==================== ex_muldiv_unit
==> ex_muldiv_unit/clk_routes.png <==
Scale bar: 50 µm.
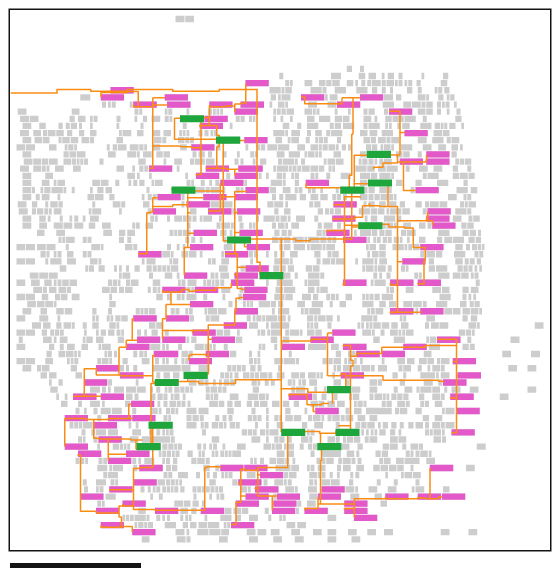

--- src/rtl/ex_muldiv_unit.sv ---
// Iterative RV32M multiply/divide unit for the EX stage.
// One shift-add or restoring-subtract step per cycle, fixed latency for every op.
module ex_muldiv_unit #(
    parameter int XLEN = 32
) (
    input  logic            clk,
    input  logic            rst_n,
    input  logic            Start,
    input  logic [2:0]      Funct3,
    input  logic [XLEN-1:0] Operand1,
    input  logic [XLEN-1:0] Operand2,
    input  logic            Flush,
    output logic            Busy,
    output logic            Done,
    output logic [XLEN-1:0] Result
);

    localparam int CW = $clog2(XLEN);
    localparam logic [CW-1:0] LAST = CW'(XLEN - 1);

    localparam logic [1:0] IDLE = 2'd0;
    localparam logic [1:0] CALC = 2'd1;
    localparam logic [1:0] FIX  = 2'd2;
    localparam logic [1:0] DONE = 2'd3;

    logic [1:0]        state;
    logic [CW-1:0]     counter;
    logic [2:0]        op;
    logic [2*XLEN-1:0] acc;
    logic [XLEN-1:0]   operand;
    logic              neg_res;
    logic              neg_rem;
    logic              div_zero;

    logic              signed1;
    logic              signed2;
    logic              neg1;
    logic              neg2;
    logic [XLEN-1:0]   mag1;
    logic [XLEN-1:0]   mag2;
    logic [XLEN:0]     add_sum;
    logic [XLEN:0]     trial;
    logic [2*XLEN-1:0] mul_next;
    logic [2*XLEN-1:0] div_next;
    logic [2*XLEN-1:0] fixed;
    logic [XLEN-1:0]   rem_fixed;
    logic [XLEN-1:0]   fix_value;

    // Operand decode at Start: which operands are signed and their magnitudes.
    always_comb begin
        signed1 = (Funct3 == 3'b001) || (Funct3 == 3'b010) ||
                  (Funct3 == 3'b100) || (Funct3 == 3'b110);
        signed2 = (Funct3 == 3'b001) || (Funct3 == 3'b100) || (Funct3 == 3'b110);
        neg1    = signed1 & Operand1[XLEN-1];
        neg2    = signed2 & Operand2[XLEN-1];
        mag1    = neg1 ? -Operand1 : Operand1;
        mag2    = neg2 ? -Operand2 : Operand2;
    end

    // acc holds {product_hi, multiplier} for multiply and {remainder, quotient} for divide.
    always_comb begin
        add_sum  = {1'b0, acc[2*XLEN-1:XLEN]} + (acc[0] ? {1'b0, operand} : '0);
        mul_next = {add_sum, acc[XLEN-1:1]};
        trial    = {acc[2*XLEN-1:XLEN], acc[XLEN-1]} - {1'b0, operand};
        div_next = trial[XLEN] ? {acc[2*XLEN-2:0], 1'b0}
                               : {trial[XLEN-1:0], acc[XLEN-2:0], 1'b1};
    end

    // Overflow (most negative / -1) falls out of the magnitude path; only divide-by-zero
    // needs an override, because its all-ones quotient must not be sign corrected.
    always_comb begin
        fixed     = neg_res ? -acc : acc;
        rem_fixed = neg_rem ? -acc[2*XLEN-1:XLEN] : acc[2*XLEN-1:XLEN];
        case (op)
            3'b000:                 fix_value = acc[XLEN-1:0];
            3'b001, 3'b010, 3'b011: fix_value = fixed[2*XLEN-1:XLEN];
            3'b100, 3'b101:         fix_value = div_zero ? '1 : fixed[XLEN-1:0];
            default:                fix_value = rem_fixed;
        endcase
    end

    always_ff @(posedge clk or negedge rst_n) begin
        if (!rst_n) begin
            state    <= IDLE;
            counter  <= '0;
            op       <= '0;
            acc      <= '0;
            operand  <= '0;
            neg_res  <= 1'b0;
            neg_rem  <= 1'b0;
            div_zero <= 1'b0;
            Result   <= '0;
        end else if (Flush) begin
            state <= IDLE;
        end else begin
            case (state)
                IDLE: begin
                    if (Start) begin
                        op       <= Funct3;
                        neg_res  <= neg1 ^ neg2;
                        neg_rem  <= neg1;
                        div_zero <= (Operand2 == '0);
                        counter  <= '0;
                        if (Funct3[2]) begin
                            acc     <= {{XLEN{1'b0}}, mag1};
                            operand <= mag2;
                        end else begin
                            acc     <= {{XLEN{1'b0}}, mag2};
                            operand <= mag1;
                        end
                        state <= CALC;
                    end
                end
                CALC: begin
                    acc     <= op[2] ? div_next : mul_next;
                    counter <= counter + CW'(1);
                    if (counter == LAST) begin
                        state <= FIX;
                    end
                end
                FIX: begin
                    Result <= fix_value;
                    state  <= DONE;
                end
                default: state <= IDLE;
            endcase
        end
    end

    assign Busy = (state != IDLE);
    assign Done = (state == DONE);

endmodule

--- config.mk ---
export PLATFORM = sky130hd
export DESIGN_NAME = ex_muldiv_unit
export DESIGN_NICKNAME = d
export VERILOG_FILES = /design/src/rtl/ex_muldiv_unit.sv
export SDC_FILE = /design/constraint.sdc
export NUM_CORES = 1
export LEC_CHECK = 0
export ABC_CLOCK_PERIOD_IN_PS = 7000
export CAP_MARGIN = 20
export CORE_MARGIN = 2
export CORE_UTILIZATION = 35
export DETAILED_ROUTE_END_ITERATION = 8
export PLACE_DENSITY = 0.63
export SETUP_SLACK_MARGIN = 0.2
export SYNTH_ARGS = -nofsm -noshare
export SYNTH_HDL_FRONTEND = slang
export SYNTH_SLANG_ARGS = --single-unit
--- constraint.sdc ---
create_clock -name clk -period 7 [get_ports clk]
set_input_delay 1.4 -clock clk [delete_from_list [all_inputs] [get_ports clk]]
set_output_delay 1.4 -clock clk [all_outputs]
set_load 0.005 [all_outputs]
==================== super_alu_sequencer
$ cat config.mk
export PLATFORM = sky130hd
export DESIGN_NAME = super_alu_sequencer
export DESIGN_NICKNAME = d
export VERILOG_FILES = /design/src/rtl/super_alu_sequencer_pkg.sv /design/src/rtl/super_alu_sequencer_regfile.sv /design/src/rtl/super_alu_sequencer.sv
export SDC_FILE = /design/constraint.sdc
export NUM_CORES = 1
export LEC_CHECK = 0
export ABC_AREA = 1
export CAP_MARGIN = 25
export CORE_MARGIN = 3
export CORE_UTILIZATION = 45
export CTS_CLUSTER_DIAMETER = 200
export CTS_CLUSTER_SIZE = 40
export DETAILED_ROUTE_END_ITERATION = 10
export PLACE_DENSITY = 0.71
export SLEW_MARGIN = 20
export SYNTH_ARGS = -nofsm -noshare
export SYNTH_HDL_FRONTEND = slang
export SYNTH_SLANG_ARGS = --single-unit
$ cat constraint.sdc
create_clock -name clk -period 3.01 [get_ports clk]
set_clock_uncertainty 0.15 [all_clocks]
set_input_delay 0.4515 -clock clk [delete_from_list [all_inputs] [get_ports clk]]
set_output_delay 0.4515 -clock clk [all_outputs]
set_load 0.02 [all_outputs]
$ cat src/rtl/super_alu_sequencer_pkg.sv
// Shared types and instruction-field layout for the super-ALU sequencer.
package super_alu_pkg;

    typedef enum logic [1:0] {
        IDLE  = 2'd0,
        FETCH = 2'd1,
        EXEC  = 2'd2,
        WB    = 2'd3
    } state_t;

    localparam int OP_MSB      = 47;
    localparam int OP_LSB      = 39;
    localparam int SEL_POS [4] = '{38, 29, 20, 11};
    localparam int NUM_LSB [4] = '{30, 21, 12, 3};
    localparam int DEST_MSB    = 2;
    localparam int ALU_IN_W    = 41;

    // Lowest register-sourced slot at or above start: {found, slot}.
    function automatic logic [2:0] find_sel(input logic [3:0] sel, input logic [2:0] start);
        logic [2:0] res;
        res = 3'b000;
        for (int i = 3; i >= 0; i--) begin
            if (sel[i] && (i >= int'(start))) begin
                res = {1'b1, 2'(i)};
            end
        end
        return res;
    endfunction

endpackage

$ cat src/rtl/super_alu_sequencer_regfile.sv
// Register file owned by the sequencer: one write port, async fetch and debug reads.
module seq_regfile #(
    parameter int DEPTH = 8,
    parameter int AW    = $clog2(DEPTH)
) (
    input  logic          clk,
    input  logic          rst_n,
    input  logic          i_wr_en,
    input  logic [AW-1:0] i_wr_addr,
    input  logic [15:0]   i_wr_data,
    input  logic [AW-1:0] i_rd_addr,
    output logic [7:0]    o_rd_byte,
    input  logic [AW-1:0] i_dbg_addr,
    output logic [15:0]   o_dbg_data
);

    logic [15:0] r_mem [DEPTH];

    always_ff @(posedge clk or negedge rst_n) begin
        if (!rst_n) begin
            for (int i = 0; i < DEPTH; i++) begin
                r_mem[i] <= '0;
            end
        end else if (i_wr_en) begin
            r_mem[i_wr_addr] <= i_wr_data;
        end
    end

    // Operands are 8 bits wide, so the fetch port only exposes the low byte.
    assign o_rd_byte  = r_mem[i_rd_addr][7:0];
    assign o_dbg_data = r_mem[i_dbg_addr];

endmodule

$ cat src/rtl/super_alu_sequencer.sv
// Sequences one super-ALU instruction at a time: operand fetch, ALU wait, writeback, result handshake.
module super_alu_sequencer
    import super_alu_pkg::*;
#(
    parameter int ALU_LATENCY = 1,
    parameter int REG_DEPTH   = 8
) (
    input  logic                clk,
    input  logic                rst_n,
    input  logic                in_valid,
    output logic                in_ready,
    input  logic [47:0]         in_instr,
    output logic [ALU_IN_W-1:0] alu_in,
    input  logic [15:0]         alu_out,
    output logic                res_valid,
    input  logic                res_ready,
    output logic [15:0]         res_data,
    output logic [2:0]          res_addr,
    output logic                busy,
    input  logic [2:0]          dbg_addr,
    output logic [15:0]         dbg_data
);

    localparam int AW    = $clog2(REG_DEPTH);
    localparam int LAT_W = (ALU_LATENCY > 1) ? $clog2(ALU_LATENCY) : 1;
    localparam logic [LAT_W-1:0] LAT_LAST = LAT_W'(ALU_LATENCY - 1);

    state_t                r_state;
    logic [8:0]            r_op;
    logic [3:0]            r_sel;
    logic [AW-1:0]         r_src [4];
    logic [DEST_MSB:0]     r_dest;
    logic [7:0]            r_opnd [4];
    logic [1:0]            r_slot;
    logic [LAT_W-1:0]      r_lat_cnt;
    logic [ALU_IN_W-1:0]   r_alu_in;
    logic [15:0]           r_res_data;
    logic [2:0]            r_res_addr;
    logic                  r_res_valid;

    logic [3:0]            w_sel_in;
    logic [7:0]            w_num_in [4];
    logic [7:0]            w_opnd_next [4];
    logic [2:0]            w_first;
    logic [2:0]            w_next;
    logic [7:0]            w_fetch_byte;
    logic                  w_wr_en;

    generate
        for (genvar gi = 0; gi < 4; gi++) begin : g_slot
            assign w_sel_in[gi] = in_instr[SEL_POS[gi]];
            assign w_num_in[gi] = in_instr[NUM_LSB[gi] +: 8];
            // Operand set as it will look after this cycle's fetch lands.
            assign w_opnd_next[gi] = (r_state == FETCH && r_slot == 2'(gi)) ? w_fetch_byte : r_opnd[gi];
        end
    endgenerate

    assign w_first = find_sel(w_sel_in, 3'd0);
    assign w_next  = find_sel(r_sel, {1'b0, r_slot} + 3'd1);
    // Write exactly once: on the WB cycle before res_valid rises.
    assign w_wr_en = (r_state == WB) && !r_res_valid;

    seq_regfile #(
        .DEPTH (REG_DEPTH),
        .AW    (AW)
    ) u_regfile (
        .clk        (clk),
        .rst_n      (rst_n),
        .i_wr_en    (w_wr_en),
        .i_wr_addr  (r_dest[AW-1:0]),
        .i_wr_data  (r_res_data),
        .i_rd_addr  (r_src[r_slot]),
        .o_rd_byte  (w_fetch_byte),
        .i_dbg_addr (dbg_addr[AW-1:0]),
        .o_dbg_data (dbg_data)
    );

    always_ff @(posedge clk or negedge rst_n) begin
        if (!rst_n) begin
            r_state     <= IDLE;
            r_op        <= '0;
            r_sel       <= '0;
            r_dest      <= '0;
            r_slot      <= '0;
            r_lat_cnt   <= '0;
            r_alu_in    <= '0;
            r_res_data  <= '0;
            r_res_addr  <= '0;
            r_res_valid <= 1'b0;
            for (int i = 0; i < 4; i++) begin
                r_src[i]  <= '0;
                r_opnd[i] <= '0;
            end
        end else begin
            unique case (r_state)
                IDLE: begin
                    if (in_valid) begin
                        r_op   <= in_instr[OP_MSB:OP_LSB];
                        r_sel  <= w_sel_in;
                        r_dest <= in_instr[DEST_MSB:0];
                        for (int i = 0; i < 4; i++) begin
                            r_src[i]  <= w_num_in[i][AW-1:0];
                            r_opnd[i] <= w_sel_in[i] ? 8'd0 : w_num_in[i];
                        end
                        if (w_first[2]) begin
                            r_slot  <= w_first[1:0];
                            r_state <= FETCH;
                        end else begin
                            r_alu_in  <= {in_instr[OP_MSB:OP_LSB], w_num_in[0], w_num_in[1],
                                          w_num_in[2], w_num_in[3]};
                            r_lat_cnt <= '0;
                            r_state   <= EXEC;
                        end
                    end
                end
                FETCH: begin
                    for (int i = 0; i < 4; i++) begin
                        r_opnd[i] <= w_opnd_next[i];
                    end
                    if (w_next[2]) begin
                        r_slot <= w_next[1:0];
                    end else begin
                        r_alu_in  <= {r_op, w_opnd_next[0], w_opnd_next[1],
                                      w_opnd_next[2], w_opnd_next[3]};
                        r_lat_cnt <= '0;
                        r_state   <= EXEC;
                    end
                end
                EXEC: begin
                    if (r_lat_cnt == LAT_LAST) begin
                        r_res_data <= alu_out;
                        r_state    <= WB;
                    end else begin
                        r_lat_cnt <= r_lat_cnt + 1'b1;
                    end
                end
                WB: begin
                    if (!r_res_valid) begin
                        r_res_valid <= 1'b1;
                        r_res_addr  <= 3'(r_dest);
                    end else if (res_ready) begin
                        r_res_valid <= 1'b0;
                        r_state     <= IDLE;
                    end
                end
                default: r_state <= IDLE;
            endcase
        end
    end

    assign in_ready  = (r_state == IDLE);
    assign busy      = (r_state != IDLE);
    assign alu_in    = r_alu_in;
    assign res_valid = r_res_valid;
    assign res_data  = r_res_data;
    assign res_addr  = r_res_addr;

endmodule

==================== demux_stream4
[src/rtl/demux_stream4.sv]
// 1-to-4 registered stream demultiplexer with per-channel output registers,
// valid/ready handshakes and saturating delivered-beat counters.
module demux_stream4 #(
  parameter int WIDTH = 2,
  parameter int CNTW  = 8
) (
  input  logic             clk,
  input  logic             rst,
  input  logic [WIDTH-1:0] in_data,
  input  logic [1:0]       in_sel,
  input  logic             in_valid,
  output logic             in_ready,
  output logic [WIDTH-1:0] out0,
  output logic [WIDTH-1:0] out1,
  output logic [WIDTH-1:0] out2,
  output logic [WIDTH-1:0] out3,
  output logic [3:0]       out_valid,
  input  logic [3:0]       out_ready,
  input  logic             cnt_clr,
  output logic [CNTW-1:0]  cnt0,
  output logic [CNTW-1:0]  cnt1,
  output logic [CNTW-1:0]  cnt2,
  output logic [CNTW-1:0]  cnt3
);

  localparam logic [CNTW-1:0] CNT_ONE = CNTW'(1);
  localparam logic [CNTW-1:0] CNT_MAX = '1;

  logic [WIDTH-1:0] data_q [4];
  logic [CNTW-1:0]  cnt_q  [4];
  logic [3:0]       valid_q;
  logic [3:0]       sel_oh;
  logic [3:0]       acc;
  logic [3:0]       dlv;
  logic             accept;

  always_comb begin
    sel_oh = '0;
    unique case (1'b1)
      (in_sel == 2'd0): sel_oh = 4'b0001;
      (in_sel == 2'd1): sel_oh = 4'b0010;
      (in_sel == 2'd2): sel_oh = 4'b0100;
      default:          sel_oh = 4'b1000;
    endcase
  end

  // A full slot can still take a beat when it is being drained this cycle.
  assign in_ready = ~valid_q[in_sel] | out_ready[in_sel];
  assign accept   = in_valid & in_ready;
  assign acc      = sel_oh & {4{accept}};
  assign dlv      = valid_q & out_ready;

  always_ff @(posedge clk or posedge rst) begin
    if (rst) begin
      valid_q <= '0;
      for (int k = 0; k < 4; k++) begin
        data_q[k] <= '0;
        cnt_q[k]  <= '0;
      end
    end else begin
      for (int k = 0; k < 4; k++) begin
        if (acc[k]) begin
          data_q[k]  <= in_data;
          valid_q[k] <= 1'b1;
        end else if (dlv[k]) begin
          valid_q[k] <= 1'b0;
        end
        // Clear wins over a same-cycle delivery.
        if (cnt_clr)
          cnt_q[k] <= '0;
        else if (dlv[k] && cnt_q[k] != CNT_MAX)
          cnt_q[k] <= cnt_q[k] + CNT_ONE;
      end
    end
  end

  assign out_valid = valid_q;
  assign out0 = data_q[0];
  assign out1 = data_q[1];
  assign out2 = data_q[2];
  assign out3 = data_q[3];
  assign cnt0 = cnt_q[0];
  assign cnt1 = cnt_q[1];
  assign cnt2 = cnt_q[2];
  assign cnt3 = cnt_q[3];

endmodule

[config.mk]
export PLATFORM = sky130hd
export DESIGN_NAME = demux_stream4
export DESIGN_NICKNAME = d
export VERILOG_FILES = /design/src/rtl/demux_stream4.sv
export SDC_FILE = /design/constraint.sdc
export NUM_CORES = 1
export LEC_CHECK = 0
export ABC_AREA = 1
export CORE_MARGIN = 10
export CORE_UTILIZATION = 45
export DETAILED_ROUTE_END_ITERATION = 7
export PLACE_DENSITY = 0.76
export SYNTH_ARGS = -nofsm -noshare
export SYNTH_HDL_FRONTEND = slang
export SYNTH_SLANG_ARGS = --single-unit
export TNS_END_PERCENT = 20
[constraint.sdc]
create_clock -name clk -period 1.2 [get_ports clk]
set_input_delay 0.24 -clock clk [delete_from_list [all_inputs] [get_ports clk]]
set_output_delay 0.24 -clock clk [all_outputs]
set_load 0.02 [all_outputs]

==> layout pictures side by side <==
Routing congestion map.
Plate I
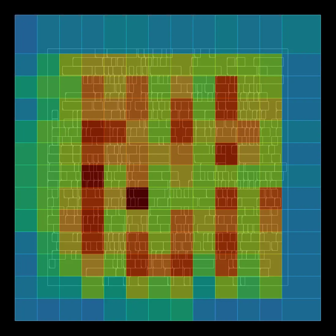
Plate II
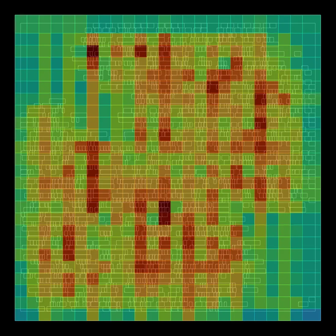
Plate III
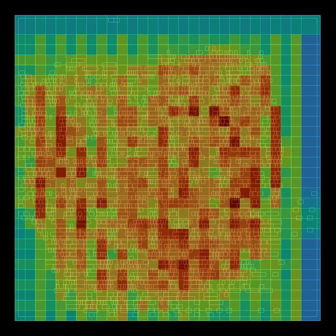
Plate II: super_alu_sequencer
Plate I: demux_stream4
Plate III: ex_muldiv_unit

==> super_alu_sequencer/layer_met4.png <==
Cells faint in the background.
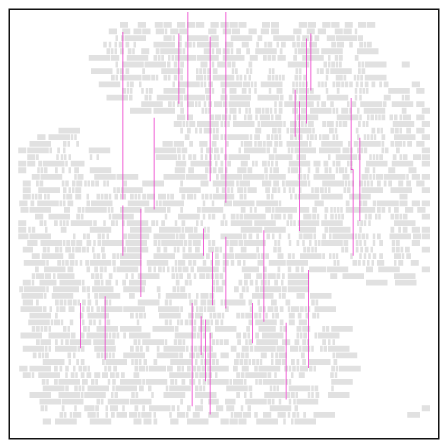
main direction: vertical
wire length on this layer: 950 µm
nets with wire on the layer: 21

==> notes.md, super_alu_sequencer <==
run metrics: Comb gates between 1,000 and 1,500, CTS resizes 3, layout cells sized above 1 0.114, vias in the first global route around 11,000, Power Clock around 1.8 mW, post-route minimum period approximately 2.9 ns, Critical Path RT about 2.4 ns, Fillers 2,588, status finished clean, main flop type dfrtp_1, most common cell in the netlist nand2_1, critical path's top delay family buffers and inverters, WL final between 30,000 and 40,000 µm, DRT antenna net count 0, IO Count 150, CTS Buf Count 10
## super_alu_sequencer: metal layers
| metal | GRT usage | vias to the layer above |
|---|---|---|
| met3 | 0.0243 | 59 |
| met2 | 0.364 | 378 |
| met5 | 0 | - |
| li1 | - | 5548 |
| met1 | 0.323 | 5428 |
| met4 | 0.0673 | 2 |
## super_alu_sequencer: sequential cells by signal (all words and copies together), names as in the netlist
name,count
r_slot,2
r_sel,3
r_src,12
u_regfile.r_mem,128
res_data,16
res_addr,3
r_state,2
r_op,9
alu_in,41
r_opnd,32
res_valid,1
r_dest,3
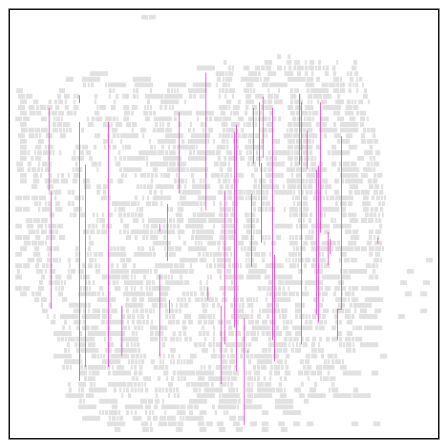
(ex_muldiv_unit/layer_met4.png)
Cells faint in the background.
nets with wire on the layer: 32
main direction: vertical

==> ex_muldiv_unit/io_placement.png <==
Pins as bars across the die edge, other pins in grey.
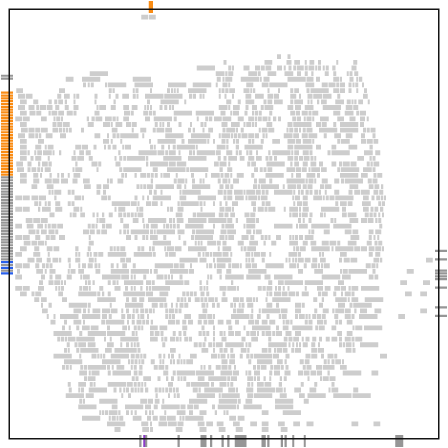
| port | colour | pins | direction | edge |
|---|---|---|---|---|
| Start | purple | 1 | input | bottom |
| Operand2 | orange | 32 | input | 30 left, 2 top |
| Funct3 | blue | 3 | input | left |
all pins by edge: 67 left, 27 bottom, 9 right, 2 top

About ex_muldiv_unit/clk_routes.png:
[clock drivers] green | count: 17
[clock wires] orange | length: 2,310 µm
[flip-flops] magenta | count: 141
routed clock nets: 18

==> notes.md, ex_muldiv_unit <==
run metrics: status finished clean, Int Power approximately 4 mW, CTS Buf Count 17, Seq pwr share 0.219, Post-Place Cells around 2,400, clock tree buffer depth 2, DR pass1 iterations 5, met3 wire length 3710 µm, Hold EP counter[4], Lkg Pwr 6.78 nW, NonClk Buf Share 0.0745, Main logic family AND-OR/OR-AND gates, WL met1 22,600 µm, Die X roughly 210 µm, worst hold slack 0.477 ns, most numerous logic cell after layout nor2_1, first-pass GRT wire length ~80,000 µm, CTS resizes 0, gr usage total 0.244, ys cells ~1,900, chip height roughly 200 µm, Top-area cell share 0.247, total power just over 8 mW, CP Class in2reg, yosys aoi share 0.287, Comb gates 1,566, P_sw between 4 and 5 mW, Overflow after GRT 0, post-route cell area about 16,000 µm², most common cell in the netlist nor2_1, Final Hold Fails 0, GRT Max-Usage Layer met2, Worst-path clk slew approximately 0.070 ns, vias in the first global route between 10,000 and 15,000, IO Count roughly 110, Syn Nets roughly 2,000, clock tree root driver cell clkbuf_16, post-route minimum period about 4.6 ns
ex_muldiv_unit: critical path: stages:
cell,delay (ns)
clkdlybuf4s50_1,0.49
nor3_1,0.41
nand4b_1,0.27
nor4_1,0.57
nor4bb_1,0.90
a21oi_1,0.18
xor2_1,0.21
nor2_1,0.06
a211oi_1,0.27
a21oi_1,0.06
o21ai_0,0.16
ex_muldiv_unit: flip-flops by register name (all words and copies together), names as in the netlist:
| register | count |
|---|---|
| Result | 32 |
| acc | 64 |
| counter | 5 |
| div_zero | 1 |
| neg_rem | 1 |
| neg_res | 1 |
| op | 3 |
| operand | 32 |
| state | 2 |
==> demux_stream4/wires.png <==
Scale bar: 20 µm.
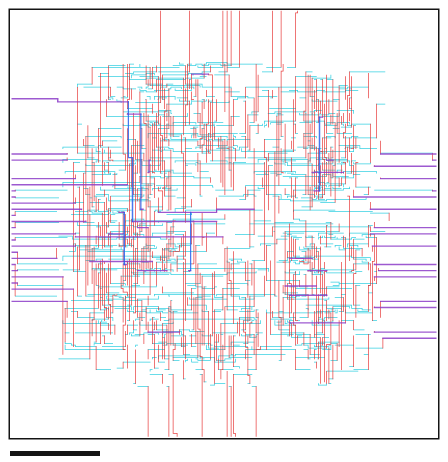
| layer | colour | wire length |
|---|---|---|
| metal 3 | purple | 588 µm |
| metal 4 | blue | 89.3 µm |
| metal 2 | red | 3,480 µm |
| metal 1 | cyan | 3,060 µm |

==> demux_stream4/flops_by_reg.png <==
Other sequential cells in the stronger grey, the rest of the logic in the fainter grey.
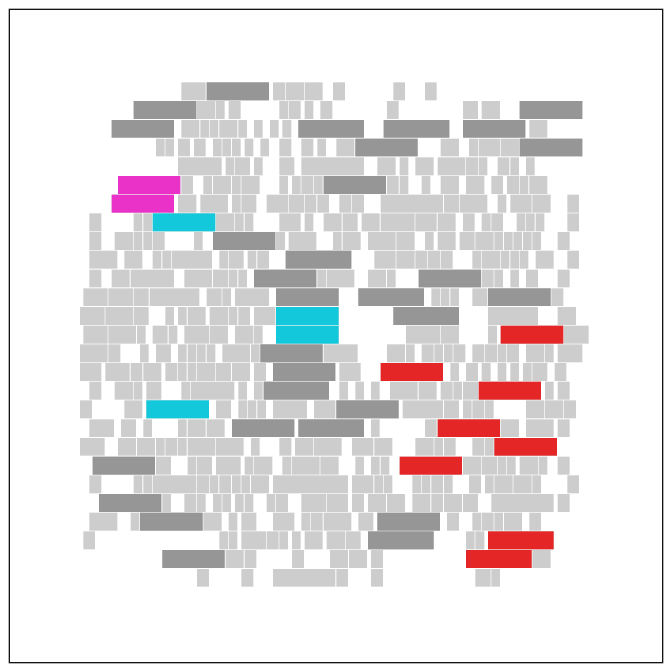
| signal | colour | placed flops |
|---|---|---|
| out0 | magenta | 2 |
| cnt1 | red | 8 |
| out_valid | cyan | 4 |
not coloured: 30

==> notes.md, demux_stream4 <==
run metrics: largest net degree at the start of global routing ~45, setup ws final -0.235 ns, RSZ-0062 raised after global routing yes, GRT Max-Usage Layer met2, CTS tree done, Setup Viol. Count Final between 40 and 50, Final Hold Fails 0, status complete, but fails checks, post-route minimum period 1.44 ns, Ys Warns 0, Comb/total area 0.368, flop2flop setup slack -0.17 ns, failing checks setup timing, Power Clock between 1 and 1.5 mW, crit-path max cell delay 0.45 ns, Slew @ Worst Pin approximately 0.35 ns, post-place setup slack -0.922 ns
==> demux_stream4: how the worst max path moves through the flow <==
stage / start / endpoint / slack [ns] / cells past startpoint
global placement: in_sel[0] / in_ready / -0.85 / 8
detailed placement: in_sel[0] / in_ready / -0.92 / 8
floorplan: cnt1[0] / cnt1[4] / -0.15 / 8
global route: out_valid[1] / in_ready / -0.31 / 6
CTS: out_valid[2] / in_ready / -0.22 / 6
finish: out_ready[2] / in_ready / -0.24 / 6
==> demux_stream4: tightest hold or removal path: cells and delay by family <==
kind | cells | cell delay, ns
buf+inv | 3 | 0.78

==================== wb_arbiter
==> wb_arbiter/layer_met4.png <==
Cells faint in the background.
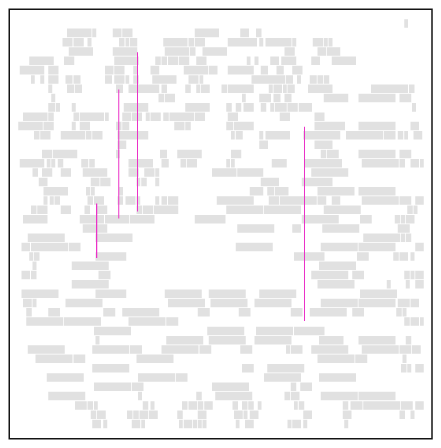

`src/rtl/wb_arbiter_pkg.sv`:
```
// Shared types for the writeback arbiter: the buffered MDU result
// record and the architectural zero register.
package wb_arbiter_pkg;

    typedef struct packed {
        logic [4:0]  rd;
        logic [31:0] data;
    } wb_entry_t;

    localparam logic [4:0] REG_ZERO = 5'd0;

endpackage

```
`src/rtl/wb_fifo.sv`:
```
// Synchronous FIFO of writeback entries; DEPTH must be a power of two
// so the pointers wrap naturally.
module wb_fifo
    import wb_arbiter_pkg::*;
#(
    parameter int DEPTH = 2
) (
    input  logic      clk,
    input  logic      rst,
    input  logic      i_push,
    input  wb_entry_t i_data,
    input  logic      i_pop,
    output wb_entry_t o_head,
    output logic      o_full,
    output logic      o_empty
);

    localparam int AW = (DEPTH > 1) ? $clog2(DEPTH) : 1;

    wb_entry_t      r_mem [DEPTH];
    logic [AW-1:0]  r_head;
    logic [AW-1:0]  r_tail;
    logic [AW:0]    r_count;
    logic           w_push;
    logic           w_pop;

    assign o_full  = (r_count == (AW+1)'(DEPTH));
    assign o_empty = (r_count == '0);
    assign w_push  = i_push && !o_full;
    assign w_pop   = i_pop && !o_empty;
    assign o_head  = r_mem[r_head];

    always_ff @(posedge clk) begin
        if (w_push) begin
            r_mem[r_tail] <= i_data;
        end
    end

    always_ff @(posedge clk) begin
        if (rst) begin
            r_head  <= '0;
            r_tail  <= '0;
            r_count <= '0;
        end else begin
            if (w_push) begin
                r_tail <= r_tail + 1'b1;
            end
            if (w_pop) begin
                r_head <= r_head + 1'b1;
            end
            unique case ({w_push, w_pop})
                2'b10:   r_count <= r_count + 1'b1;
                2'b01:   r_count <= r_count - 1'b1;
                default: r_count <= r_count;
            endcase
        end
    end

endmodule

```
`src/rtl/wb_arbiter.sv`:
```
// Regfile write-port arbiter: merges in-order pipeline results with
// buffered MDU results and tracks outstanding MDU destinations.
module wb_arbiter
    import wb_arbiter_pkg::*;
#(
    parameter int DEPTH = 2
) (
    input  logic        clk,
    input  logic        rst,
    input  logic        pipe_valid,
    input  logic [4:0]  pipe_rd,
    input  logic [31:0] pipe_data,
    output logic        pipe_stall,
    input  logic        issue_valid,
    input  logic [4:0]  issue_rd,
    input  logic        mdu_valid,
    output logic        mdu_ready,
    input  logic [4:0]  mdu_rd,
    input  logic [31:0] mdu_data,
    output logic        rf_load,
    output logic [4:0]  rf_dest,
    output logic [31:0] rf_in,
    output logic        rf_use_rd,
    output logic [31:0] pend_mask
);

    wb_entry_t   w_head;
    wb_entry_t   w_push_data;
    logic        w_full;
    logic        w_empty;
    logic        w_push;
    logic        w_pipe_req;
    logic        w_fifo_win;
    logic        w_pipe_win;
    logic [31:0] w_pend_nxt;
    logic [31:0] r_pend;

    assign mdu_ready   = !w_full && !rst;
    assign w_push      = mdu_valid && mdu_ready;
    assign w_push_data = '{rd: mdu_rd, data: mdu_data};
    assign w_pipe_req  = pipe_valid && (pipe_rd != REG_ZERO);

    wb_fifo #(
        .DEPTH (DEPTH)
    ) u_fifo (
        .clk     (clk),
        .rst     (rst),
        .i_push  (w_push),
        .i_data  (w_push_data),
        .i_pop   (w_fifo_win),
        .o_head  (w_head),
        .o_full  (w_full),
        .o_empty (w_empty)
    );

    // A full FIFO takes priority so the MDU can never be starved.
    always_comb begin
        w_fifo_win = 1'b0;
        w_pipe_win = 1'b0;
        pipe_stall = 1'b0;
        if (!rst) begin
            if (w_full && !w_empty) begin
                w_fifo_win = 1'b1;
                pipe_stall = pipe_valid;
            end else if (w_pipe_req) begin
                w_pipe_win = 1'b1;
            end else if (!w_empty) begin
                w_fifo_win = 1'b1;
            end
        end
    end

    always_comb begin
        rf_load = 1'b0;
        rf_dest = '0;
        rf_in   = '0;
        if (w_fifo_win && (w_head.rd != REG_ZERO)) begin
            rf_load = 1'b1;
            rf_dest = w_head.rd;
            rf_in   = w_head.data;
        end else if (w_pipe_win) begin
            rf_load = 1'b1;
            rf_dest = pipe_rd;
            rf_in   = pipe_data;
        end
    end

    assign rf_use_rd = rf_load;

    // A new issue to the same register overrides the retiring result.
    always_comb begin
        w_pend_nxt = r_pend;
        if (w_fifo_win && rf_load) begin
            w_pend_nxt[rf_dest] = 1'b0;
        end
        if (issue_valid && (issue_rd != REG_ZERO)) begin
            w_pend_nxt[issue_rd] = 1'b1;
        end
        w_pend_nxt[0] = 1'b0;
    end

    always_ff @(posedge clk) begin
        if (rst) begin
            r_pend <= '0;
        end else begin
            r_pend <= w_pend_nxt;
        end
    end

    assign pend_mask = r_pend;

endmodule

```
`config.mk`:
```
export PLATFORM = sky130hd
export DESIGN_NAME = wb_arbiter
export DESIGN_NICKNAME = d
export VERILOG_FILES = /design/src/rtl/wb_arbiter_pkg.sv /design/src/rtl/wb_fifo.sv /design/src/rtl/wb_arbiter.sv
export SDC_FILE = /design/constraint.sdc
export NUM_CORES = 1
export LEC_CHECK = 0
export ABC_AREA = 0
export CORE_AREA = 2 2 121 123
export CTS_CLUSTER_DIAMETER = 80
export CTS_CLUSTER_SIZE = 12
export DETAILED_ROUTE_END_ITERATION = 8
export DIE_AREA = 0 0 123 125
export DONT_BUFFER_PORTS = 1
export PLACE_DENSITY_LB_ADDON = 0.05
export REMOVE_ABC_BUFFERS = 1
export SYNTH_ARGS = -nofsm -noshare
export SYNTH_HDL_FRONTEND = slang
export SYNTH_SLANG_ARGS = --single-unit
```
`constraint.sdc`:
```
create_clock -name clk -period 3 [get_ports clk]
set_clock_uncertainty 0.2 [all_clocks]
set_input_delay 0.6 -clock clk [delete_from_list [all_inputs] [get_ports clk]]
set_output_delay 0.6 -clock clk [all_outputs]
set_load 0.01 [all_outputs]
```
==================== clock_mode_controller
## src/rtl/clock_mode_controller.sv

```systemverilog
// rtl/clock_mode_controller.sv - run/pause/set sequencer for the HH:MM:SS counter chain
// Produces the 1 Hz count-enable, clamped BCD load strobes and the set-mode blink mask.
module clock_mode_controller #(
  parameter int TICK_DIV  = 50000000,
  parameter int BLINK_DIV = 12500000
) (
  input  logic       CLK_50_MHZ_GEN,
  input  logic       Reset,
  input  logic       Time_Stop,
  input  logic       Time_Set,
  input  logic [9:4] SW,
  output logic       tick_1hz,
  output logic       load_hours,
  output logic       load_minutes,
  output logic [3:0] load_tens,
  output logic [3:0] load_ones,
  output logic [5:0] blink_mask,
  output logic [1:0] mode
);

  localparam int TW = $clog2(TICK_DIV);
  localparam int BW = $clog2(BLINK_DIV);

  typedef enum logic [1:0] {
    S_RUN     = 2'b00,
    S_PAUSED  = 2'b01,
    S_SET_HR  = 2'b10,
    S_SET_MIN = 2'b11
  } state_t;

  state_t        state_q, state_d;
  logic [TW-1:0] presc_q, presc_d;
  logic [BW-1:0] bcnt_q, bcnt_d;
  logic          phase_q, phase_d;
  logic          tick_q, tick_d;
  logic          lh_q, lh_d;
  logic          lm_q, lm_d;
  logic [3:0]    tens_q, tens_d;
  logic [3:0]    ones_q, ones_d;
  logic [5:0]    mask_q, mask_d;
  logic          stop_s1_q, stop_s2_q;
  logic          set_s1_q, set_s2_q, set_s3_q;

  logic          set_edge;
  logic [5:0]    hr_v, min_v;
  logic [7:0]    hr_bcd, min_bcd;

  // Inputs are at most 59 here, so the ones digit fits in 4 bits and mod-16 arithmetic is exact.
  function automatic logic [7:0] to_bcd(input logic [5:0] v);
    logic [3:0] t;
    if (v >= 6'd50)      t = 4'd5;
    else if (v >= 6'd40) t = 4'd4;
    else if (v >= 6'd30) t = 4'd3;
    else if (v >= 6'd20) t = 4'd2;
    else if (v >= 6'd10) t = 4'd1;
    else                 t = 4'd0;
    return {t, v[3:0] - 4'(t * 4'd10)};
  endfunction

  assign set_edge = set_s2_q & ~set_s3_q;
  assign hr_v     = (SW > 6'd23) ? 6'd23 : SW;
  assign min_v    = (SW > 6'd59) ? 6'd59 : SW;
  assign hr_bcd   = to_bcd(hr_v);
  assign min_bcd  = to_bcd(min_v);

  always_comb begin
    state_d = state_q;
    presc_d = presc_q;
    tick_d  = 1'b0;
    lh_d    = 1'b0;
    lm_d    = 1'b0;
    tens_d  = tens_q;
    ones_d  = ones_q;
    bcnt_d  = bcnt_q;
    phase_d = phase_q;
    mask_d  = 6'b000000;

    case (state_q)
      S_RUN: begin
        if (set_edge)        state_d = S_SET_HR;
        else if (!stop_s2_q) state_d = S_PAUSED;
      end
      S_PAUSED: begin
        if (set_edge)       state_d = S_SET_HR;
        else if (stop_s2_q) state_d = S_RUN;
      end
      S_SET_HR: begin
        if (set_edge) begin
          state_d          = S_SET_MIN;
          lh_d             = 1'b1;
          {tens_d, ones_d} = hr_bcd;
        end
      end
      S_SET_MIN: begin
        if (set_edge) begin
          state_d          = S_RUN;
          lm_d             = 1'b1;
          {tens_d, ones_d} = min_bcd;
          presc_d          = '0;
        end
      end
      default: state_d = S_RUN;
    endcase

    // Tick is qualified by the next state so a wrap on the way out of RUN stays silent.
    if (state_q == S_RUN) begin
      if (presc_q == TW'(TICK_DIV - 1)) begin
        presc_d = '0;
        tick_d  = (state_d == S_RUN);
      end else begin
        presc_d = presc_q + TW'(1);
      end
    end

    if (bcnt_q == BW'(BLINK_DIV - 1)) begin
      bcnt_d  = '0;
      phase_d = ~phase_q;
    end else begin
      bcnt_d = bcnt_q + BW'(1);
    end

    if (phase_d) begin
      if (state_d == S_SET_HR)       mask_d = 6'b110000;
      else if (state_d == S_SET_MIN) mask_d = 6'b001100;
    end
  end

  always_ff @(posedge CLK_50_MHZ_GEN or posedge Reset) begin
    if (Reset) begin
      state_q   <= S_RUN;
      presc_q   <= '0;
      bcnt_q    <= '0;
      phase_q   <= 1'b0;
      tick_q    <= 1'b0;
      lh_q      <= 1'b0;
      lm_q      <= 1'b0;
      tens_q    <= 4'd0;
      ones_q    <= 4'd0;
      mask_q    <= 6'b000000;
      stop_s1_q <= 1'b0;
      stop_s2_q <= 1'b0;
      set_s1_q  <= 1'b0;
      set_s2_q  <= 1'b0;
      set_s3_q  <= 1'b0;
    end else begin
      state_q   <= state_d;
      presc_q   <= presc_d;
      bcnt_q    <= bcnt_d;
      phase_q   <= phase_d;
      tick_q    <= tick_d;
      lh_q      <= lh_d;
      lm_q      <= lm_d;
      tens_q    <= tens_d;
      ones_q    <= ones_d;
      mask_q    <= mask_d;
      stop_s1_q <= Time_Stop;
      stop_s2_q <= stop_s1_q;
      set_s1_q  <= Time_Set;
      set_s2_q  <= set_s1_q;
      set_s3_q  <= set_s2_q;
    end
  end

  assign tick_1hz     = tick_q;
  assign load_hours   = lh_q;
  assign load_minutes = lm_q;
  assign load_tens    = tens_q;
  assign load_ones    = ones_q;
  assign blink_mask   = mask_q;
  assign mode         = state_q;

endmodule

```

## config.mk

```make
export PLATFORM = sky130hd
export DESIGN_NAME = clock_mode_controller
export DESIGN_NICKNAME = d
export VERILOG_FILES = /design/src/rtl/clock_mode_controller.sv
export SDC_FILE = /design/constraint.sdc
export NUM_CORES = 1
export LEC_CHECK = 0
export ABC_AREA = 1
export CELL_PAD_IN_SITES_DETAIL_PLACEMENT = 1
export CELL_PAD_IN_SITES_GLOBAL_PLACEMENT = 2
export CORE_MARGIN = 4
export CORE_UTILIZATION = 34
export DETAILED_ROUTE_END_ITERATION = 8
export MAX_ROUTING_LAYER = met4
export PLACE_DENSITY_LB_ADDON = 0.1
export SLEW_MARGIN = 10
export SYNTH_ARGS = -nofsm -noshare
export SYNTH_HDL_FRONTEND = slang
export SYNTH_SLANG_ARGS = --single-unit
```

## constraint.sdc

```tcl
create_clock -name CLK_50_MHZ_GEN -period 2.6 [get_ports CLK_50_MHZ_GEN]
set_input_delay 0.39 -clock CLK_50_MHZ_GEN [delete_from_list [all_inputs] [get_ports CLK_50_MHZ_GEN]]
set_output_delay 0.39 -clock CLK_50_MHZ_GEN [all_outputs]
set_load 0.05 [all_outputs]
```

==================== fifo_drain_serializer
## config.mk

```make
export PLATFORM = sky130hd
export DESIGN_NAME = fifo_drain_serializer
export DESIGN_NICKNAME = d
export VERILOG_FILES = /design/src/rtl/fifo_pkg.sv /design/src/rtl/fifo_drain_serializer_baud_tick_gen.sv /design/src/rtl/fifo_drain_serializer.sv
export SDC_FILE = /design/constraint.sdc
export NUM_CORES = 1
export LEC_CHECK = 0
export CAP_MARGIN = 10
export CORE_MARGIN = 2
export CORE_UTILIZATION = 55
export DETAILED_ROUTE_END_ITERATION = 8
export PLACE_DENSITY_LB_ADDON = 0.3
export SYNTH_ARGS = -nofsm -noshare
export SYNTH_HDL_FRONTEND = slang
export SYNTH_SLANG_ARGS = --single-unit
export TNS_END_PERCENT = 10
```

## constraint.sdc

```tcl
create_clock -name clk -period 5.2 [get_ports clk]
set_input_delay 1.04 -clock clk [delete_from_list [all_inputs] [get_ports clk]]
set_output_delay 1.04 -clock clk [all_outputs]
set_load 0.05 [all_outputs]
```

## src/rtl/fifo_pkg.sv

```systemverilog
// Shared FIFO geometry and the serializer state encoding.
// Used by the FIFO, its dual-port RAM and fifo_drain_serializer.
package fifo_pkg;

    localparam int DATA_W = 8;
    localparam int ADDR_W = 3;

    typedef enum logic [2:0] {
        IDLE  = 3'd0,
        POP   = 3'd1,
        LOAD  = 3'd2,
        START = 3'd3,
        DATA  = 3'd4,
        PAR   = 3'd5,
        STOP  = 3'd6
    } ser_state_t;

endpackage

```

## src/rtl/fifo_drain_serializer_baud_tick_gen.sv

```systemverilog
// baud_tick_gen: divides clk by CLKS_PER_BIT; tick is high in the last cycle of each bit period.
// clr restarts the period so the next cycle is cycle 0 of a fresh bit.
module baud_tick_gen #(
    parameter int CLKS_PER_BIT = 16
) (
    input  logic clk,
    input  logic rst,
    input  logic clr,
    output logic tick
);

    localparam int CNT_W = $clog2(CLKS_PER_BIT);
    localparam logic [CNT_W-1:0] LAST = CNT_W'(CLKS_PER_BIT - 1);

    logic [CNT_W-1:0] cnt;
    logic [CNT_W-1:0] cnt_d;

    always_comb begin
        // NOTE: default assigned first so no branch leaves cnt_d unassigned and infers a latch.
        cnt_d = cnt + 1'b1;
        if (clr || tick) begin
            cnt_d = '0;
        end
    end

    // tick is kept as a flop that always equals (cnt == LAST), so it is glitch-free.
    always_ff @(posedge clk or posedge rst) begin
        if (rst) begin
            cnt  <= '0;
            tick <= 1'b0;
        end else begin
            // NOTE: state registers use non-blocking assignments so every flop samples pre-edge values.
            cnt  <= cnt_d;
            tick <= (cnt_d == LAST);
        end
    end

endmodule

```

## src/rtl/fifo_drain_serializer.sv

```systemverilog
// fifo_drain_serializer: pops bytes from the upstream FIFO and sends each as an async serial frame.
// Define SERIAL_PARITY_EN to insert an even-parity bit between the data bits and the stop bit.
module fifo_drain_serializer #(
    parameter int CLKS_PER_BIT = 16,
    parameter int DATA_W       = fifo_pkg::DATA_W
) (
    input  logic              clk,
    input  logic              rst,
    input  logic              stack_empty,
    input  logic [DATA_W-1:0] fifo_data,
    output logic              read_from_stack,
    output logic              tx,
    output logic              busy,
    output logic              frame_done
);

    import fifo_pkg::*;

    localparam logic [2:0] LAST_BIT = 3'(DATA_W - 1);

    ser_state_t        state;
    ser_state_t        state_d;
    logic [DATA_W-1:0] shreg;
    logic [DATA_W-1:0] shreg_d;
    logic [2:0]        bit_cnt;
    logic              tick;
    logic              clr;
    logic              tx_d;
`ifdef SERIAL_PARITY_EN
    logic              parity;
`endif

    assign clr = (state == LOAD);

    baud_tick_gen #(
        .CLKS_PER_BIT(CLKS_PER_BIT)
    ) u_baud (
        .clk  (clk),
        .rst  (rst),
        .clr  (clr),
        .tick (tick)
    );

    // stack_empty is looked at only in IDLE; the FIFO may change freely mid-frame.
    always_comb begin
        state_d = state;
        unique case (state)
            IDLE:  if (!stack_empty) state_d = POP;
            POP:   state_d = LOAD;
            LOAD:  state_d = START;
            START: if (tick) state_d = DATA;
            DATA: begin
                if (tick && bit_cnt == LAST_BIT) begin
`ifdef SERIAL_PARITY_EN
                    state_d = PAR;
`else
                    state_d = STOP;
`endif
                end
            end
`ifdef SERIAL_PARITY_EN
            PAR:   if (tick) state_d = STOP;
`endif
            STOP:  if (tick) state_d = IDLE;
            default: state_d = IDLE;
        endcase
    end

    always_comb begin
        shreg_d = shreg;
        if (state == LOAD) begin
            shreg_d = fifo_data;
        end else if (state == DATA && tick) begin
            shreg_d = shreg >> 1;
        end
    end

    // The line level is derived from next-cycle state so tx comes straight out of a flop.
    always_comb begin
        tx_d = 1'b1;
        case (state_d)
            START:   tx_d = 1'b0;
            DATA:    tx_d = shreg_d[0];
`ifdef SERIAL_PARITY_EN
            PAR:     tx_d = parity;
`endif
            default: tx_d = 1'b1;
        endcase
    end

    always_ff @(posedge clk or posedge rst) begin
        if (rst) begin
            state           <= IDLE;
            shreg           <= '0;
            bit_cnt         <= '0;
            tx              <= 1'b1;
            busy            <= 1'b0;
            read_from_stack <= 1'b0;
        end else begin
            state           <= state_d;
            shreg           <= shreg_d;
            if (state == LOAD) begin
                bit_cnt <= '0;
            end else if (state == DATA && tick) begin
                bit_cnt <= bit_cnt + 1'b1;
            end
            tx              <= tx_d;
            busy            <= (state_d != IDLE);
            read_from_stack <= (state_d == POP);
        end
    end

`ifdef SERIAL_PARITY_EN
    always_ff @(posedge clk or posedge rst) begin
        if (rst) begin
            parity <= 1'b0;
        end else if (state == LOAD) begin
            parity <= ^fifo_data;
        end
    end
`endif

    // Both operands are flops, so the strobe has no path from any input.
    assign frame_done = (state == STOP) && tick;

endmodule

```

==================== chimera_pmu_sequencer
$ cat src/rtl/chimera_pmu_pkg.sv
// -----------------------------------------------------------------------------
// chimera_pmu_pkg
// Shared types and helpers for the Chimera cluster power-sequencing controller.
//   pmu_state_e : sequencer FSM states
//   pmu_req_t   : latched request payload (cluster index, direction)
//   PmuTimerW   : width of the shared down-counter for a set of cycle params
// -----------------------------------------------------------------------------
package chimera_pmu_pkg;

    // Upper bound on the cluster index width carried in the request payload.
    localparam int unsigned PmuIdxMaxW = 8;

    typedef enum logic [2:0] {
        IDLE       = 3'd0,
        ISO_ASSERT = 3'd1,
        ISO_WAIT   = 3'd2,
        CLK_WAIT   = 3'd3,
        RST_WAIT   = 3'd4,
        ACK_WAIT   = 3'd5,
        DONE       = 3'd6
    } pmu_state_e;

    typedef struct packed {
        logic [PmuIdxMaxW-1:0] idx;
        logic                  on;
    } pmu_req_t;

    // Counter width able to hold the largest of the three cycle parameters.
    function automatic int unsigned PmuTimerW(input int unsigned a,
                                              input int unsigned b,
                                              input int unsigned c);
        int unsigned m;
        m = a;
        if (b > m) m = b;
        if (c > m) m = c;
        return (m < 1) ? 1 : $clog2(m + 1);
    endfunction

endpackage : chimera_pmu_pkg

$ cat src/rtl/chimera_pmu_timer.sv
// -----------------------------------------------------------------------------
// chimera_pmu_timer
// Loadable, saturating down-counter shared by all sequencer wait states.
//   clk_i, rst_i : clock, synchronous active-high reset
//   load_i       : load value_i this cycle
//   value_i      : wait length in cycles
//   expired_o    : counter is zero
// The load cycle itself counts as the first wait cycle, so a load of N expires
// N cycles after the load edge; a load of 0 expires in the cycle after load.
// -----------------------------------------------------------------------------
module chimera_pmu_timer #(
    parameter int unsigned W = 7
) (
    input  logic         clk_i,
    input  logic         rst_i,
    input  logic         load_i,
    input  logic [W-1:0] value_i,
    output logic         expired_o
);

    logic [W-1:0] cnt_q;

    // Load (minus the load cycle) or count down, saturating at zero.
    always_ff @(posedge clk_i) begin
        if (rst_i) begin
            cnt_q <= '0;
        end else if (load_i) begin
            cnt_q <= (value_i == '0) ? '0 : value_i - W'(1);
        end else if (cnt_q != '0) begin
            cnt_q <= cnt_q - W'(1);
        end
    end

    assign expired_o = (cnt_q == '0);

endmodule : chimera_pmu_timer

$ cat src/rtl/chimera_pmu_sequencer.sv
// -----------------------------------------------------------------------------
// chimera_pmu_sequencer
// Ordered power-off / power-on sequencing of per-cluster reset, clock-enable
// and isolation pins, one request at a time, with an isolation-ack handshake
// and timeout.
//   clk_i, rst_i          : clock, synchronous active-high reset
//   req_valid_i/ready_o   : request handshake (ready only in IDLE)
//   req_idx_i, req_on_i   : target cluster, 1 = power on / 0 = power off
//   done_o, err_o         : one-cycle completion pulse and its error qualifier
//   busy_o                : sequencer not idle
//   cluster_on_o          : committed power state per cluster
//   rst_clusters_no       : active-low cluster resets
//   clk_en_clusters_o     : cluster clock enables
//   iso_en_clusters_o     : cluster output isolation enables
//   iso_ack_clusters_i    : isolation acknowledge from each cluster
// -----------------------------------------------------------------------------
module chimera_pmu_sequencer
    import chimera_pmu_pkg::*;
#(
    parameter int unsigned             NumClusters      = 5,
    parameter logic [NumClusters-1:0]  BootOn           = '1,
    parameter int unsigned             ClkSettleCycles  = 4,
    parameter int unsigned             RstHoldCycles    = 8,
    parameter int unsigned             IsoTimeoutCycles = 64,
    parameter int unsigned             IdxW             = (NumClusters > 1) ? $clog2(NumClusters) : 1
) (
    input  logic                   clk_i,
    input  logic                   rst_i,
    input  logic                   req_valid_i,
    output logic                   req_ready_o,
    input  logic [IdxW-1:0]        req_idx_i,
    input  logic                   req_on_i,
    output logic                   done_o,
    output logic                   err_o,
    output logic                   busy_o,
    output logic [NumClusters-1:0] cluster_on_o,
    output logic [NumClusters-1:0] rst_clusters_no,
    output logic [NumClusters-1:0] clk_en_clusters_o,
    output logic [NumClusters-1:0] iso_en_clusters_o,
    input  logic [NumClusters-1:0] iso_ack_clusters_i
);

    localparam int unsigned TimerW = PmuTimerW(ClkSettleCycles, RstHoldCycles, IsoTimeoutCycles);

    pmu_state_e state_q, state_d;
    pmu_req_t   req_q, req_d;

    logic [NumClusters-1:0] cluster_on_d;
    logic [NumClusters-1:0] rst_n_d;
    logic [NumClusters-1:0] clk_en_d;
    logic [NumClusters-1:0] iso_en_d;
    logic                   done_d;
    logic                   err_d;
    logic                   busy_d;

    logic [NumClusters-1:0] sel_mask;
    logic [NumClusters-1:0] in_mask;
    logic                   idx_illegal;
    logic                   ack_sel;

    logic                   tmr_load;
    logic [TimerW-1:0]      tmr_value;
    logic                   tmr_expired;

    // One-hot masks for the latched request and for the incoming request.
    assign sel_mask    = NumClusters'(1) << req_q.idx;
    assign in_mask     = NumClusters'(1) << req_idx_i;
    assign idx_illegal = (32'(req_idx_i) >= NumClusters);
    assign ack_sel     = ((iso_ack_clusters_i & sel_mask) != '0);

    assign req_ready_o = (state_q == IDLE);

    chimera_pmu_timer #(
        .W (TimerW)
    ) u_timer (
        .clk_i     (clk_i),
        .rst_i     (rst_i),
        .load_i    (tmr_load),
        .value_i   (tmr_value),
        .expired_o (tmr_expired)
    );

    // State and all registered outputs.
    always_ff @(posedge clk_i) begin
        if (rst_i) begin
            state_q           <= IDLE;
            req_q             <= '0;
            cluster_on_o      <= BootOn;
            rst_clusters_no   <= BootOn;
            clk_en_clusters_o <= BootOn;
            iso_en_clusters_o <= ~BootOn;
            done_o            <= 1'b0;
            err_o             <= 1'b0;
            busy_o            <= 1'b0;
        end else begin
            state_q           <= state_d;
            req_q             <= req_d;
            cluster_on_o      <= cluster_on_d;
            rst_clusters_no   <= rst_n_d;
            clk_en_clusters_o <= clk_en_d;
            iso_en_clusters_o <= iso_en_d;
            done_o            <= done_d;
            err_o             <= err_d;
            busy_o            <= busy_d;
        end
    end

    // Next-state and next-output decode; only the selected cluster's bits move.
    always_comb begin
        state_d      = state_q;
        req_d        = req_q;
        cluster_on_d = cluster_on_o;
        rst_n_d      = rst_clusters_no;
        clk_en_d     = clk_en_clusters_o;
        iso_en_d     = iso_en_clusters_o;
        err_d        = 1'b0;
        tmr_load     = 1'b0;
        tmr_value    = '0;

        unique case (state_q)
            IDLE: begin
                if (req_valid_i) begin
                    req_d.idx = PmuIdxMaxW'(req_idx_i);
                    req_d.on  = req_on_i;
                    if (idx_illegal) begin
                        state_d = DONE;
                        err_d   = 1'b1;
                    end else if (((cluster_on_o & in_mask) != '0) == req_on_i) begin
                        // Already in the requested state.
                        state_d = DONE;
                    end else if (req_on_i) begin
                        state_d   = CLK_WAIT;
                        clk_en_d  = clk_en_clusters_o | in_mask;
                        tmr_load  = 1'b1;
                        tmr_value = TimerW'(ClkSettleCycles);
                    end else begin
                        state_d  = ISO_ASSERT;
                        iso_en_d = iso_en_clusters_o | in_mask;
                    end
                end
            end

            ISO_ASSERT: begin
                state_d   = ISO_WAIT;
                tmr_load  = 1'b1;
                tmr_value = TimerW'(IsoTimeoutCycles);
            end

            ISO_WAIT: begin
                if (ack_sel) begin
                    state_d   = CLK_WAIT;
                    clk_en_d  = clk_en_clusters_o & ~sel_mask;
                    tmr_load  = 1'b1;
                    tmr_value = TimerW'(ClkSettleCycles);
                end else if (tmr_expired) begin
                    // Abort power-off: drop isolation, leave clock and reset alone.
                    state_d  = DONE;
                    iso_en_d = iso_en_clusters_o & ~sel_mask;
                    err_d    = 1'b1;
                end
            end

            CLK_WAIT: begin
                if (tmr_expired) begin
                    if (req_q.on) begin
                        state_d   = RST_WAIT;
                        rst_n_d   = rst_clusters_no | sel_mask;
                        tmr_load  = 1'b1;
                        tmr_value = TimerW'(RstHoldCycles);
                    end else begin
                        state_d      = DONE;
                        rst_n_d      = rst_clusters_no & ~sel_mask;
                        cluster_on_d = cluster_on_o & ~sel_mask;
                    end
                end
            end

            RST_WAIT: begin
                if (tmr_expired) begin
                    state_d   = ACK_WAIT;
                    iso_en_d  = iso_en_clusters_o & ~sel_mask;
                    tmr_load  = 1'b1;
                    tmr_value = TimerW'(IsoTimeoutCycles);
                end
            end

            ACK_WAIT: begin
                if (!ack_sel) begin
                    state_d      = DONE;
                    cluster_on_d = cluster_on_o | sel_mask;
                end else if (tmr_expired) begin
                    // Abort power-on: keep the cluster isolated, clock/reset stay released.
                    state_d  = DONE;
                    iso_en_d = iso_en_clusters_o | sel_mask;
                    err_d    = 1'b1;
                end
            end

            DONE: begin
                state_d = IDLE;
            end

            default: begin
                state_d = IDLE;
            end
        endcase

        done_d = (state_d == DONE);
        busy_d = (state_d != IDLE);
    end

endmodule : chimera_pmu_sequencer

$ cat config.mk
export PLATFORM = sky130hd
export DESIGN_NAME = chimera_pmu_sequencer
export DESIGN_NICKNAME = d
export VERILOG_FILES = /design/src/rtl/chimera_pmu_pkg.sv /design/src/rtl/chimera_pmu_timer.sv /design/src/rtl/chimera_pmu_sequencer.sv
export SDC_FILE = /design/constraint.sdc
export NUM_CORES = 1
export LEC_CHECK = 0
export CAP_MARGIN = 20
export CORE_ASPECT_RATIO = 0.75
export CORE_MARGIN = 1
export CORE_UTILIZATION = 59
export CTS_BUF_LIST = sky130_fd_sc_hd__clkbuf_8 sky130_fd_sc_hd__clkbuf_16
export CTS_CLUSTER_SIZE = 20
export DETAILED_ROUTE_END_ITERATION = 8
export PLACE_DENSITY = 0.86
export SLEW_MARGIN = 20
export SYNTH_ARGS = -nofsm -noshare
export SYNTH_HDL_FRONTEND = slang
export SYNTH_HIERARCHICAL = 1
export SYNTH_SLANG_ARGS = --single-unit
$ cat constraint.sdc
create_clock -name clk_i -period 6.9 [get_ports clk_i]
set_input_delay 0.69 -clock clk_i [delete_from_list [all_inputs] [get_ports clk_i]]
set_output_delay 0.69 -clock clk_i [all_outputs]
set_load 0.05 [all_outputs]
==> fifo_drain_serializer/clk_routes.png <==
Scale bar: 10 µm.
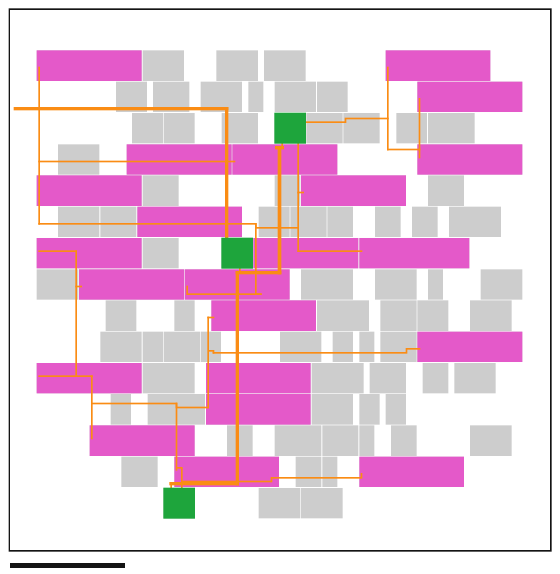
[clock drivers] green | count: 3
[flip-flops] magenta | count: 22
[clock wires] orange | length: 269 µm
routed clock nets: 4
flops lie: all over the die

==> notes.md, fifo_drain_serializer <==
run metrics: H-tree lvl count 1, WL met1 781 µm, Fillers ~140, status finished clean, DRT antenna net count 0, Biggest consumer registers, cts hold-fix bufs 0, clock power share 0.183, worst hold slack around 0.49 ns, post-synth design cell area approximately 1000 µm², Power Dens Cells 440 nW/µm², met3 Usage GRT 0.0346, Critical path destination frame_done, Post-synth regs 22, Tcrit/Tclk final 0.612, vias in the first global route approximately 630, Worst Min Path Start shreg[4], Syn Nets 96, Seq area share 0.468, via count roughly 680, Int Power between 0.3 and 0.4 mW, post-DP HPWL between 1000 and 1500 µm, CLK BUF 4, RSZ-0062 raised after global routing no, top post-synthesis cells by area dfrtp_1, a22o_1, a21o_1, ha_1, dfstp_2, CP Class reg2out, total power ~0.52 mW, Hold Crit Depth 1, Slew headroom 0.468, reg2reg start state[2], sequential cell power 0.273 mW, multi-input logic area between 400 and 500 µm², Chip Area 2210 µm², syn avg cell area between 10 and 15 µm², num tapcells 25, setup ws final about 2.0 ns, count of mapped cells out of synthesis about 80, Gate power share 0.292, Post-Layout Cell Count ~120, Ys Warns 0, CP startpoint state[2], routed len/inst between 10 and 15 µm
fifo_drain_serializer: cell families after synthesis:
group	Yosys count	share of synthesized area
multiplexers	2	0.0221
buffers and inverters	7	0.0480
XOR/XNOR	2	0.0172
AND-OR/OR-AND	21	0.166
adder cells (fa/ha/maj)	3	0.0369
AND/OR/NAND/NOR	25	0.167
flip-flops	22	0.542
fifo_drain_serializer: registers in the layout, summed over array words and instances (netlist names):
register and flops:
shreg 8, bit_cnt 3, busy 1, u_baud.tick 1, state 3, read_from_stack 1, u_baud.cnt 4, tx 1
==> wb_arbiter/congestion.png <==
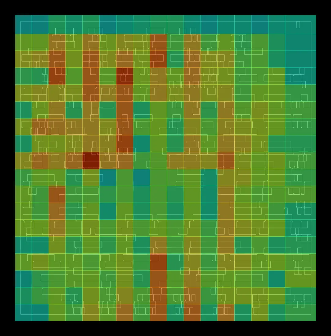
routed len/inst: 19.0 µm
met2 Use GR: 0.239
met1 Usage GRT: 0.200

==> wb_arbiter/flops_by_reg.png <==
Other sequential cells in the stronger grey, the rest of the logic in the fainter grey.
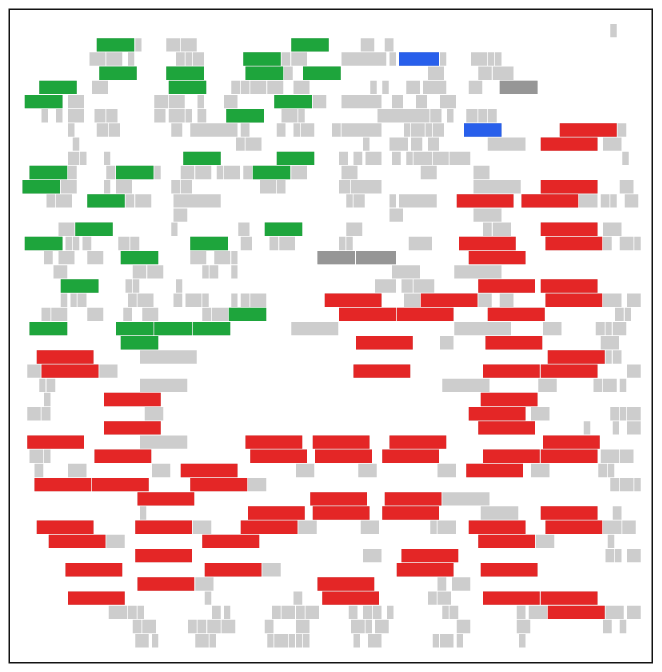
| signal | colour | placed flops |
|---|---|---|
| u_fifo.r_count | blue | 2 |
| pend_mask | green | 31 |
| u_fifo.r_mem | red | 74 |

Notes on wb_arbiter/layer_met4.png above:
share of all routed wire: 1.3%
nets with wire on the layer: 2
wire length on this layer: 156 µm
longest straight run: 56.4 µm

==> notes.md, wb_arbiter <==
run metrics: count of mapped cells out of synthesis roughly 410, Sw Share 0.295, CP Class reg2out, Mux area share 0.0787, top post-synthesis cells by area edfxtp_1, dfxtp_1, mux2i_1, nand2_1, o21ai_0, Post-Place Cells around 610, Post-synth regs between 100 and 150, post-route cell area 5650 µm², Post-synth EDFFs 74, Critical path destination rf_in[0], yosys aoi share 0.151, Main logic family AND-OR/OR-AND gates, status finished clean, Insertion Delay late pin about 0.33 ns, main flop type edfxtp_1, Biggest Area Class registers, area reported by Yosys stat 4870 µm², TritonCTS sink count about 110, max_cap viols 0, largest fanout on the critical path 34, CP Cell Sequence nor4b_4 -> o2bb2ai_4 -> nand2_1 -> buf_12 -> o21ai_0 -> buf_4, Fillers between 1,000 and 1,500, via count approximately 3,300, P_comb 1.12 mW, Inserted Diodes 0, WL final approximately 12,000 µm, Hold EP pend_mask[9], Post-Layout Cell Count 624, IO Count roughly 160, Hold WC Path Type in2reg, Seq area share 0.521, Worst Min Path Start rst, CLK BUF 11, ys cells approximately 400, Die X between 100 and 150 µm, r2r endpoint pend_mask[2], Util after Layout 0.398
wb_arbiter: per-layer routing:
| metal | GRT usage | up-vias | wire length, µm |
|---|---|---|---|
| met2 | 0.239 | 108 | 5580 |
| met1 | 0.200 | 1602 | 5000 |
| met3 | 0.0575 | 13 | 1140 |
| met5 | 0 | - | 0 |
| met4 | 0.0495 | 0 | 155 |
| li1 | - | 1604 | - |
wb_arbiter: registers in the layout (all words and copies together) (netlist names), named ones only:
register / cells
u_fifo.r_mem: 74
pend_mask: 31
u_fifo.r_count: 2
u_fifo.r_head: 1
u_fifo.r_tail: 1
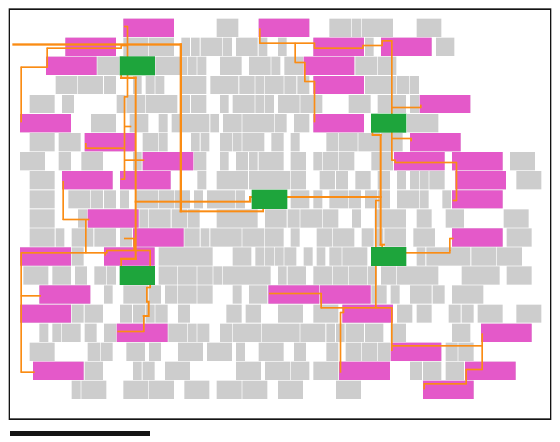
(chimera_pmu_sequencer/clk_routes.png)
Scale bar: 20 µm.
[clock drivers] green | count: 5
[clock wires] orange | length: 461 µm
[flip-flops] magenta | count: 37
routed clock nets: 6
flops lie: all over the die

==> notes.md, chimera_pmu_sequencer <==
run metrics: Inserted Diodes 0, met1 Usage GRT 0.395, cts hold-fix bufs 0, DR pass1 iterations 5, Crit. End Element flop, top post-synthesis cells by area dfxtp_1, a21oi_1, nor2_1, inv_1, ha_1, I/O Buffers 35, routed len/inst 16.3 µm, area added between synthesis and finish 15.8%, status finished clean, via/cell ratio roughly 6.2, H-tree lvl count 2, first-pass GRT wire length approximately 9900 µm, vias in the first global route 2,039, crit-path max cell delay between 0.6 and 0.7 ns, RSZ-0062 raised after global routing no, DRT antenna net count 0, TritonCTS sink count 37, Post-Place Cells 376, Post-synth EDFFs 0, Startpoint Class primary input, Power Clock around 0.15 mW, Hold EP iso_en_clusters_o[2], Die X 77.1 µm, top cells by count dfxtp_1, nor2_1, a21oi_1, reg2reg path depth 9, clock tree root driver cell clkbuf_8, crit-path most repeated cell inv_1, Yosys top cell by area dfxtp_1, clock tree buffer depth 2, met3 wire length just under 500 µm, Gate power share 0.492, Max VDD drop approximately 170 µV, Lkg Pwr 1.07 nW, Unique cell types 73, yosys simple share 0.244, DR WL met2 ~2700 µm, main flop type dfxtp_1, clock power share 0.174, GRT Max-Usage Layer met2, layout cells sized above 1 0.106
## chimera_pmu_sequencer: through the flow
| stage | hold WS [ns] | worst slack, ns |
|---|---|---|
| after global placement | 0.469 | 3.21 |
| after CTS | 0.493 | 3.37 |
| after floorplan | 0.508 | 3.76 |
| final | 0.489 | 3.35 |
| after detailed placement | 0.480 | 3.07 |
| after global routing | 0.508 | 3.15 |
## chimera_pmu_sequencer: final cells by class
type | count | area share
multi-input cells | 226 | 0.537
clock inverters | 3 | 0.00607
inverters | 22 | 0.0286
repair buffers | 36 | 0.124
clock buffers | 5 | 0.0238
well taps | 55 | 0.0238
flip-flops and latches | 37 | 0.257
==> clock_mode_controller/congestion.png <==
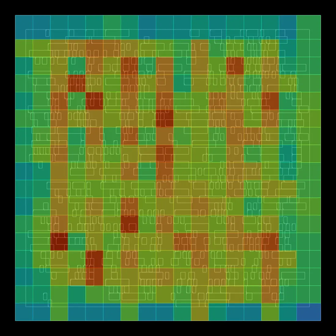
met2 Use GR: 0.283
met1 Usage GRT: 0.259

==> notes.md, clock_mode_controller <==
run metrics: status finished clean, Async S/R FF share, synth 1.00, Inserted Diodes 0, max FFs per register 26, FP Util 0.351, Post-Place Cells between 700 and 800, Util after Layout 0.423, fmax about 410 MHz, most common cell in the netlist nand2_1, flop2flop setup slack just under 0.5 ns, gpl congestion around 0.85, post-route minimum period roughly 2.4 ns, CTS Buf Count 9, Repair and plain buffers approximately 45, sequential cell power roughly 1.3 mW, chip height 120 µm, met3 Usage GRT 0.0368, Post-CTS Setup Bufs 0, Insertion Delay late pin between 0.3 and 0.4 ns
-- clock_mode_controller: per-stage QoR --
| step | instance area, µm² | hold WS, ns | setup slack [ns] |
|---|---|---|---|
| 2_1_floorplan | 4260 | 0.331 | 0.301 |
| 3_3_place_gp | 4800 | 0.342 | -0.186 |
| 3_5_place_dp | 4800 | 0.337 | -0.363 |
| 4_1_cts | 5090 | 0.309 | 0.0621 |
| 5_1_grt | 5120 | 0.334 | 0.00737 |
| 6_report | 5120 | 0.313 | 0.170 |

==================== vmem_scanout
==> vmem_scanout/congestion.png <==
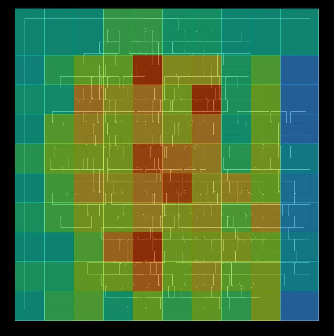

==> src/rtl/vmem_pkg.sv <==
// Shared constants for the vmem scanout block: default address width,
// default raster timing and the scanout FSM state encoding.
package vmem_pkg;

  localparam int VMEM_ADDRW = 14;

  localparam int H_ACTIVE = 128;
  localparam int H_FP     = 8;
  localparam int H_SYNC   = 16;
  localparam int H_BP     = 8;

  localparam int V_ACTIVE = 128;
  localparam int V_FP     = 2;
  localparam int V_SYNC   = 2;
  localparam int V_BP     = 2;

  typedef enum logic [1:0] {
    ST_IDLE = 2'd0,
    ST_RUN  = 2'd1,
    ST_STOP = 2'd2
  } state_t;

endpackage

==> src/rtl/vmem_scanout_timing.sv <==
// Raster timing: h/v counters plus stage-0 active/sync/frame decode.
// Ports: clk, rst (sync, high), adv (count enable); outputs active,
// hsync/vsync (active-low, stage-0), first (pixel 0,0), last (end of
// frame); with VMEM_SCANOUT_SCALE2_EN also rewind (end of even line).
module vmem_scanout_timing #(
  parameter int H_ACTIVE = vmem_pkg::H_ACTIVE,
  parameter int H_FP     = vmem_pkg::H_FP,
  parameter int H_SYNC   = vmem_pkg::H_SYNC,
  parameter int H_BP     = vmem_pkg::H_BP,
  parameter int V_ACTIVE = vmem_pkg::V_ACTIVE,
  parameter int V_FP     = vmem_pkg::V_FP,
  parameter int V_SYNC   = vmem_pkg::V_SYNC,
  parameter int V_BP     = vmem_pkg::V_BP
) (
  input  logic clk,
  input  logic rst,
  input  logic adv,
  output logic active,
  output logic hsync,
  output logic vsync,
  output logic first,
`ifdef VMEM_SCANOUT_SCALE2_EN
  output logic rewind,
`endif
  output logic last
);

  localparam int H_TOTAL = H_ACTIVE + H_FP + H_SYNC + H_BP;
  localparam int V_TOTAL = V_ACTIVE + V_FP + V_SYNC + V_BP;
  localparam int HW = $clog2(H_TOTAL + 1);
  localparam int VW = $clog2(V_TOTAL + 1);

  localparam int HS_LO = H_ACTIVE + H_FP;
  localparam int HS_HI = H_ACTIVE + H_FP + H_SYNC;
  localparam int VS_LO = V_ACTIVE + V_FP;
  localparam int VS_HI = V_ACTIVE + V_FP + V_SYNC;

  logic [HW-1:0] h;
  logic [VW-1:0] v;
  logic          h_last;
  logic          v_last;

  assign h_last = (h == HW'(H_TOTAL - 1));
  assign v_last = (v == VW'(V_TOTAL - 1));

  always_ff @(posedge clk) begin
    if (rst) begin
      h <= '0;
      v <= '0;
    end else if (adv) begin
      if (h_last) begin
        h <= '0;
        v <= v_last ? '0 : v + VW'(1);
      end else begin
        h <= h + HW'(1);
      end
    end
  end

  assign active = (h < HW'(H_ACTIVE))
               && (v < VW'(V_ACTIVE));

  assign hsync = !((h >= HW'(HS_LO))
                && (h < HW'(HS_HI)));
  assign vsync = !((v >= VW'(VS_LO))
                && (v < VW'(VS_HI)));

  assign first = (h == '0) && (v == '0);
  assign last  = h_last && v_last;

`ifdef VMEM_SCANOUT_SCALE2_EN
  // Even source rows are shown twice, so the
  // row's last pixel steps back to its start.
  assign rewind = active && !v[0]
               && (h == HW'(H_ACTIVE - 1));
`endif

endmodule

==> src/rtl/vmem_scanout.sv <==
// Video memory scanout: FSM, vmem address generator, output stage.
// Ports: clk_i, rst_i (sync, high), en_i; disp_raddr_o/disp_rdata_i
// (1-cycle read); pix_o, de_o, hsync_o, vsync_o, frame_start_o, busy_o.
// Macro VMEM_SCANOUT_SCALE2_EN enables 2x2 pixel doubling.
module vmem_scanout #(
  parameter int VMEM_ADDRW  = vmem_pkg::VMEM_ADDRW,
  parameter int VMEM_WDATAW = 3,
  parameter int H_ACTIVE    = vmem_pkg::H_ACTIVE,
  parameter int H_FP        = vmem_pkg::H_FP,
  parameter int H_SYNC      = vmem_pkg::H_SYNC,
  parameter int H_BP        = vmem_pkg::H_BP,
  parameter int V_ACTIVE    = vmem_pkg::V_ACTIVE,
  parameter int V_FP        = vmem_pkg::V_FP,
  parameter int V_SYNC      = vmem_pkg::V_SYNC,
  parameter int V_BP        = vmem_pkg::V_BP
) (
  input  logic                   clk_i,
  input  logic                   rst_i,
  input  logic                   en_i,
  output logic [VMEM_ADDRW-1:0]  disp_raddr_o,
  input  logic [VMEM_WDATAW-1:0] disp_rdata_i,
  output logic [VMEM_WDATAW-1:0] pix_o,
  output logic                   de_o,
  output logic                   hsync_o,
  output logic                   vsync_o,
  output logic                   frame_start_o,
  output logic                   busy_o
);

  import vmem_pkg::*;

  if (VMEM_ADDRW < $clog2(H_ACTIVE * V_ACTIVE))
  begin : g_addrw_chk
    $error("VMEM_ADDRW too small for frame");
  end

`ifdef VMEM_SCANOUT_SCALE2_EN
  if ((H_ACTIVE % 2 != 0) || (V_ACTIVE % 2 != 0))
  begin : g_even_chk
    $error("H_ACTIVE and V_ACTIVE must be even");
  end
`endif

  state_t                state;
  logic [VMEM_ADDRW-1:0] addr;
  logic                  run;
  logic                  active;
  logic                  hs0;
  logic                  vs0;
  logic                  first;
  logic                  last;
  logic                  de_q;
  logic                  hs_q;
  logic                  vs_q;
  logic                  fs_q;
`ifdef VMEM_SCANOUT_SCALE2_EN
  logic                  rewind;
`endif

  assign run = (state != ST_IDLE);

  vmem_scanout_timing #(
    .H_ACTIVE (H_ACTIVE),
    .H_FP     (H_FP),
    .H_SYNC   (H_SYNC),
    .H_BP     (H_BP),
    .V_ACTIVE (V_ACTIVE),
    .V_FP     (V_FP),
    .V_SYNC   (V_SYNC),
    .V_BP     (V_BP)
  ) u_timing (
    .clk    (clk_i),
    .rst    (rst_i),
    .adv    (run),
    .active (active),
    .hsync  (hs0),
    .vsync  (vs0),
    .first  (first),
`ifdef VMEM_SCANOUT_SCALE2_EN
    .rewind (rewind),
`endif
    .last   (last)
  );

  always_ff @(posedge clk_i) begin
    if (rst_i) begin
      state <= ST_IDLE;
      addr  <= '0;
      de_q  <= 1'b0;
      hs_q  <= 1'b1;
      vs_q  <= 1'b1;
      fs_q  <= 1'b0;
    end else begin
      unique case (state)
        ST_IDLE: begin
          if (en_i) state <= ST_RUN;
        end
        ST_RUN: begin
          if (!en_i) state <= ST_STOP;
        end
        ST_STOP: begin
          if (en_i)      state <= ST_RUN;
          else if (last) state <= ST_IDLE;
        end
        default: state <= ST_IDLE;
      endcase

      de_q <= run && active;
      hs_q <= run ? hs0 : 1'b1;
      vs_q <= run ? vs0 : 1'b1;
      fs_q <= run && first;

      // Clearing on the frame's last clock leaves
      // address 0 ready for pixel (0,0).
      if (run) begin
        if (last) begin
          addr <= '0;
`ifdef VMEM_SCANOUT_SCALE2_EN
        end else if (rewind) begin
          addr <= addr
                - VMEM_ADDRW'(H_ACTIVE / 2 - 1);
        end else if (active && u_timing.h[0]) begin
          addr <= addr + VMEM_ADDRW'(1);
`else
        end else if (active) begin
          addr <= addr + VMEM_ADDRW'(1);
`endif
        end
      end
    end
  end

  assign disp_raddr_o  = addr;
  assign de_o          = de_q;
  assign hsync_o       = hs_q;
  assign vsync_o       = vs_q;
  assign frame_start_o = fs_q;
  assign busy_o        = run;
  assign pix_o         = de_q ? disp_rdata_i : '0;

endmodule

==> config.mk <==
export PLATFORM = sky130hd
export DESIGN_NAME = vmem_scanout
export DESIGN_NICKNAME = d
export VERILOG_FILES = /design/src/rtl/vmem_pkg.sv /design/src/rtl/vmem_scanout_timing.sv /design/src/rtl/vmem_scanout.sv
export SDC_FILE = /design/constraint.sdc
export NUM_CORES = 1
export LEC_CHECK = 0
export CORE_AREA = 2 2 69 71
export DETAILED_ROUTE_END_ITERATION = 16
export DIE_AREA = 0 0 71 73
export PLACE_DENSITY = 0.7
export SLEW_MARGIN = 0
export SYNTH_ARGS = -nofsm -noshare
export SYNTH_HDL_FRONTEND = slang
export SYNTH_HIERARCHICAL = 1
export SYNTH_SLANG_ARGS = --single-unit
export TNS_END_PERCENT = 30
==> constraint.sdc <==
create_clock -name clk_i -period 2.15 [get_ports clk_i]
set_input_delay 0.43 -clock clk_i [delete_from_list [all_inputs] [get_ports clk_i]]
set_output_delay 0.43 -clock clk_i [all_outputs]
set_load 0.05 [all_outputs]
==================== mac_10g_xgmii_tx
--- config.mk ---
export PLATFORM = sky130hd
export DESIGN_NAME = mac_10g_xgmii_tx
export DESIGN_NICKNAME = d
export VERILOG_FILES = /design/src/rtl/mac_10g_xgmii_tx.sv
export SDC_FILE = /design/constraint.sdc
export NUM_CORES = 1
export LEC_CHECK = 0
export CORE_ASPECT_RATIO = 0.7
export CORE_MARGIN = 2
export CORE_UTILIZATION = 45
export CTS_BUF_LIST = sky130_fd_sc_hd__clkbuf_2
export DETAILED_ROUTE_END_ITERATION = 10
export PLACE_DENSITY = 0.8
export SETUP_SLACK_MARGIN = 0.5
export SLEW_MARGIN = 0
export SYNTH_ARGS = -nofsm -noshare
export SYNTH_HDL_FRONTEND = slang
export SYNTH_HIERARCHICAL = 1
export SYNTH_SLANG_ARGS = --single-unit
--- constraint.sdc ---
create_clock -name clk -period 1.8 [get_ports clk]
set_input_delay 0.36 -clock clk [delete_from_list [all_inputs] [get_ports clk]]
set_output_delay 0.36 -clock clk [all_outputs]
set_load 0.05 [all_outputs]
--- src/rtl/mac_10g_xgmii_tx.sv ---
// mac_10g_xgmii_tx -- 10G MAC transmit framer feeding an XGMII-input PCS.
//
// Turns a 64-bit valid/ready frame stream (FCS already present) into XGMII
// txd/txc words: /S/+preamble+SFD word, data words, /T/ (either packed in
// the last data word or as a separate terminate word), then enough idle
// words to honour IFG_BYTES. Any framing fault (bad keep, underrun) emits
// an all-/E/ word and the rest of the frame is drained silently.
//
// Ports:
//   clk, nreset          clock, asynchronous active-low reset
//   valid_i/ready_o      upstream handshake (ready_o is combinational)
//   data_i, keep_i       frame bytes, lane 0 first on the wire
//   last_i               final word of frame
//   pcs_ready_i          PCS sample enable; low = whole block stalls
//   xgmii_txd_o/txc_o    registered XGMII data / control
//   frame_cnt_o          good frames terminated (MAC_TX_STATS_EN only)
//   err_cnt_o            error words emitted    (MAC_TX_STATS_EN only)
//
// Build option: define MAC_TX_STATS_EN to add the saturating counters.

// Terminate-word byte for one lane: data below lane k, /T/ at lane k,
// /I/ above it.
module mac_10g_xgmii_tx_lane #(
  parameter int LANE = 0
) (
  input  logic [7:0] data,
  input  logic [3:0] k,
  output logic [7:0] txd,
  output logic       txc
);
  localparam logic [3:0] LN = 4'(LANE);

  always_comb begin
    txd = 8'h07;
    txc = 1'b1;
    if (LN < k) begin
      txd = data;
      txc = 1'b0;
    end else if (LN == k) begin
      txd = 8'hFD;
    end
  end
endmodule

module mac_10g_xgmii_tx #(
  parameter int XGMII_DATA_W = 64,
  parameter int XGMII_CTRL_W = 8,
  parameter int IFG_BYTES    = 12
) (
  input  logic                    clk,
  input  logic                    nreset,
  input  logic                    valid_i,
  input  logic [XGMII_DATA_W-1:0] data_i,
  input  logic [XGMII_CTRL_W-1:0] keep_i,
  input  logic                    last_i,
  output logic                    ready_o,
  input  logic                    pcs_ready_i,
  output logic [XGMII_DATA_W-1:0] xgmii_txd_o,
  output logic [XGMII_CTRL_W-1:0] xgmii_txc_o
`ifdef MAC_TX_STATS_EN
  ,
  output logic [31:0]             frame_cnt_o,
  output logic [15:0]             err_cnt_o
`endif
);
  localparam int NUM_LANES = XGMII_CTRL_W;
  localparam int CNT_W     = 8;

  localparam logic [XGMII_DATA_W-1:0] IDLE_D = 64'h0707070707070707;
  localparam logic [XGMII_DATA_W-1:0] ERR_D  = 64'hFEFEFEFEFEFEFEFE;
  localparam logic [XGMII_DATA_W-1:0] PRE_D  = 64'hD5555555555555FB;
  localparam logic [XGMII_DATA_W-1:0] TERM_D = 64'h07070707070707FD;
  localparam logic [XGMII_CTRL_W-1:0] KEEP_ONE = {{(XGMII_CTRL_W-1){1'b0}}, 1'b1};

  typedef enum logic [2:0] {S_IDLE, S_DATA, S_ABORT, S_TERM, S_IFG} state_t;

  state_t                  state, state_n;
  logic [XGMII_DATA_W-1:0] txd_n;
  logic [XGMII_CTRL_W-1:0] txc_n;
  logic [CNT_W-1:0]        cnt, cnt_n;

  function automatic logic [3:0] popcnt(input logic [XGMII_CTRL_W-1:0] v);
    logic [3:0] c;
    c = '0;
    for (int i = 0; i < XGMII_CTRL_W; i++) c = c + {3'b000, v[i]};
    return c;
  endfunction

  // Idle words still owed after a terminate word carrying k data bytes;
  // the /T/ and trailing /I/ bytes of that word already count as gap.
  function automatic logic [CNT_W-1:0] ifg_words(input logic [3:0] k);
    int gap;
    gap = IFG_BYTES - 8 + int'(k);
    if (gap <= 0) return '0;
    return CNT_W'((gap + 7) / 8);
  endfunction

  logic [3:0] keep_k;
  logic       keep_ok;
  assign keep_k  = popcnt(keep_i);
  // Contiguous from lane 0 <=> keep+1 has no bit in common with keep.
  assign keep_ok = (keep_i != '0) && ((keep_i & (keep_i + KEEP_ONE)) == '0);

  logic [XGMII_DATA_W-1:0] term_d;
  logic [XGMII_CTRL_W-1:0] term_c;

  for (genvar g = 0; g < NUM_LANES; g++) begin : g_lane
    mac_10g_xgmii_tx_lane #(.LANE(g)) u_lane (
      .data (data_i[8*g +: 8]),
      .k    (keep_k),
      .txd  (term_d[8*g +: 8]),
      .txc  (term_c[g])
    );
  end

  assign ready_o = pcs_ready_i && (state == S_DATA || state == S_ABORT);

  always_comb begin
    state_n = state;
    txd_n   = xgmii_txd_o;
    txc_n   = xgmii_txc_o;
    cnt_n   = cnt;
    if (pcs_ready_i) begin
      unique case (state)
        S_IDLE: begin
          txd_n = IDLE_D;
          txc_n = '1;
          if (valid_i) begin
            txd_n   = PRE_D;
            txc_n   = 8'h01;
            state_n = S_DATA;
          end
        end
        S_DATA: begin
          if (!valid_i || (!last_i && keep_i != '1) || (last_i && !keep_ok)) begin
            txd_n   = ERR_D;
            txc_n   = '1;
            // A bad last word has already ended the frame: nothing to drain.
            state_n = (valid_i && last_i) ? S_TERM : S_ABORT;
          end else if (!last_i || keep_k == 4'd8) begin
            txd_n   = data_i;
            txc_n   = '0;
            if (last_i) state_n = S_TERM;
          end else begin
            txd_n   = term_d;
            txc_n   = term_c;
            cnt_n   = ifg_words(keep_k);
            state_n = (ifg_words(keep_k) == '0) ? S_IDLE : S_IFG;
          end
        end
        S_ABORT: begin
          txd_n = IDLE_D;
          txc_n = '1;
          if (valid_i && last_i) state_n = S_TERM;
        end
        S_TERM: begin
          txd_n   = TERM_D;
          txc_n   = '1;
          cnt_n   = ifg_words(4'd0);
          state_n = (ifg_words(4'd0) == '0) ? S_IDLE : S_IFG;
        end
        S_IFG: begin
          txd_n = IDLE_D;
          txc_n = '1;
          if (cnt <= CNT_W'(1)) begin
            cnt_n   = '0;
            state_n = S_IDLE;
          end else begin
            cnt_n = cnt - CNT_W'(1);
          end
        end
        default: state_n = S_IDLE;
      endcase
    end
  end

  always_ff @(posedge clk or negedge nreset) begin
    if (!nreset) begin
      state       <= S_IDLE;
      cnt         <= '0;
      xgmii_txd_o <= IDLE_D;
      xgmii_txc_o <= '1;
    end else begin
      state       <= state_n;
      cnt         <= cnt_n;
      xgmii_txd_o <= txd_n;
      xgmii_txc_o <= txc_n;
    end
  end

`ifdef MAC_TX_STATS_EN
  logic frm_err, err_pulse, term_pulse;

  always_comb begin
    err_pulse  = 1'b0;
    term_pulse = 1'b0;
    if (pcs_ready_i) begin
      if (state == S_DATA) begin
        if (!valid_i)     err_pulse  = 1'b1;
        else if (!last_i) err_pulse  = (keep_i != '1);
        else if (!keep_ok) err_pulse = 1'b1;
        else              term_pulse = (keep_k != 4'd8); // k=8 terminates from TERM
      end else if (state == S_TERM) begin
        term_pulse = 1'b1;
      end
    end
  end

  always_ff @(posedge clk or negedge nreset) begin
    if (!nreset) begin
      frm_err     <= 1'b0;
      frame_cnt_o <= '0;
      err_cnt_o   <= '0;
    end else begin
      if (pcs_ready_i && state == S_IDLE && valid_i) frm_err <= 1'b0;
      else if (err_pulse)                            frm_err <= 1'b1;
      if (term_pulse && !frm_err && frame_cnt_o != '1) frame_cnt_o <= frame_cnt_o + 32'd1;
      if (err_pulse && err_cnt_o != '1)                err_cnt_o   <= err_cnt_o + 16'd1;
    end
  end
`endif
endmodule

==================== mux_arb_n
**src/rtl/mux_pkg.sv**
```systemverilog
// Shared constants for the channel mux/arbiter: selection modes, counter sizing, default width.
// Latency: n/a (package only).
// Backpressure: n/a (package only).
package mux_pkg;

    // Selection modes driven on the modo input
    localparam logic MODO_FIXO = 1'b0;
    localparam logic MODO_RR   = 1'b1;

    // Per-channel transfer counter sizing (optional counters)
    localparam int          CONT_W   = 16;
    localparam logic [15:0] CONT_MAX = 16'hFFFF;

    // Default data width per channel
    localparam int LARGURA_PADRAO = 32;

endpackage

```
**src/rtl/rr_arbitro.sv**
```systemverilog
// Round-robin grant: first requesting channel after ptr, scanning ptr+1, ptr+2, ... modulo CANAIS.
// Latency: purely combinational.
// Backpressure: none here; the caller gates the grant with its own accept condition.
module rr_arbitro #(
    parameter  int CANAIS = 4,
    localparam int SEL_W  = $clog2(CANAIS)
) (
    input  logic [CANAIS-1:0] pedido,
    input  logic [SEL_W-1:0]  ptr,
    output logic [CANAIS-1:0] concede,
    output logic [SEL_W-1:0]  indice,
    output logic              tem_concessao
);

    // Scan from the lowest priority (ptr itself) to the highest (ptr+1) so the last hit wins
    always_comb begin
        concede       = '0;
        indice        = '0;
        tem_concessao = 1'b0;
        for (int k = CANAIS; k >= 1; k--) begin
            if (pedido[(int'(ptr) + k) % CANAIS]) begin
                concede                                = '0;
                concede[(int'(ptr) + k) % CANAIS]      = 1'b1;
                indice                                 = SEL_W'((int'(ptr) + k) % CANAIS);
                tem_concessao                          = 1'b1;
            end
        end
    end

endmodule

```
**src/rtl/mux_arb_n.sv**
```systemverilog
// Selects one of CANAIS valid/ready channels (fixed select or round-robin) into a registered output; MUX_ARB_CONTADORES_EN adds saturating per-channel transfer counters.
// Latency: 1 clock from input handshake to saida_valida; 1 word/clock sustained.
// Backpressure: input ready only when the output register is empty or draining; stall holds saida/canal_saida.
module mux_arb_n
    import mux_pkg::*;
#(
    parameter  int LARGURA = LARGURA_PADRAO,
    parameter  int CANAIS  = 4,
    localparam int SEL_W   = $clog2(CANAIS)
) (
    input  logic                      clock,
    input  logic                      reset,
    input  logic                      modo,
    input  logic [SEL_W-1:0]          controle,
    input  logic [CANAIS*LARGURA-1:0] entrada,
    input  logic [CANAIS-1:0]         entrada_valida,
    output logic [CANAIS-1:0]         entrada_pronta,
    output logic [LARGURA-1:0]        saida,
    output logic                      saida_valida,
    input  logic                      saida_pronta,
    output logic [SEL_W-1:0]          canal_saida
`ifdef MUX_ARB_CONTADORES_EN
    ,
    output logic [CANAIS*CONT_W-1:0]  contagem
`endif
);

    logic [SEL_W-1:0]  ptr;
    logic [CANAIS-1:0] rr_concede;
    logic [SEL_W-1:0]  rr_indice;
    logic              rr_tem;
    logic              aceita;
    logic              tem_g;
    logic [SEL_W-1:0]  g;
    logic [CANAIS-1:0] g_onehot;
    logic              transferencia;

    rr_arbitro #(
        .CANAIS (CANAIS)
    ) u_rr (
        .pedido        (entrada_valida),
        .ptr           (ptr),
        .concede       (rr_concede),
        .indice        (rr_indice),
        .tem_concessao (rr_tem)
    );

    // Output register can take a word when empty or being drained this cycle
    assign aceita        = !saida_valida || saida_pronta;
    assign transferencia = tem_g && aceita;

    // Grant selection for the current mode; an out-of-range or idle controle yields no grant
    always_comb begin
        tem_g    = 1'b0;
        g        = '0;
        g_onehot = '0;
        if (modo == MODO_FIXO) begin
            if ((int'(controle) < CANAIS) && entrada_valida[controle]) begin
                tem_g              = 1'b1;
                g                  = controle;
                g_onehot[controle] = 1'b1;
            end
        end else begin
            tem_g    = rr_tem;
            g        = rr_indice;
            g_onehot = rr_concede;
        end
    end

    // Ready goes only to the granted channel, and only when the output can accept
    always_comb begin
        entrada_pronta = '0;
        if (transferencia) begin
            entrada_pronta = g_onehot;
        end
    end

    // Output stage and round-robin pointer; reset wins over any same-cycle transfer
    always_ff @(posedge clock) begin
        if (reset) begin
            saida        <= '0;
            saida_valida <= 1'b0;
            canal_saida  <= '0;
            ptr          <= SEL_W'(CANAIS - 1);
        end else if (transferencia) begin
            saida        <= entrada[int'(g)*LARGURA +: LARGURA];
            saida_valida <= 1'b1;
            canal_saida  <= g;
            ptr          <= g;
        end else if (saida_pronta) begin
            saida_valida <= 1'b0;
        end
    end

`ifdef MUX_ARB_CONTADORES_EN
    // Per-channel accepted-transfer counters, saturating at CONT_MAX
    always_ff @(posedge clock) begin
        if (reset) begin
            contagem <= '0;
        end else if (transferencia) begin
            for (int i = 0; i < CANAIS; i++) begin
                if ((g == SEL_W'(i)) && (contagem[i*CONT_W +: CONT_W] != CONT_MAX)) begin
                    contagem[i*CONT_W +: CONT_W] <= contagem[i*CONT_W +: CONT_W] + CONT_W'(1);
                end
            end
        end
    end
`endif

endmodule

```
**config.mk**
```make
export PLATFORM = sky130hd
export DESIGN_NAME = mux_arb_n
export DESIGN_NICKNAME = d
export VERILOG_FILES = /design/src/rtl/mux_pkg.sv /design/src/rtl/rr_arbitro.sv /design/src/rtl/mux_arb_n.sv
export SDC_FILE = /design/constraint.sdc
export NUM_CORES = 1
export LEC_CHECK = 0
export ABC_AREA = 1
export CAP_MARGIN = 20
export CORE_ASPECT_RATIO = 1.2
export CORE_MARGIN = 4
export CORE_UTILIZATION = 30
export DETAILED_ROUTE_END_ITERATION = 7
export PLACE_DENSITY = 0.7
export SLEW_MARGIN = 20
export SYNTH_ARGS = -nofsm -noshare
export SYNTH_HDL_FRONTEND = slang
export SYNTH_SLANG_ARGS = --single-unit
```
**constraint.sdc**
```tcl
create_clock -name clock -period 3.1 [get_ports clock]
set_clock_uncertainty 0.1 [all_clocks]
set_input_delay 0.93 -clock clock [delete_from_list [all_inputs] [get_ports clock]]
set_output_delay 0.93 -clock clock [all_outputs]
set_load 0.1 [all_outputs]
```
==================== edge_byte_packer
**src/rtl/edge_byte_packer.sv**
```systemverilog
// Binarises an edge-magnitude pixel stream to 1 bit/pixel and packs 8 pixels per byte, row-aligned.
// Each frame is wrapped in SOF/EOF marker bytes, and the result drains through a show-ahead FIFO.
module edge_byte_packer #(
  parameter int          H_RES      = 172,
  parameter int          V_RES      = 240,
  parameter int          THRESHOLD  = 128,
  parameter int          FIFO_DEPTH = 64,
  parameter logic [7:0]  SOF_BYTE   = 8'hA5,
  parameter logic [7:0]  EOF_BYTE   = 8'h5A
) (
  input  logic       clk,
  input  logic       reset,
  input  logic       i_de,
  input  logic [7:0] i_data,
  input  logic       i_ready,
  output logic       o_valid,
  output logic [7:0] o_byte,
  output logic       o_frame_done,
  output logic       o_overflow
);

  localparam int XW = $clog2(H_RES);
  localparam int YW = $clog2(V_RES);
  localparam int AW = $clog2(FIFO_DEPTH);
  localparam logic [8:0] THR = 9'(THRESHOLD);

  logic [XW-1:0] x;
  logic [YW-1:0] y;
  logic [2:0]    bit_cnt;
  logic [7:0]    acc;
  logic          eof_pend;
  logic          sof_pend;

  logic          pix_bit;
  logic [7:0]    bit_mask;
  logic [7:0]    data_byte;
  logic          x_last;
  logic          y_last;
  logic          data_push;
  logic          frame_start;
  logic          frame_end;

  assign pix_bit     = ({1'b0, i_data} >= THR);
  assign bit_mask    = 8'h80 >> bit_cnt;
  assign data_byte   = pix_bit ? (acc | bit_mask) : acc;
  assign x_last      = (x == XW'(H_RES - 1));
  assign y_last      = (y == YW'(V_RES - 1));
  assign data_push   = i_de && ((bit_cnt == 3'd7) || x_last);
  assign frame_start = i_de && (x == '0) && (y == '0);
  assign frame_end   = i_de && x_last && y_last;

  // Push arbitration, one FIFO write per cycle. EOF of the previous frame wins;
  // an SOF that collides with it is deferred one cycle.
  logic       push;
  logic [8:0] push_word;  // {is_eof, byte}
  logic       sof_defer;

  always_comb begin
    push      = 1'b0;
    push_word = '0;
    sof_defer = 1'b0;
    if (eof_pend) begin
      push      = 1'b1;
      push_word = {1'b1, EOF_BYTE};
      sof_defer = frame_start;
    end else if (sof_pend || frame_start) begin
      push      = 1'b1;
      push_word = {1'b0, SOF_BYTE};
    end else if (data_push) begin
      push      = 1'b1;
      push_word = {1'b0, data_byte};
    end
  end

  // NOTE: sequential state uses non-blocking assignments so every flop samples pre-edge values.
  always_ff @(posedge clk or posedge reset) begin
    if (reset) begin
      x        <= '0;
      y        <= '0;
      bit_cnt  <= '0;
      acc      <= '0;
      eof_pend <= 1'b0;
      sof_pend <= 1'b0;
    end else begin
      eof_pend <= frame_end;
      sof_pend <= sof_defer;
      if (i_de) begin
        x <= x_last ? '0 : x + XW'(1);
        if (x_last) y <= y_last ? '0 : y + YW'(1);
        if (data_push) begin
          acc     <= '0;
          bit_cnt <= '0;
        end else begin
          acc     <= data_byte;
          bit_cnt <= bit_cnt + 3'd1;
        end
      end
    end
  end

  // Show-ahead FIFO; the EOF tag travels with the byte so data equal to EOF_BYTE is harmless.
  logic [8:0]  mem [FIFO_DEPTH];
  logic [AW-1:0] wr_ptr;
  logic [AW-1:0] rd_ptr;
  logic [AW:0]   count;
  logic          full;
  logic          pop;
  logic          wr_en;

  assign full    = (count == (AW+1)'(FIFO_DEPTH));
  assign o_valid = (count != '0);
  assign o_byte  = o_valid ? mem[rd_ptr][7:0] : 8'h00;
  assign pop     = o_valid && i_ready;
  assign wr_en   = push && (!full || pop);

  // NOTE: the storage array has no reset; the count and pointers alone define which entries are live.
  always_ff @(posedge clk) begin
    if (wr_en) mem[wr_ptr] <= push_word;
  end

  always_ff @(posedge clk or posedge reset) begin
    if (reset) begin
      wr_ptr       <= '0;
      rd_ptr       <= '0;
      count        <= '0;
      o_frame_done <= 1'b0;
      o_overflow   <= 1'b0;
    end else begin
      if (wr_en) wr_ptr <= wr_ptr + AW'(1);
      if (pop)   rd_ptr <= rd_ptr + AW'(1);
      case ({wr_en, pop})
        2'b10:   count <= count + (AW+1)'(1);
        2'b01:   count <= count - (AW+1)'(1);
        default: count <= count;
      endcase
      o_frame_done <= pop && mem[rd_ptr][8];
      if (push && full && !pop) o_overflow <= 1'b1;
    end
  end

endmodule
```
**config.mk**
```make
export PLATFORM = sky130hd
export DESIGN_NAME = edge_byte_packer
export DESIGN_NICKNAME = d
export VERILOG_FILES = /design/src/rtl/edge_byte_packer.sv
export SDC_FILE = /design/constraint.sdc
export NUM_CORES = 1
export LEC_CHECK = 0
export CAP_MARGIN = 10
export CORE_MARGIN = 2
export CORE_UTILIZATION = 56
export DETAILED_ROUTE_END_ITERATION = 6
export PLACE_DENSITY = 0.75
export SETUP_SLACK_MARGIN = 0.02
export SLEW_MARGIN = 15
export SYNTH_ARGS = -nofsm -noshare
export SYNTH_HDL_FRONTEND = slang
export SYNTH_SLANG_ARGS = --single-unit
```
**constraint.sdc**
```tcl
create_clock -name clk -period 4.8 [get_ports clk]
set_input_delay 0.48 -clock clk [delete_from_list [all_inputs] [get_ports clk]]
set_output_delay 0.48 -clock clk [all_outputs]
set_load 0.03 [all_outputs]
```

==> layout pictures side by side <==
Routing congestion map.
picture 1
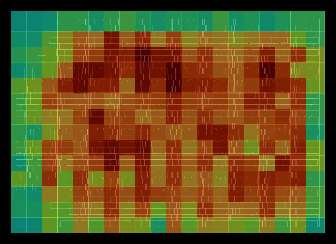
picture 2
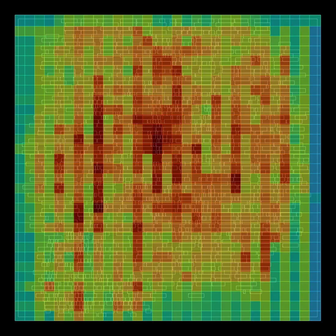
picture 3
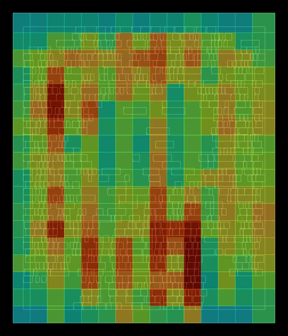
| picture | from |
|---|---|
| picture 3 | mux_arb_n |
| picture 1 | mac_10g_xgmii_tx |
| picture 2 | edge_byte_packer |
Of these, least wire per cell: picture 3
Of these, most wire per cell: picture 2

==> vmem_scanout/io_placement.png <==
Pins as bars across the die edge, other pins in grey.
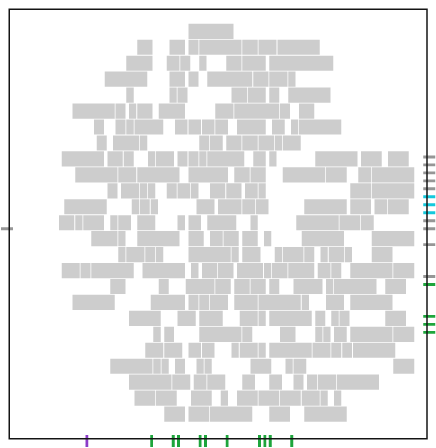
| port | colour | pins | direction | edge |
|---|---|---|---|---|
| disp_rdata_i | cyan | 3 | input | right |
| disp_raddr_o | green | 14 | output | 10 bottom, 4 right |
| clk_i | purple | 1 | input | bottom |

## Picture notes: vmem_scanout/congestion.png
GRT Max-Usage Layer: met2
met2 Use GR: 0.228

==> notes.md, vmem_scanout <==
run metrics: critical path's top delay family simple AND/OR/NAND/NOR gates, gpl congestion roughly 0.77, most numerous logic cell after layout dfxtp_1, CTS Buf Count 5, largest fanout on the critical path 5, post-route minimum period about 2.1 ns, CP Class reg2reg, crit-path max cell delay between 0.3 and 0.4 ns, via count between 1,500 and 2,000, Crit. End Element flop, row count 25, Power Clock between 0.5 and 0.6 mW, first-pass GRT wire length around 6200 µm, vias in the first global route ~1,300, status finished clean, Slew @ Worst Pin around 0.50 ns, Repair and plain buffers 46, Post-synth regs 36, Tcrit/Tclk final 0.987, WL final about 3700 µm, IO Count 28, met3 wire length 150 µm, top cells by count dfxtp_1, nor2_1, nand2_1, Util after Layout 0.522, Post-Place Cells around 290, Critical Path RT approximately 2.4 ns, DRT antenna net count 0, Setup TNS 0 ns, Final Hold Fails 0, Top cells excl fill/tap dfxtp_1, nor2_1, clkdlybuf4s50_1
==> vmem_scanout: final timing paths <==
check	cells after the start	start	slack, ns	end
setup / recovery	7	u_timing/v[6]	0.03	disp_raddr_o[13]
setup reg to reg	7	u_timing/v[6]	0.03	disp_raddr_o[13]
hold reg to reg	2	disp_raddr_o[13]	0.49	disp_raddr_o[13]
hold / removal	2	disp_raddr_o[13]	0.49	disp_raddr_o[13]
==> vmem_scanout: per-layer routing <==
metal  up-vias  global-route usage
met3         2              0.0387
met1       690               0.203
met4         0              0.0566
met5         -                   0
met2        29               0.228
li1        787                   -
==> mac_10g_xgmii_tx/flops_by_reg.png <==
Other sequential cells in the stronger grey, the rest of the logic in the fainter grey.
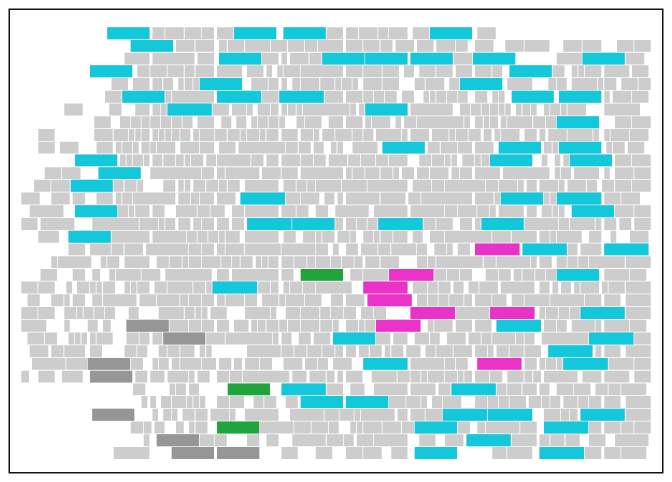
| signal | colour | placed flops |
|---|---|---|
| xgmii_txc_o | magenta | 8 |
| xgmii_txd_o | cyan | 64 |
| state | green | 3 |
not coloured: 8

==> notes.md, mac_10g_xgmii_tx <==
run metrics: status complete, but fails checks, failing checks setup timing, syn avg cell area around 8.6 µm², Setup Viol. Count Final 84, CTS Buf Count 9, CP max-delay cell fa_1, placed standard-cell area approximately 8400 µm², chip height ~99 µm, post-route cell area a little over 10,000 µm², yosys aoi share 0.227, cts hold-fix bufs 1, Slew @ Worst Pin 0.735 ns, Yosys top cell by area dfrtp_1, Biggest consumer combinational logic, Insertion Delay late pin a little over 0.6 ns, P_sw ~8.2 mW, critical path's top delay family adder cells, top cells by count nand2_1, nor2_1, dfrtp_1, setup ws final -1.98 ns, Critical Path RT 2.36 ns, DR iter-0 viols 736, main flop type dfrtp_1, layout cells sized above 1 0.470, clock power share 0.073, largest fanout on the critical path 15, max_cap viols 0, Gate power share 0.716, WL met1 9640 µm, reg2reg start state[1], Chip Area 13,800 µm², reg2reg path depth 6, layout net count 1,079, TritonCTS sink count roughly 83, WP buf/inv 5, worst hold slack 0.285 ns, tool warning count 37, Sw Share 0.483, Mux area share 0.0351, FA/HA/MAJ Cells, Area Fraction 0.0420, Crit. End Element flop, Post-synth seq share 0.366
## mac_10g_xgmii_tx: sequential cells by signal, summed over array words and instances, names as in the netlist
signal,flops
xgmii_txd_o,64
xgmii_txc_o,8
state,3
cnt,8
## mac_10g_xgmii_tx: final cells by class
cell class	instances	area (µm²)	area share
Clock buffer	10	50.0	0.00487
Clock inverter	6	87.6	0.00852
Inverter	38	153	0.0148
Multi-Input combinational cell	504	3940	0.383
Sequential cell	83	2120	0.206
Tap cell	162	203	0.0197
Timing Repair Buffer	349	3730	0.363
==> mux_arb_n/layer_met4.png <==
Cells faint in the background.
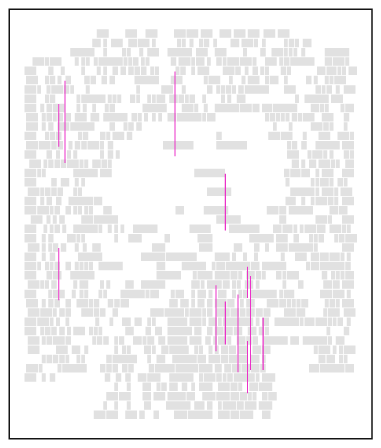
wire length on this layer: 212 µm
longest straight run: 27.2 µm
share of all routed wire: 1.7%

==> notes.md, mux_arb_n <==
run metrics: Post-synth EDFFs 0, FP Util 0.308, Final Hold Fails 0, P_sw 1.70 mW, Setup Viol. Count Final 4, Fillers 1,126, sequential cell power between 0.5 and 0.6 mW, inverters about 120, Sw Share 0.502, CTS resizes 57, Overflow after GRT 0, yosys simple share 0.497, Max Slew Vio Count 0, Comb/total area 0.372, Flops 37, count of mapped cells out of synthesis 622, failing checks setup timing, met3 wire length 1350 µm, Util after Layout 0.548, status complete, but fails checks, setup ws final -0.127 ns
==> mux_arb_n: final timing paths <==
kind	from	end	slack [ns]
setup / recovery	entrada_valida[1]	entrada_pronta[2]	-0.13
hold / removal	canal_saida[0]	canal_saida[0]	0.37
setup reg to reg	ptr[0]	saida[23]	0.28
hold reg to reg	canal_saida[0]	canal_saida[0]	0.37
==> mux_arb_n: state kept, by name (all words and copies together) (netlist names) <==
register,flops
saida_valida,1
canal_saida,2
ptr,2
saida,32
==> edge_byte_packer/layer_met4.png <==
Cells faint in the background.
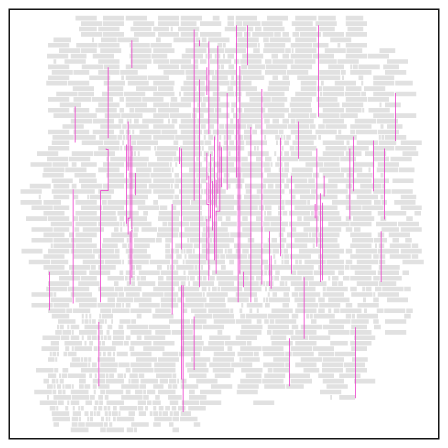
wire length on this layer: 2,530 µm
main direction: vertical
nets with wire on the layer: 39

==> edge_byte_packer/io_placement.png <==
Pins as bars across the die edge, other pins in grey.
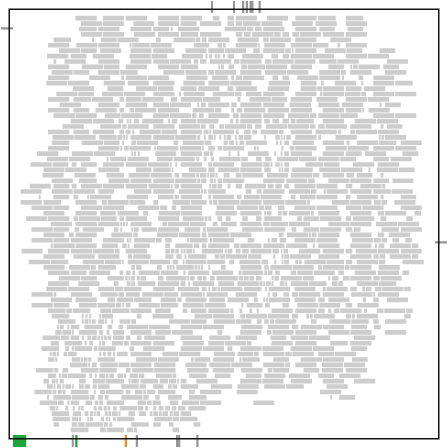
| port | colour | pins | direction | edge |
|---|---|---|---|---|
| reset | orange | 1 | input | bottom |
| i_data | green | 8 | input | bottom |

==> notes.md, edge_byte_packer <==
run metrics: status finished clean, Top cells excl fill/tap edfxtp_1, mux4_2, buf_4, Flops between 600 and 700, tool warning count 39, FA/HA/MAJ Cells, Area Fraction 0.00934, xor/xnor share of the synthesized area 0.00809, Seq pwr share 0.426, Slew headroom 0.294, Post-synth EDFFs 576, top post-synthesis cells by area edfxtp_1, mux4_2, dfrtp_1, mux2i_1, nor2_1, DR pass1 iterations 5, P_comb 4.27 mW, inverters 14, syn avg cell area around 19 µm², Overflow after GRT 0, cts hold-fix bufs 0, Yosys top cell by area edfxtp_1, Seq area share 0.656, Crit. End Element output port, reg2reg path depth 5, Lkg Pwr 9.41 nW, flop2flop setup slack 1.22 ns, WP buf/inv 3, routed len/inst between 20 and 30 µm, Hold WC Path Type in2async, CTS resizes 0, Gate power share 0.281, WL final between 50,000 and 60,000 µm, Power Dens Cells approximately 540 nW/µm², Tcrit/Tclk final 0.940, post-DP HPWL approximately 33,000 µm, max_cap viols 0, Worst-path clk slew 0.07 ns, crit-path most repeated cell buf_4, placed standard-cell area 26,400 µm², Util after Layout 0.642
[edge_byte_packer: metrics by stage]
step                      hold WS, ns  worst slack (ns)
final                           0.352             0.290
after global routing            0.449             0.180
after CTS                       0.477             0.307
after detailed placement        0.463             0.904
after global placement          0.466             0.948
after floorplan                 0.457            0.0493
[edge_byte_packer: state kept, by name, indices dropped and copies added (netlist names)]
register	cells
acc	8
bit_cnt	3
count	7
eof_pend	1
mem	576
o_frame_done	1
o_overflow	1
rd_ptr	6
sof_pend	1
wr_ptr	6
x	8
y	8

==================== input_sample_fifo_flat
==> input_sample_fifo_flat/clk_routes.png <==
Scale bar: 50 µm.
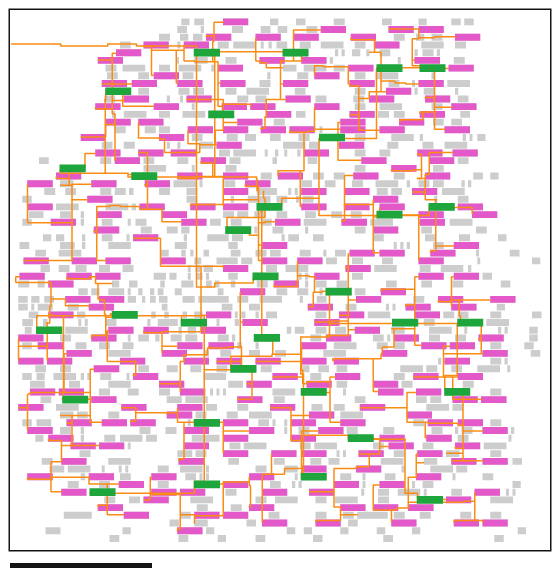

## src/rtl/input_sample_fifo_pkg.sv

```systemverilog
// fir_pkg: shared FIR datapath sample width, FIFO depth and sample type
package fir_pkg;
  localparam int SAMPLE_W = 32;
  localparam int FIFO_DEPTH = 8;
  typedef logic [SAMPLE_W-1:0] sample_t;
endpackage

```

## src/rtl/input_sample_fifo_if.sv

```systemverilog
// input_sample_fifo_if: push/pull handshake and status bundle between host, fifo and control_fsm
interface input_sample_fifo_if
  import fir_pkg::*;
#(
  parameter int DATA_W = SAMPLE_W,
  parameter int DEPTH = FIFO_DEPTH
);
  localparam int ADDR_W = $clog2(DEPTH);
  logic              PushIn;
  logic [DATA_W-1:0] DataIn;
  logic              fifoPullOut;
  logic              fifo_empty;
  logic              fifo_full;
  logic [DATA_W-1:0] DataOut;
  logic [ADDR_W:0]   count;
  logic              overflow;
  logic              underflow;
  modport master (
    output PushIn, DataIn, fifoPullOut,
    input  fifo_empty, fifo_full, DataOut, count, overflow, underflow
  );
  modport slave (
    input  PushIn, DataIn, fifoPullOut,
    output fifo_empty, fifo_full, DataOut, count, overflow, underflow
  );
endinterface

```

## src/rtl/input_sample_fifo.sv

```systemverilog
// input_sample_fifo: FWFT circular sample buffer feeding control_fsm, wrap-bit pointers, sticky error flags
module input_sample_fifo
  import fir_pkg::*;
#(
  parameter int DATA_W = SAMPLE_W,
  parameter int DEPTH = FIFO_DEPTH,
  localparam int ADDR_W = $clog2(DEPTH)
) (
  input logic clk,
  input logic reset,
  input_sample_fifo_if.slave bus
);
  logic [DATA_W-1:0] r_mem [DEPTH];
  logic [ADDR_W:0]   r_wr;
  logic [ADDR_W:0]   r_rd;
  logic              r_ovf;
  logic              r_udf;
  logic              w_empty;
  logic              w_full;
  logic              w_push;
  logic              w_pull;
  assign w_empty = r_wr == r_rd;
  assign w_full  = (r_wr[ADDR_W-1:0] == r_rd[ADDR_W-1:0]) && (r_wr[ADDR_W] != r_rd[ADDR_W]);
  // a same-cycle pull frees the slot, so a push into a full buffer is still taken then
  assign w_push  = bus.PushIn && (!w_full || bus.fifoPullOut);
  assign w_pull  = bus.fifoPullOut && !w_empty;
  assign bus.fifo_empty = w_empty;
  assign bus.fifo_full  = w_full;
  assign bus.count      = r_wr - r_rd;
  assign bus.DataOut    = r_mem[r_rd[ADDR_W-1:0]];
  assign bus.overflow   = r_ovf;
  assign bus.underflow  = r_udf;
  // pointer advance, sample capture and sticky error flags
  always_ff @(posedge clk or negedge reset) begin
    if (!reset) begin
      r_wr  <= '0;
      r_rd  <= '0;
      r_ovf <= 1'b0;
      r_udf <= 1'b0;
      for (int i = 0; i < DEPTH; i++) r_mem[i] <= '0;
    end else begin
      if (w_push) begin
        r_mem[r_wr[ADDR_W-1:0]] <= bus.DataIn;
        r_wr <= r_wr + 1'b1;
      end
      if (w_pull) r_rd <= r_rd + 1'b1;
      if (bus.PushIn && w_full && !bus.fifoPullOut) r_ovf <= 1'b1;
      if (bus.fifoPullOut && w_empty) r_udf <= 1'b1;
    end
  end
endmodule

```

## src/flat_wrapper.sv

```systemverilog
// flat-port wrapper written by rule: the top's interface ports become plain ports
module input_sample_fifo_flat import fir_pkg::*;
#(
  parameter int DATA_W = SAMPLE_W,
  parameter int DEPTH = FIFO_DEPTH,
  localparam int ADDR_W = $clog2(DEPTH)
)
  (clk, reset, bus_PushIn, bus_DataIn, bus_fifoPullOut, bus_fifo_empty, bus_fifo_full, bus_DataOut, bus_count, bus_overflow, bus_underflow);
  input_sample_fifo_if #(.DATA_W(DATA_W), .DEPTH(DEPTH)) bus_i ();
  input logic clk;
  input logic reset;
  input wire logic [$bits(bus_i.PushIn)-1:0] bus_PushIn;
  input wire logic [$bits(bus_i.DataIn)-1:0] bus_DataIn;
  input wire logic [$bits(bus_i.fifoPullOut)-1:0] bus_fifoPullOut;
  output wire logic [$bits(bus_i.fifo_empty)-1:0] bus_fifo_empty;
  output wire logic [$bits(bus_i.fifo_full)-1:0] bus_fifo_full;
  output wire logic [$bits(bus_i.DataOut)-1:0] bus_DataOut;
  output wire logic [$bits(bus_i.count)-1:0] bus_count;
  output wire logic [$bits(bus_i.overflow)-1:0] bus_overflow;
  output wire logic [$bits(bus_i.underflow)-1:0] bus_underflow;
  assign bus_i.PushIn = bus_PushIn;
  assign bus_i.DataIn = bus_DataIn;
  assign bus_i.fifoPullOut = bus_fifoPullOut;
  assign bus_fifo_empty = bus_i.fifo_empty;
  assign bus_fifo_full = bus_i.fifo_full;
  assign bus_DataOut = bus_i.DataOut;
  assign bus_count = bus_i.count;
  assign bus_overflow = bus_i.overflow;
  assign bus_underflow = bus_i.underflow;
  input_sample_fifo #(.DATA_W(DATA_W), .DEPTH(DEPTH)) u_core (.clk(clk), .reset(reset), .bus(bus_i));
endmodule
```

## config.mk

```make
export PLATFORM = sky130hd
export DESIGN_NAME = input_sample_fifo_flat
export DESIGN_NICKNAME = d
export VERILOG_FILES = /design/src/rtl/input_sample_fifo_pkg.sv /design/src/rtl/input_sample_fifo_if.sv /design/src/rtl/input_sample_fifo.sv /design/src/flat_wrapper.sv
export SDC_FILE = /design/constraint.sdc
export NUM_CORES = 1
export LEC_CHECK = 0
export CELL_PAD_IN_SITES_DETAIL_PLACEMENT = 1
export CELL_PAD_IN_SITES_GLOBAL_PLACEMENT = 1
export CORE_MARGIN = 2
export CORE_UTILIZATION = 35
export DETAILED_ROUTE_END_ITERATION = 16
export GPL_TIMING_DRIVEN = 0
export PLACE_DENSITY_LB_ADDON = 0.15
export SYNTH_ARGS = -nofsm -noshare
export SYNTH_HDL_FRONTEND = slang
export SYNTH_SLANG_ARGS = --single-unit
```

## constraint.sdc

```tcl
create_clock -name clk -period 5.3 [get_ports clk]
set_input_delay 1.325 -clock clk [delete_from_list [all_inputs] [get_ports clk]]
set_output_delay 1.325 -clock clk [all_outputs]
set_load 0.1 [all_outputs]
```

==================== rr_arbiter8
File: src/rtl/rr_arbiter8.sv
// Eight-way round-robin arbiter with a registered one-hot grant and rotating priority.
// Define ARB_TIMEOUT_EN to build in the watchdog that revokes a grant after TIMEOUT cycles.
module rr_arbiter8 #(
    parameter int TIMEOUT = 15
) (
    input  logic       clk,
    input  logic       rst,
    input  logic [7:0] req,
    input  logic       done,
    output logic [7:0] grant,
    output logic       busy,
    output logic       timeout,
    output logic       dbg_state,
    output logic [2:0] dbg_ptr
);

    // Handshake: req is a level held by the requester. grant is one-hot or zero.
    // The grantee owns the resource while its grant bit is high and returns it
    // by pulsing done; done outside GRANT and req changes during GRANT are ignored.

    typedef enum logic {
        IDLE  = 1'b0,
        GRANT = 1'b1
    } state_t;

    state_t     state_q, state_d;
    logic [2:0] ptr_q, ptr_d;
    logic [2:0] idx_q, idx_d;
    logic [7:0] grant_q, grant_d;

    logic [15:0] req_dbl;
    logic [7:0]  req_rot;
    logic [2:0]  win_off;
    logic [2:0]  win_idx;
    logic        any_req;
    logic        expire;

    if (TIMEOUT < 1 || TIMEOUT > 255) begin : g_bad_timeout
        $error("rr_arbiter8: TIMEOUT must be within 1..255");
    end

    // Rotate so that bit 0 of req_rot is the channel at ptr, then take the lowest set bit.
    always_comb begin
        req_dbl = {req, req};
        req_rot = req_dbl[ptr_q +: 8];
        win_off = 3'd0;
        for (int k = 7; k >= 0; k--) begin
            if (req_rot[k]) win_off = 3'(k);
        end
        win_idx = ptr_q + win_off;
        any_req = |req;
    end

`ifdef ARB_TIMEOUT_EN
    localparam logic [7:0] CNT_LAST = 8'(TIMEOUT - 1);

    logic [7:0] cnt_q, cnt_d;
    logic       timeout_q, timeout_d;

    // A simultaneous done wins over expiry, so no timeout pulse is raised then.
    assign expire = (state_q == GRANT) && !done && (cnt_q == CNT_LAST);

    always_ff @(posedge clk) begin
        if (rst) begin
            cnt_q     <= 8'd0;
            timeout_q <= 1'b0;
        end else begin
            cnt_q     <= cnt_d;
            timeout_q <= timeout_d;
        end
    end

    always_comb begin
        cnt_d     = cnt_q;
        timeout_d = 1'b0;
        if (state_q == IDLE) begin
            if (any_req) cnt_d = 8'd0;
        end else if (!done) begin
            if (expire) timeout_d = 1'b1;
            else        cnt_d     = cnt_q + 8'd1;
        end
    end

    assign timeout = timeout_q;
`else
    assign expire  = 1'b0;
    assign timeout = 1'b0;
`endif

    // State register
    always_ff @(posedge clk) begin
        if (rst) begin
            state_q <= IDLE;
            ptr_q   <= 3'd0;
            idx_q   <= 3'd0;
            grant_q <= 8'h00;
        end else begin
            state_q <= state_d;
            ptr_q   <= ptr_d;
            idx_q   <= idx_d;
            grant_q <= grant_d;
        end
    end

    // Next-state logic; the grant vector is loaded only on the IDLE->GRANT edge.
    always_comb begin
        state_d = state_q;
        ptr_d   = ptr_q;
        idx_d   = idx_q;
        grant_d = grant_q;
        case (state_q)
            IDLE: begin
                if (any_req) begin
                    state_d = GRANT;
                    idx_d   = win_idx;
                    grant_d = 8'b1 << win_idx;
                end
            end
            GRANT: begin
                if (done || expire) begin
                    state_d = IDLE;
                    grant_d = 8'h00;
                    ptr_d   = idx_q + 3'd1;
                end
            end
            default: begin
                state_d = IDLE;
                grant_d = 8'h00;
            end
        endcase
    end

    // Outputs
    always_comb begin
        grant     = grant_q;
        busy      = (state_q == GRANT);
        dbg_state = state_q;
        dbg_ptr   = ptr_q;
    end

endmodule

File: config.mk
export PLATFORM = sky130hd
export DESIGN_NAME = rr_arbiter8
export DESIGN_NICKNAME = d
export VERILOG_FILES = /design/src/rtl/rr_arbiter8.sv
export SDC_FILE = /design/constraint.sdc
export NUM_CORES = 1
export LEC_CHECK = 0
export CAP_MARGIN = 20
export CORE_ASPECT_RATIO = 1.1
export CORE_UTILIZATION = 28
export DETAILED_ROUTE_END_ITERATION = 12
export GPL_TIMING_DRIVEN = 0
export SLEW_MARGIN = 20
export SYNTH_ARGS = -nofsm -noshare
export SYNTH_HDL_FRONTEND = slang
export SYNTH_SLANG_ARGS = --single-unit
File: constraint.sdc
create_clock -name clk -period 3.5 [get_ports clk]
set_input_delay 0.7 -clock clk [delete_from_list [all_inputs] [get_ports clk]]
set_output_delay 0.7 -clock clk [all_outputs]
set_load 0.005 [all_outputs]

## Gallery

Pin placement.
Pins as bars across the die edge, other pins in grey.
panel A
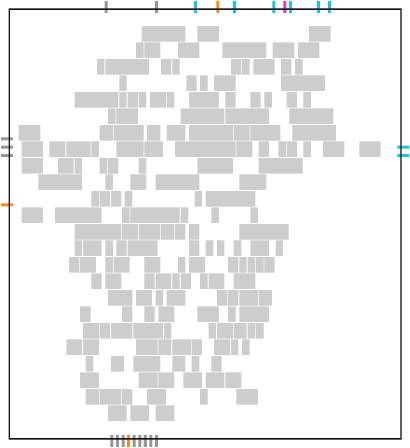
panel B
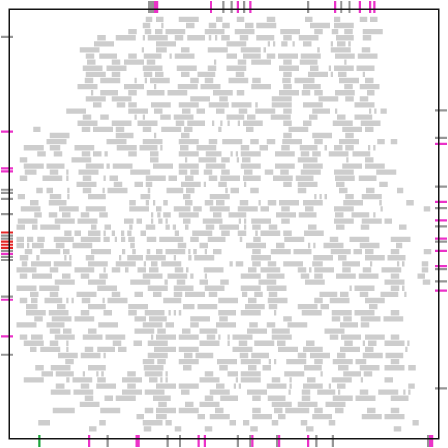
panel A -> rr_arbiter8
panel B -> input_sample_fifo_flat
The one with the most pins is panel B.

Key to panel B:
| port | colour | pins | direction | edge |
|---|---|---|---|---|
| bus_count | red | 4 | output | left |
| bus_DataIn | magenta | 32 | input | 10 bottom, 9 top, 7 right, 6 left |
| reset | green | 1 | input | bottom |
all pins by edge: 22 left, 20 bottom, 18 top, 16 right

==> input_sample_fifo_flat/congestion.png <==
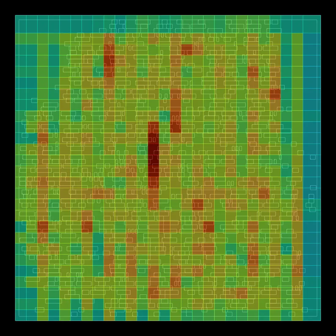
met1 Usage GRT: 0.235
routed len/inst: 21.3 µm
met3 Usage GRT: 0.0221

==> input_sample_fifo_flat/flops_by_reg.png <==
Other sequential cells in the stronger grey, the rest of the logic in the fainter grey.
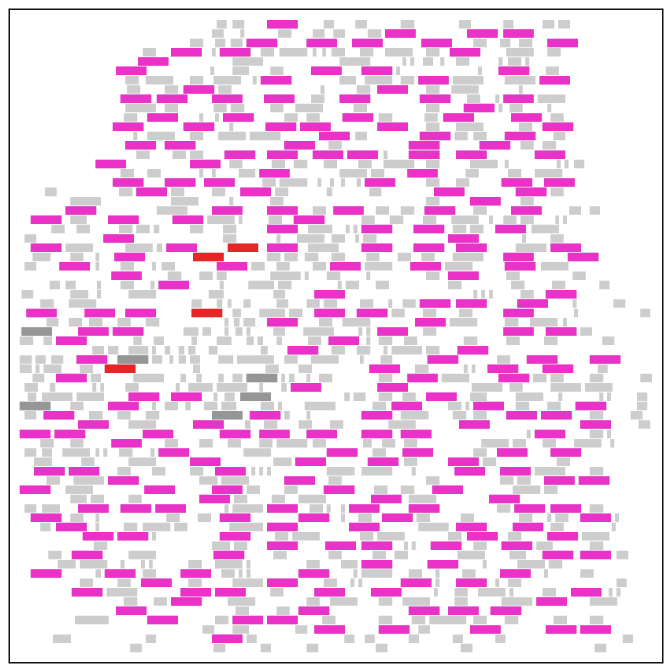
| signal | colour | placed flops |
|---|---|---|
| u_core.r_mem | magenta | 256 |
| u_core.r_wr | red | 4 |
not coloured: 6

Notes on input_sample_fifo_flat/clk_routes.png above:
[clock drivers] green | count: 31
[clock wires] orange | length: 3,770 µm
[flip-flops] magenta | count: 266
flops lie: all over the die
routed clock nets: 32

==> notes.md, input_sample_fifo_flat <==
run metrics: Hold Crit Depth 1, Util after Layout 0.424, Max Used Layer met4, top cells by count dfrtp_1, mux2_2, nand2_1, status finished clean, met2 Use GR 0.283, r2r endpoint u_core.r_mem[89], CP Class reg2out, Worst Min Path Start u_core.bus.underflow, setup ws final 0.143 ns, crit-path max cell delay between 0.8 and 0.9 ns, CP max-delay cell dlygate4sd2_1, area added between synthesis and finish 19.8%, CTS resizes 38, WL final 29,300 µm, Layout clock area frac 0.0726, Yosys top cell by area dfrtp_1, largest net degree at the start of global routing ~120, IO Count roughly 76, Setup Viol. Count Final 0, Worst EP arrival roughly 3.8 ns, Post-synth regs about 270, area reported by Yosys stat between 10,000 and 15,000 µm²
==> input_sample_fifo_flat: kinds of logic after synthesis <==
| group | count (synthesis) | synth area share |
|---|---|---|
| fa+ha+maj | 6 | 0.00678 |
| buf+inv | 56 | 0.0333 |
| xor+xnor | 9 | 0.00709 |
| flops | 266 | 0.547 |
| mux | 322 | 0.360 |
| compound gates | 4 | 0.00226 |
| simple gates | 119 | 0.0440 |
==> input_sample_fifo_flat: flip-flops by register name, summed over array words and instances, names as in the netlist <==
signal and count:
u_core.bus.overflow 1, u_core.bus.underflow 1, u_core.r_mem 256, u_core.r_rd 4, u_core.r_wr 4
==> rr_arbiter8/clk_routes.png <==
Scale bar: 20 µm.
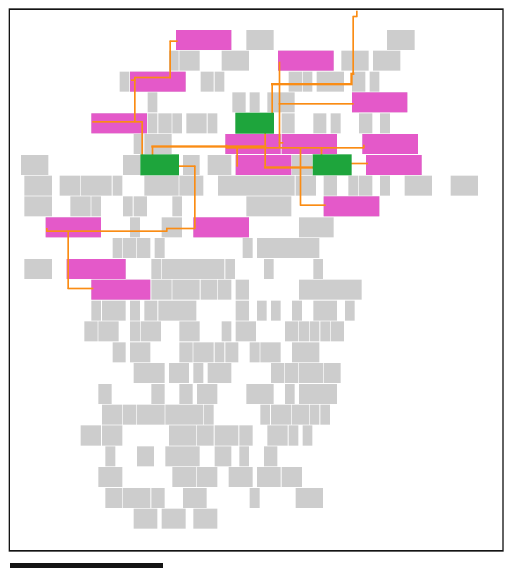
[flip-flops] magenta | count: 15
[clock wires] orange | length: 197 µm
[clock drivers] green | count: 3
routed clock nets: 4

==> notes.md, rr_arbiter8 <==
run metrics: DR iter-0 viols 33, status finished clean, Startpoint Class primary input, H-tree lvl count 1, Max Used Layer met3, Insertion Delay late pin around 0.24 ns, area reported by Yosys stat about 1200 µm², layout net count approximately 200, Main logic family simple AND/OR/NAND/NOR gates, syn avg cell area ~7.7 µm², initial antenna violation count 0, fmax between 300 and 400 MHz, via/cell ratio ~5.0, post-synth design cell area around 1200 µm², row count 24
rr_arbiter8: final timing paths:
| check | start | to | slack (ns) | depth (start not counted) |
|---|---|---|---|---|
| setup / recovery | req[0] | grant[6] | 0.18 | 12 |
| hold / removal | grant[5] | grant[5] | 0.44 | 2 |
| setup reg to reg | dbg_ptr[0] | grant[6] | 0.22 | 12 |
| hold reg to reg | grant[5] | grant[5] | 0.44 | 2 |
rr_arbiter8: final cells by class:
cell class	instances	area share
multi-input cells	126	0.545
well taps	52	0.0419
inverters	7	0.0169
clock buffers	4	0.0290
plain buffers	8	0.0315
flip-flops and latches	15	0.195
repair buffers	23	0.140


==> screenshots <==
Register map, names as in the netlist.
Other sequential cells in the stronger grey, the rest of the logic in the fainter grey.
shot_01.png
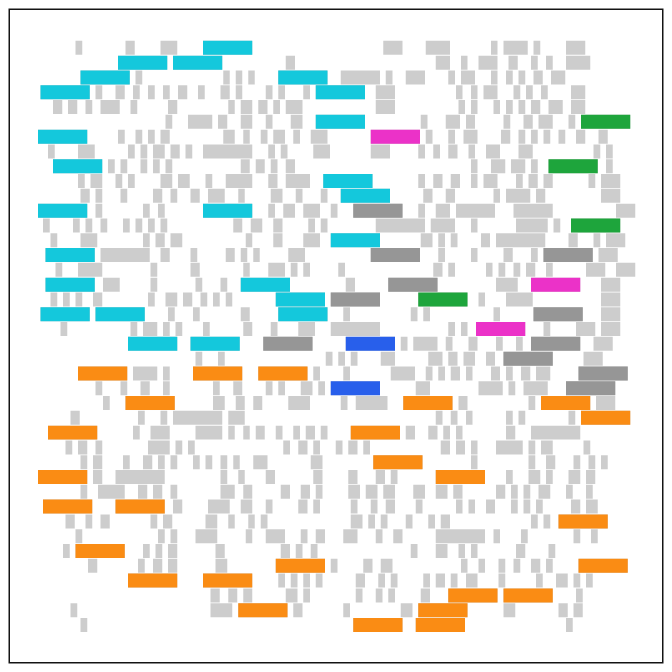
shot_02.png
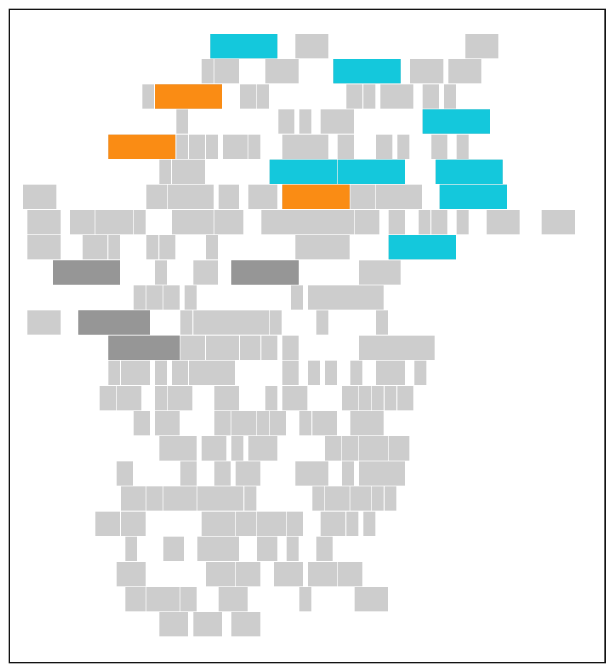
shot_03.png
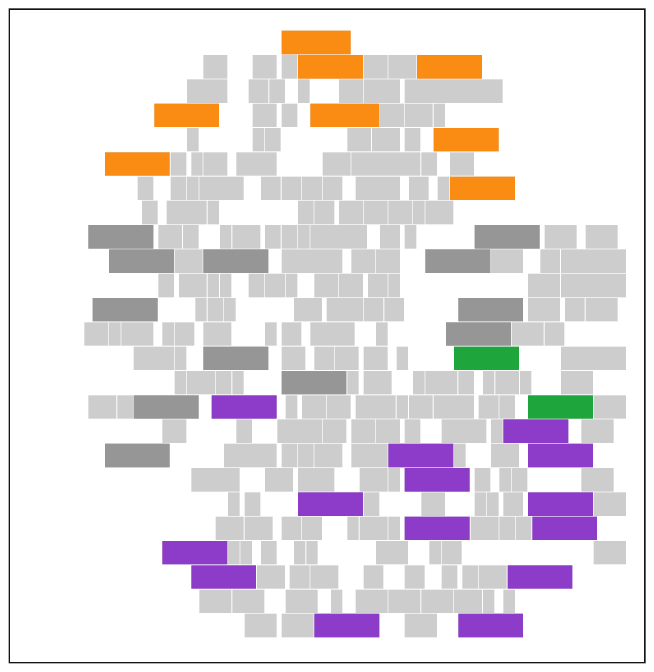
shot_04.png
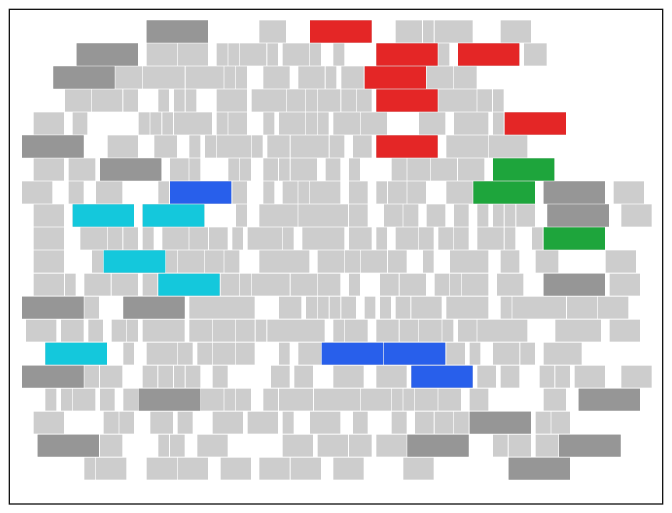
shot_05.png
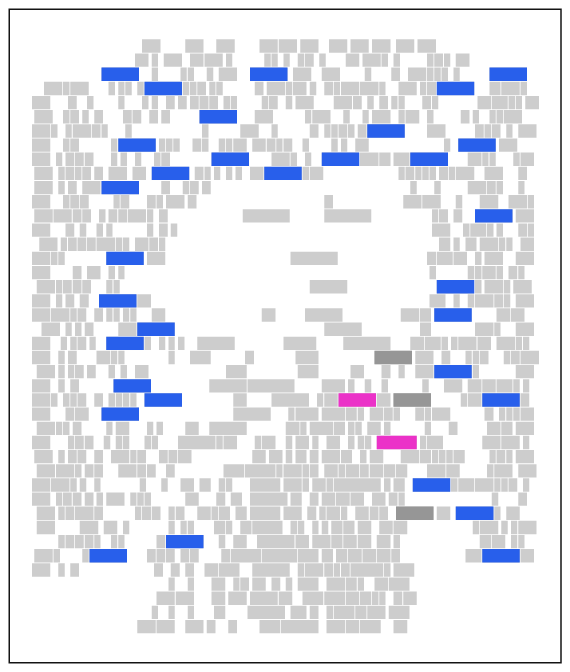
shot_06.png
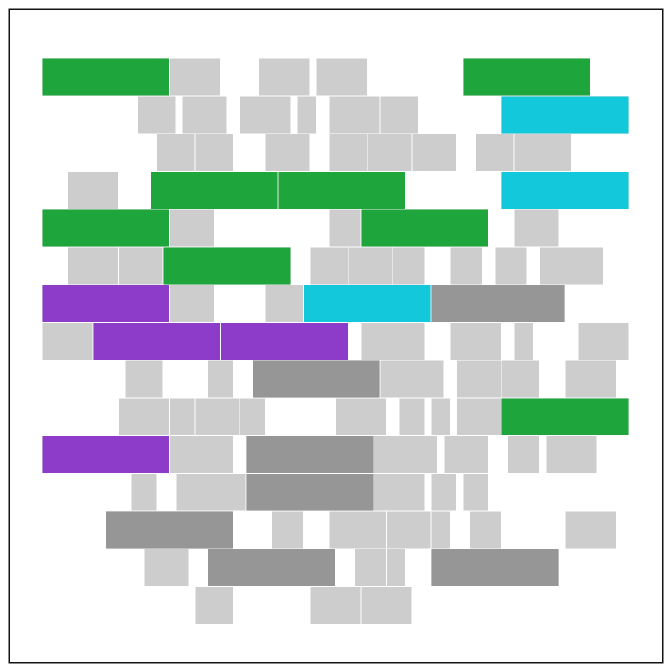
| picture | from |
|---|---|
| shot_04.png | chimera_pmu_sequencer |
| shot_06.png | fifo_drain_serializer |
| shot_03.png | vmem_scanout |
| shot_02.png | rr_arbiter8 |
| shot_05.png | mux_arb_n |
| shot_01.png | clock_mode_controller |
The one with the fewest cells is shot_06.png.
The one with the most cells is shot_05.png.

Key to shot_01.png:
| signal | colour | placed flops |
|---|---|---|
| mode | blue | 2 |
| bcnt_q | cyan | 24 |
| load_ones | green | 4 |
| presc_q | orange | 26 |
| load_tens | magenta | 3 |
not coloured: 11


## Gallery

Routing congestion map.
image #1
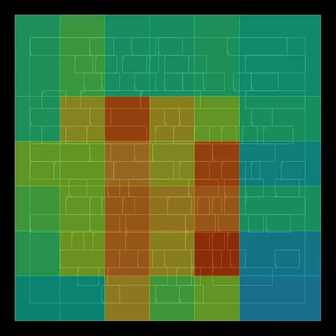
image #2
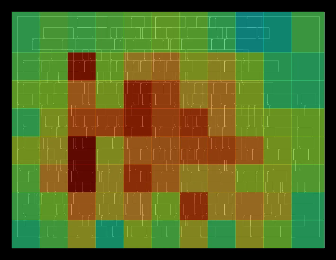
image #3
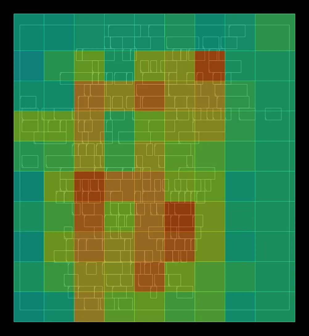
fifo_drain_serializer is image #1.
chimera_pmu_sequencer is image #2.
rr_arbiter8 is image #3.
Of these, lowest utilization: image #3
Of these, highest track usage: image #2

Power and IR drop assume default switching activity.
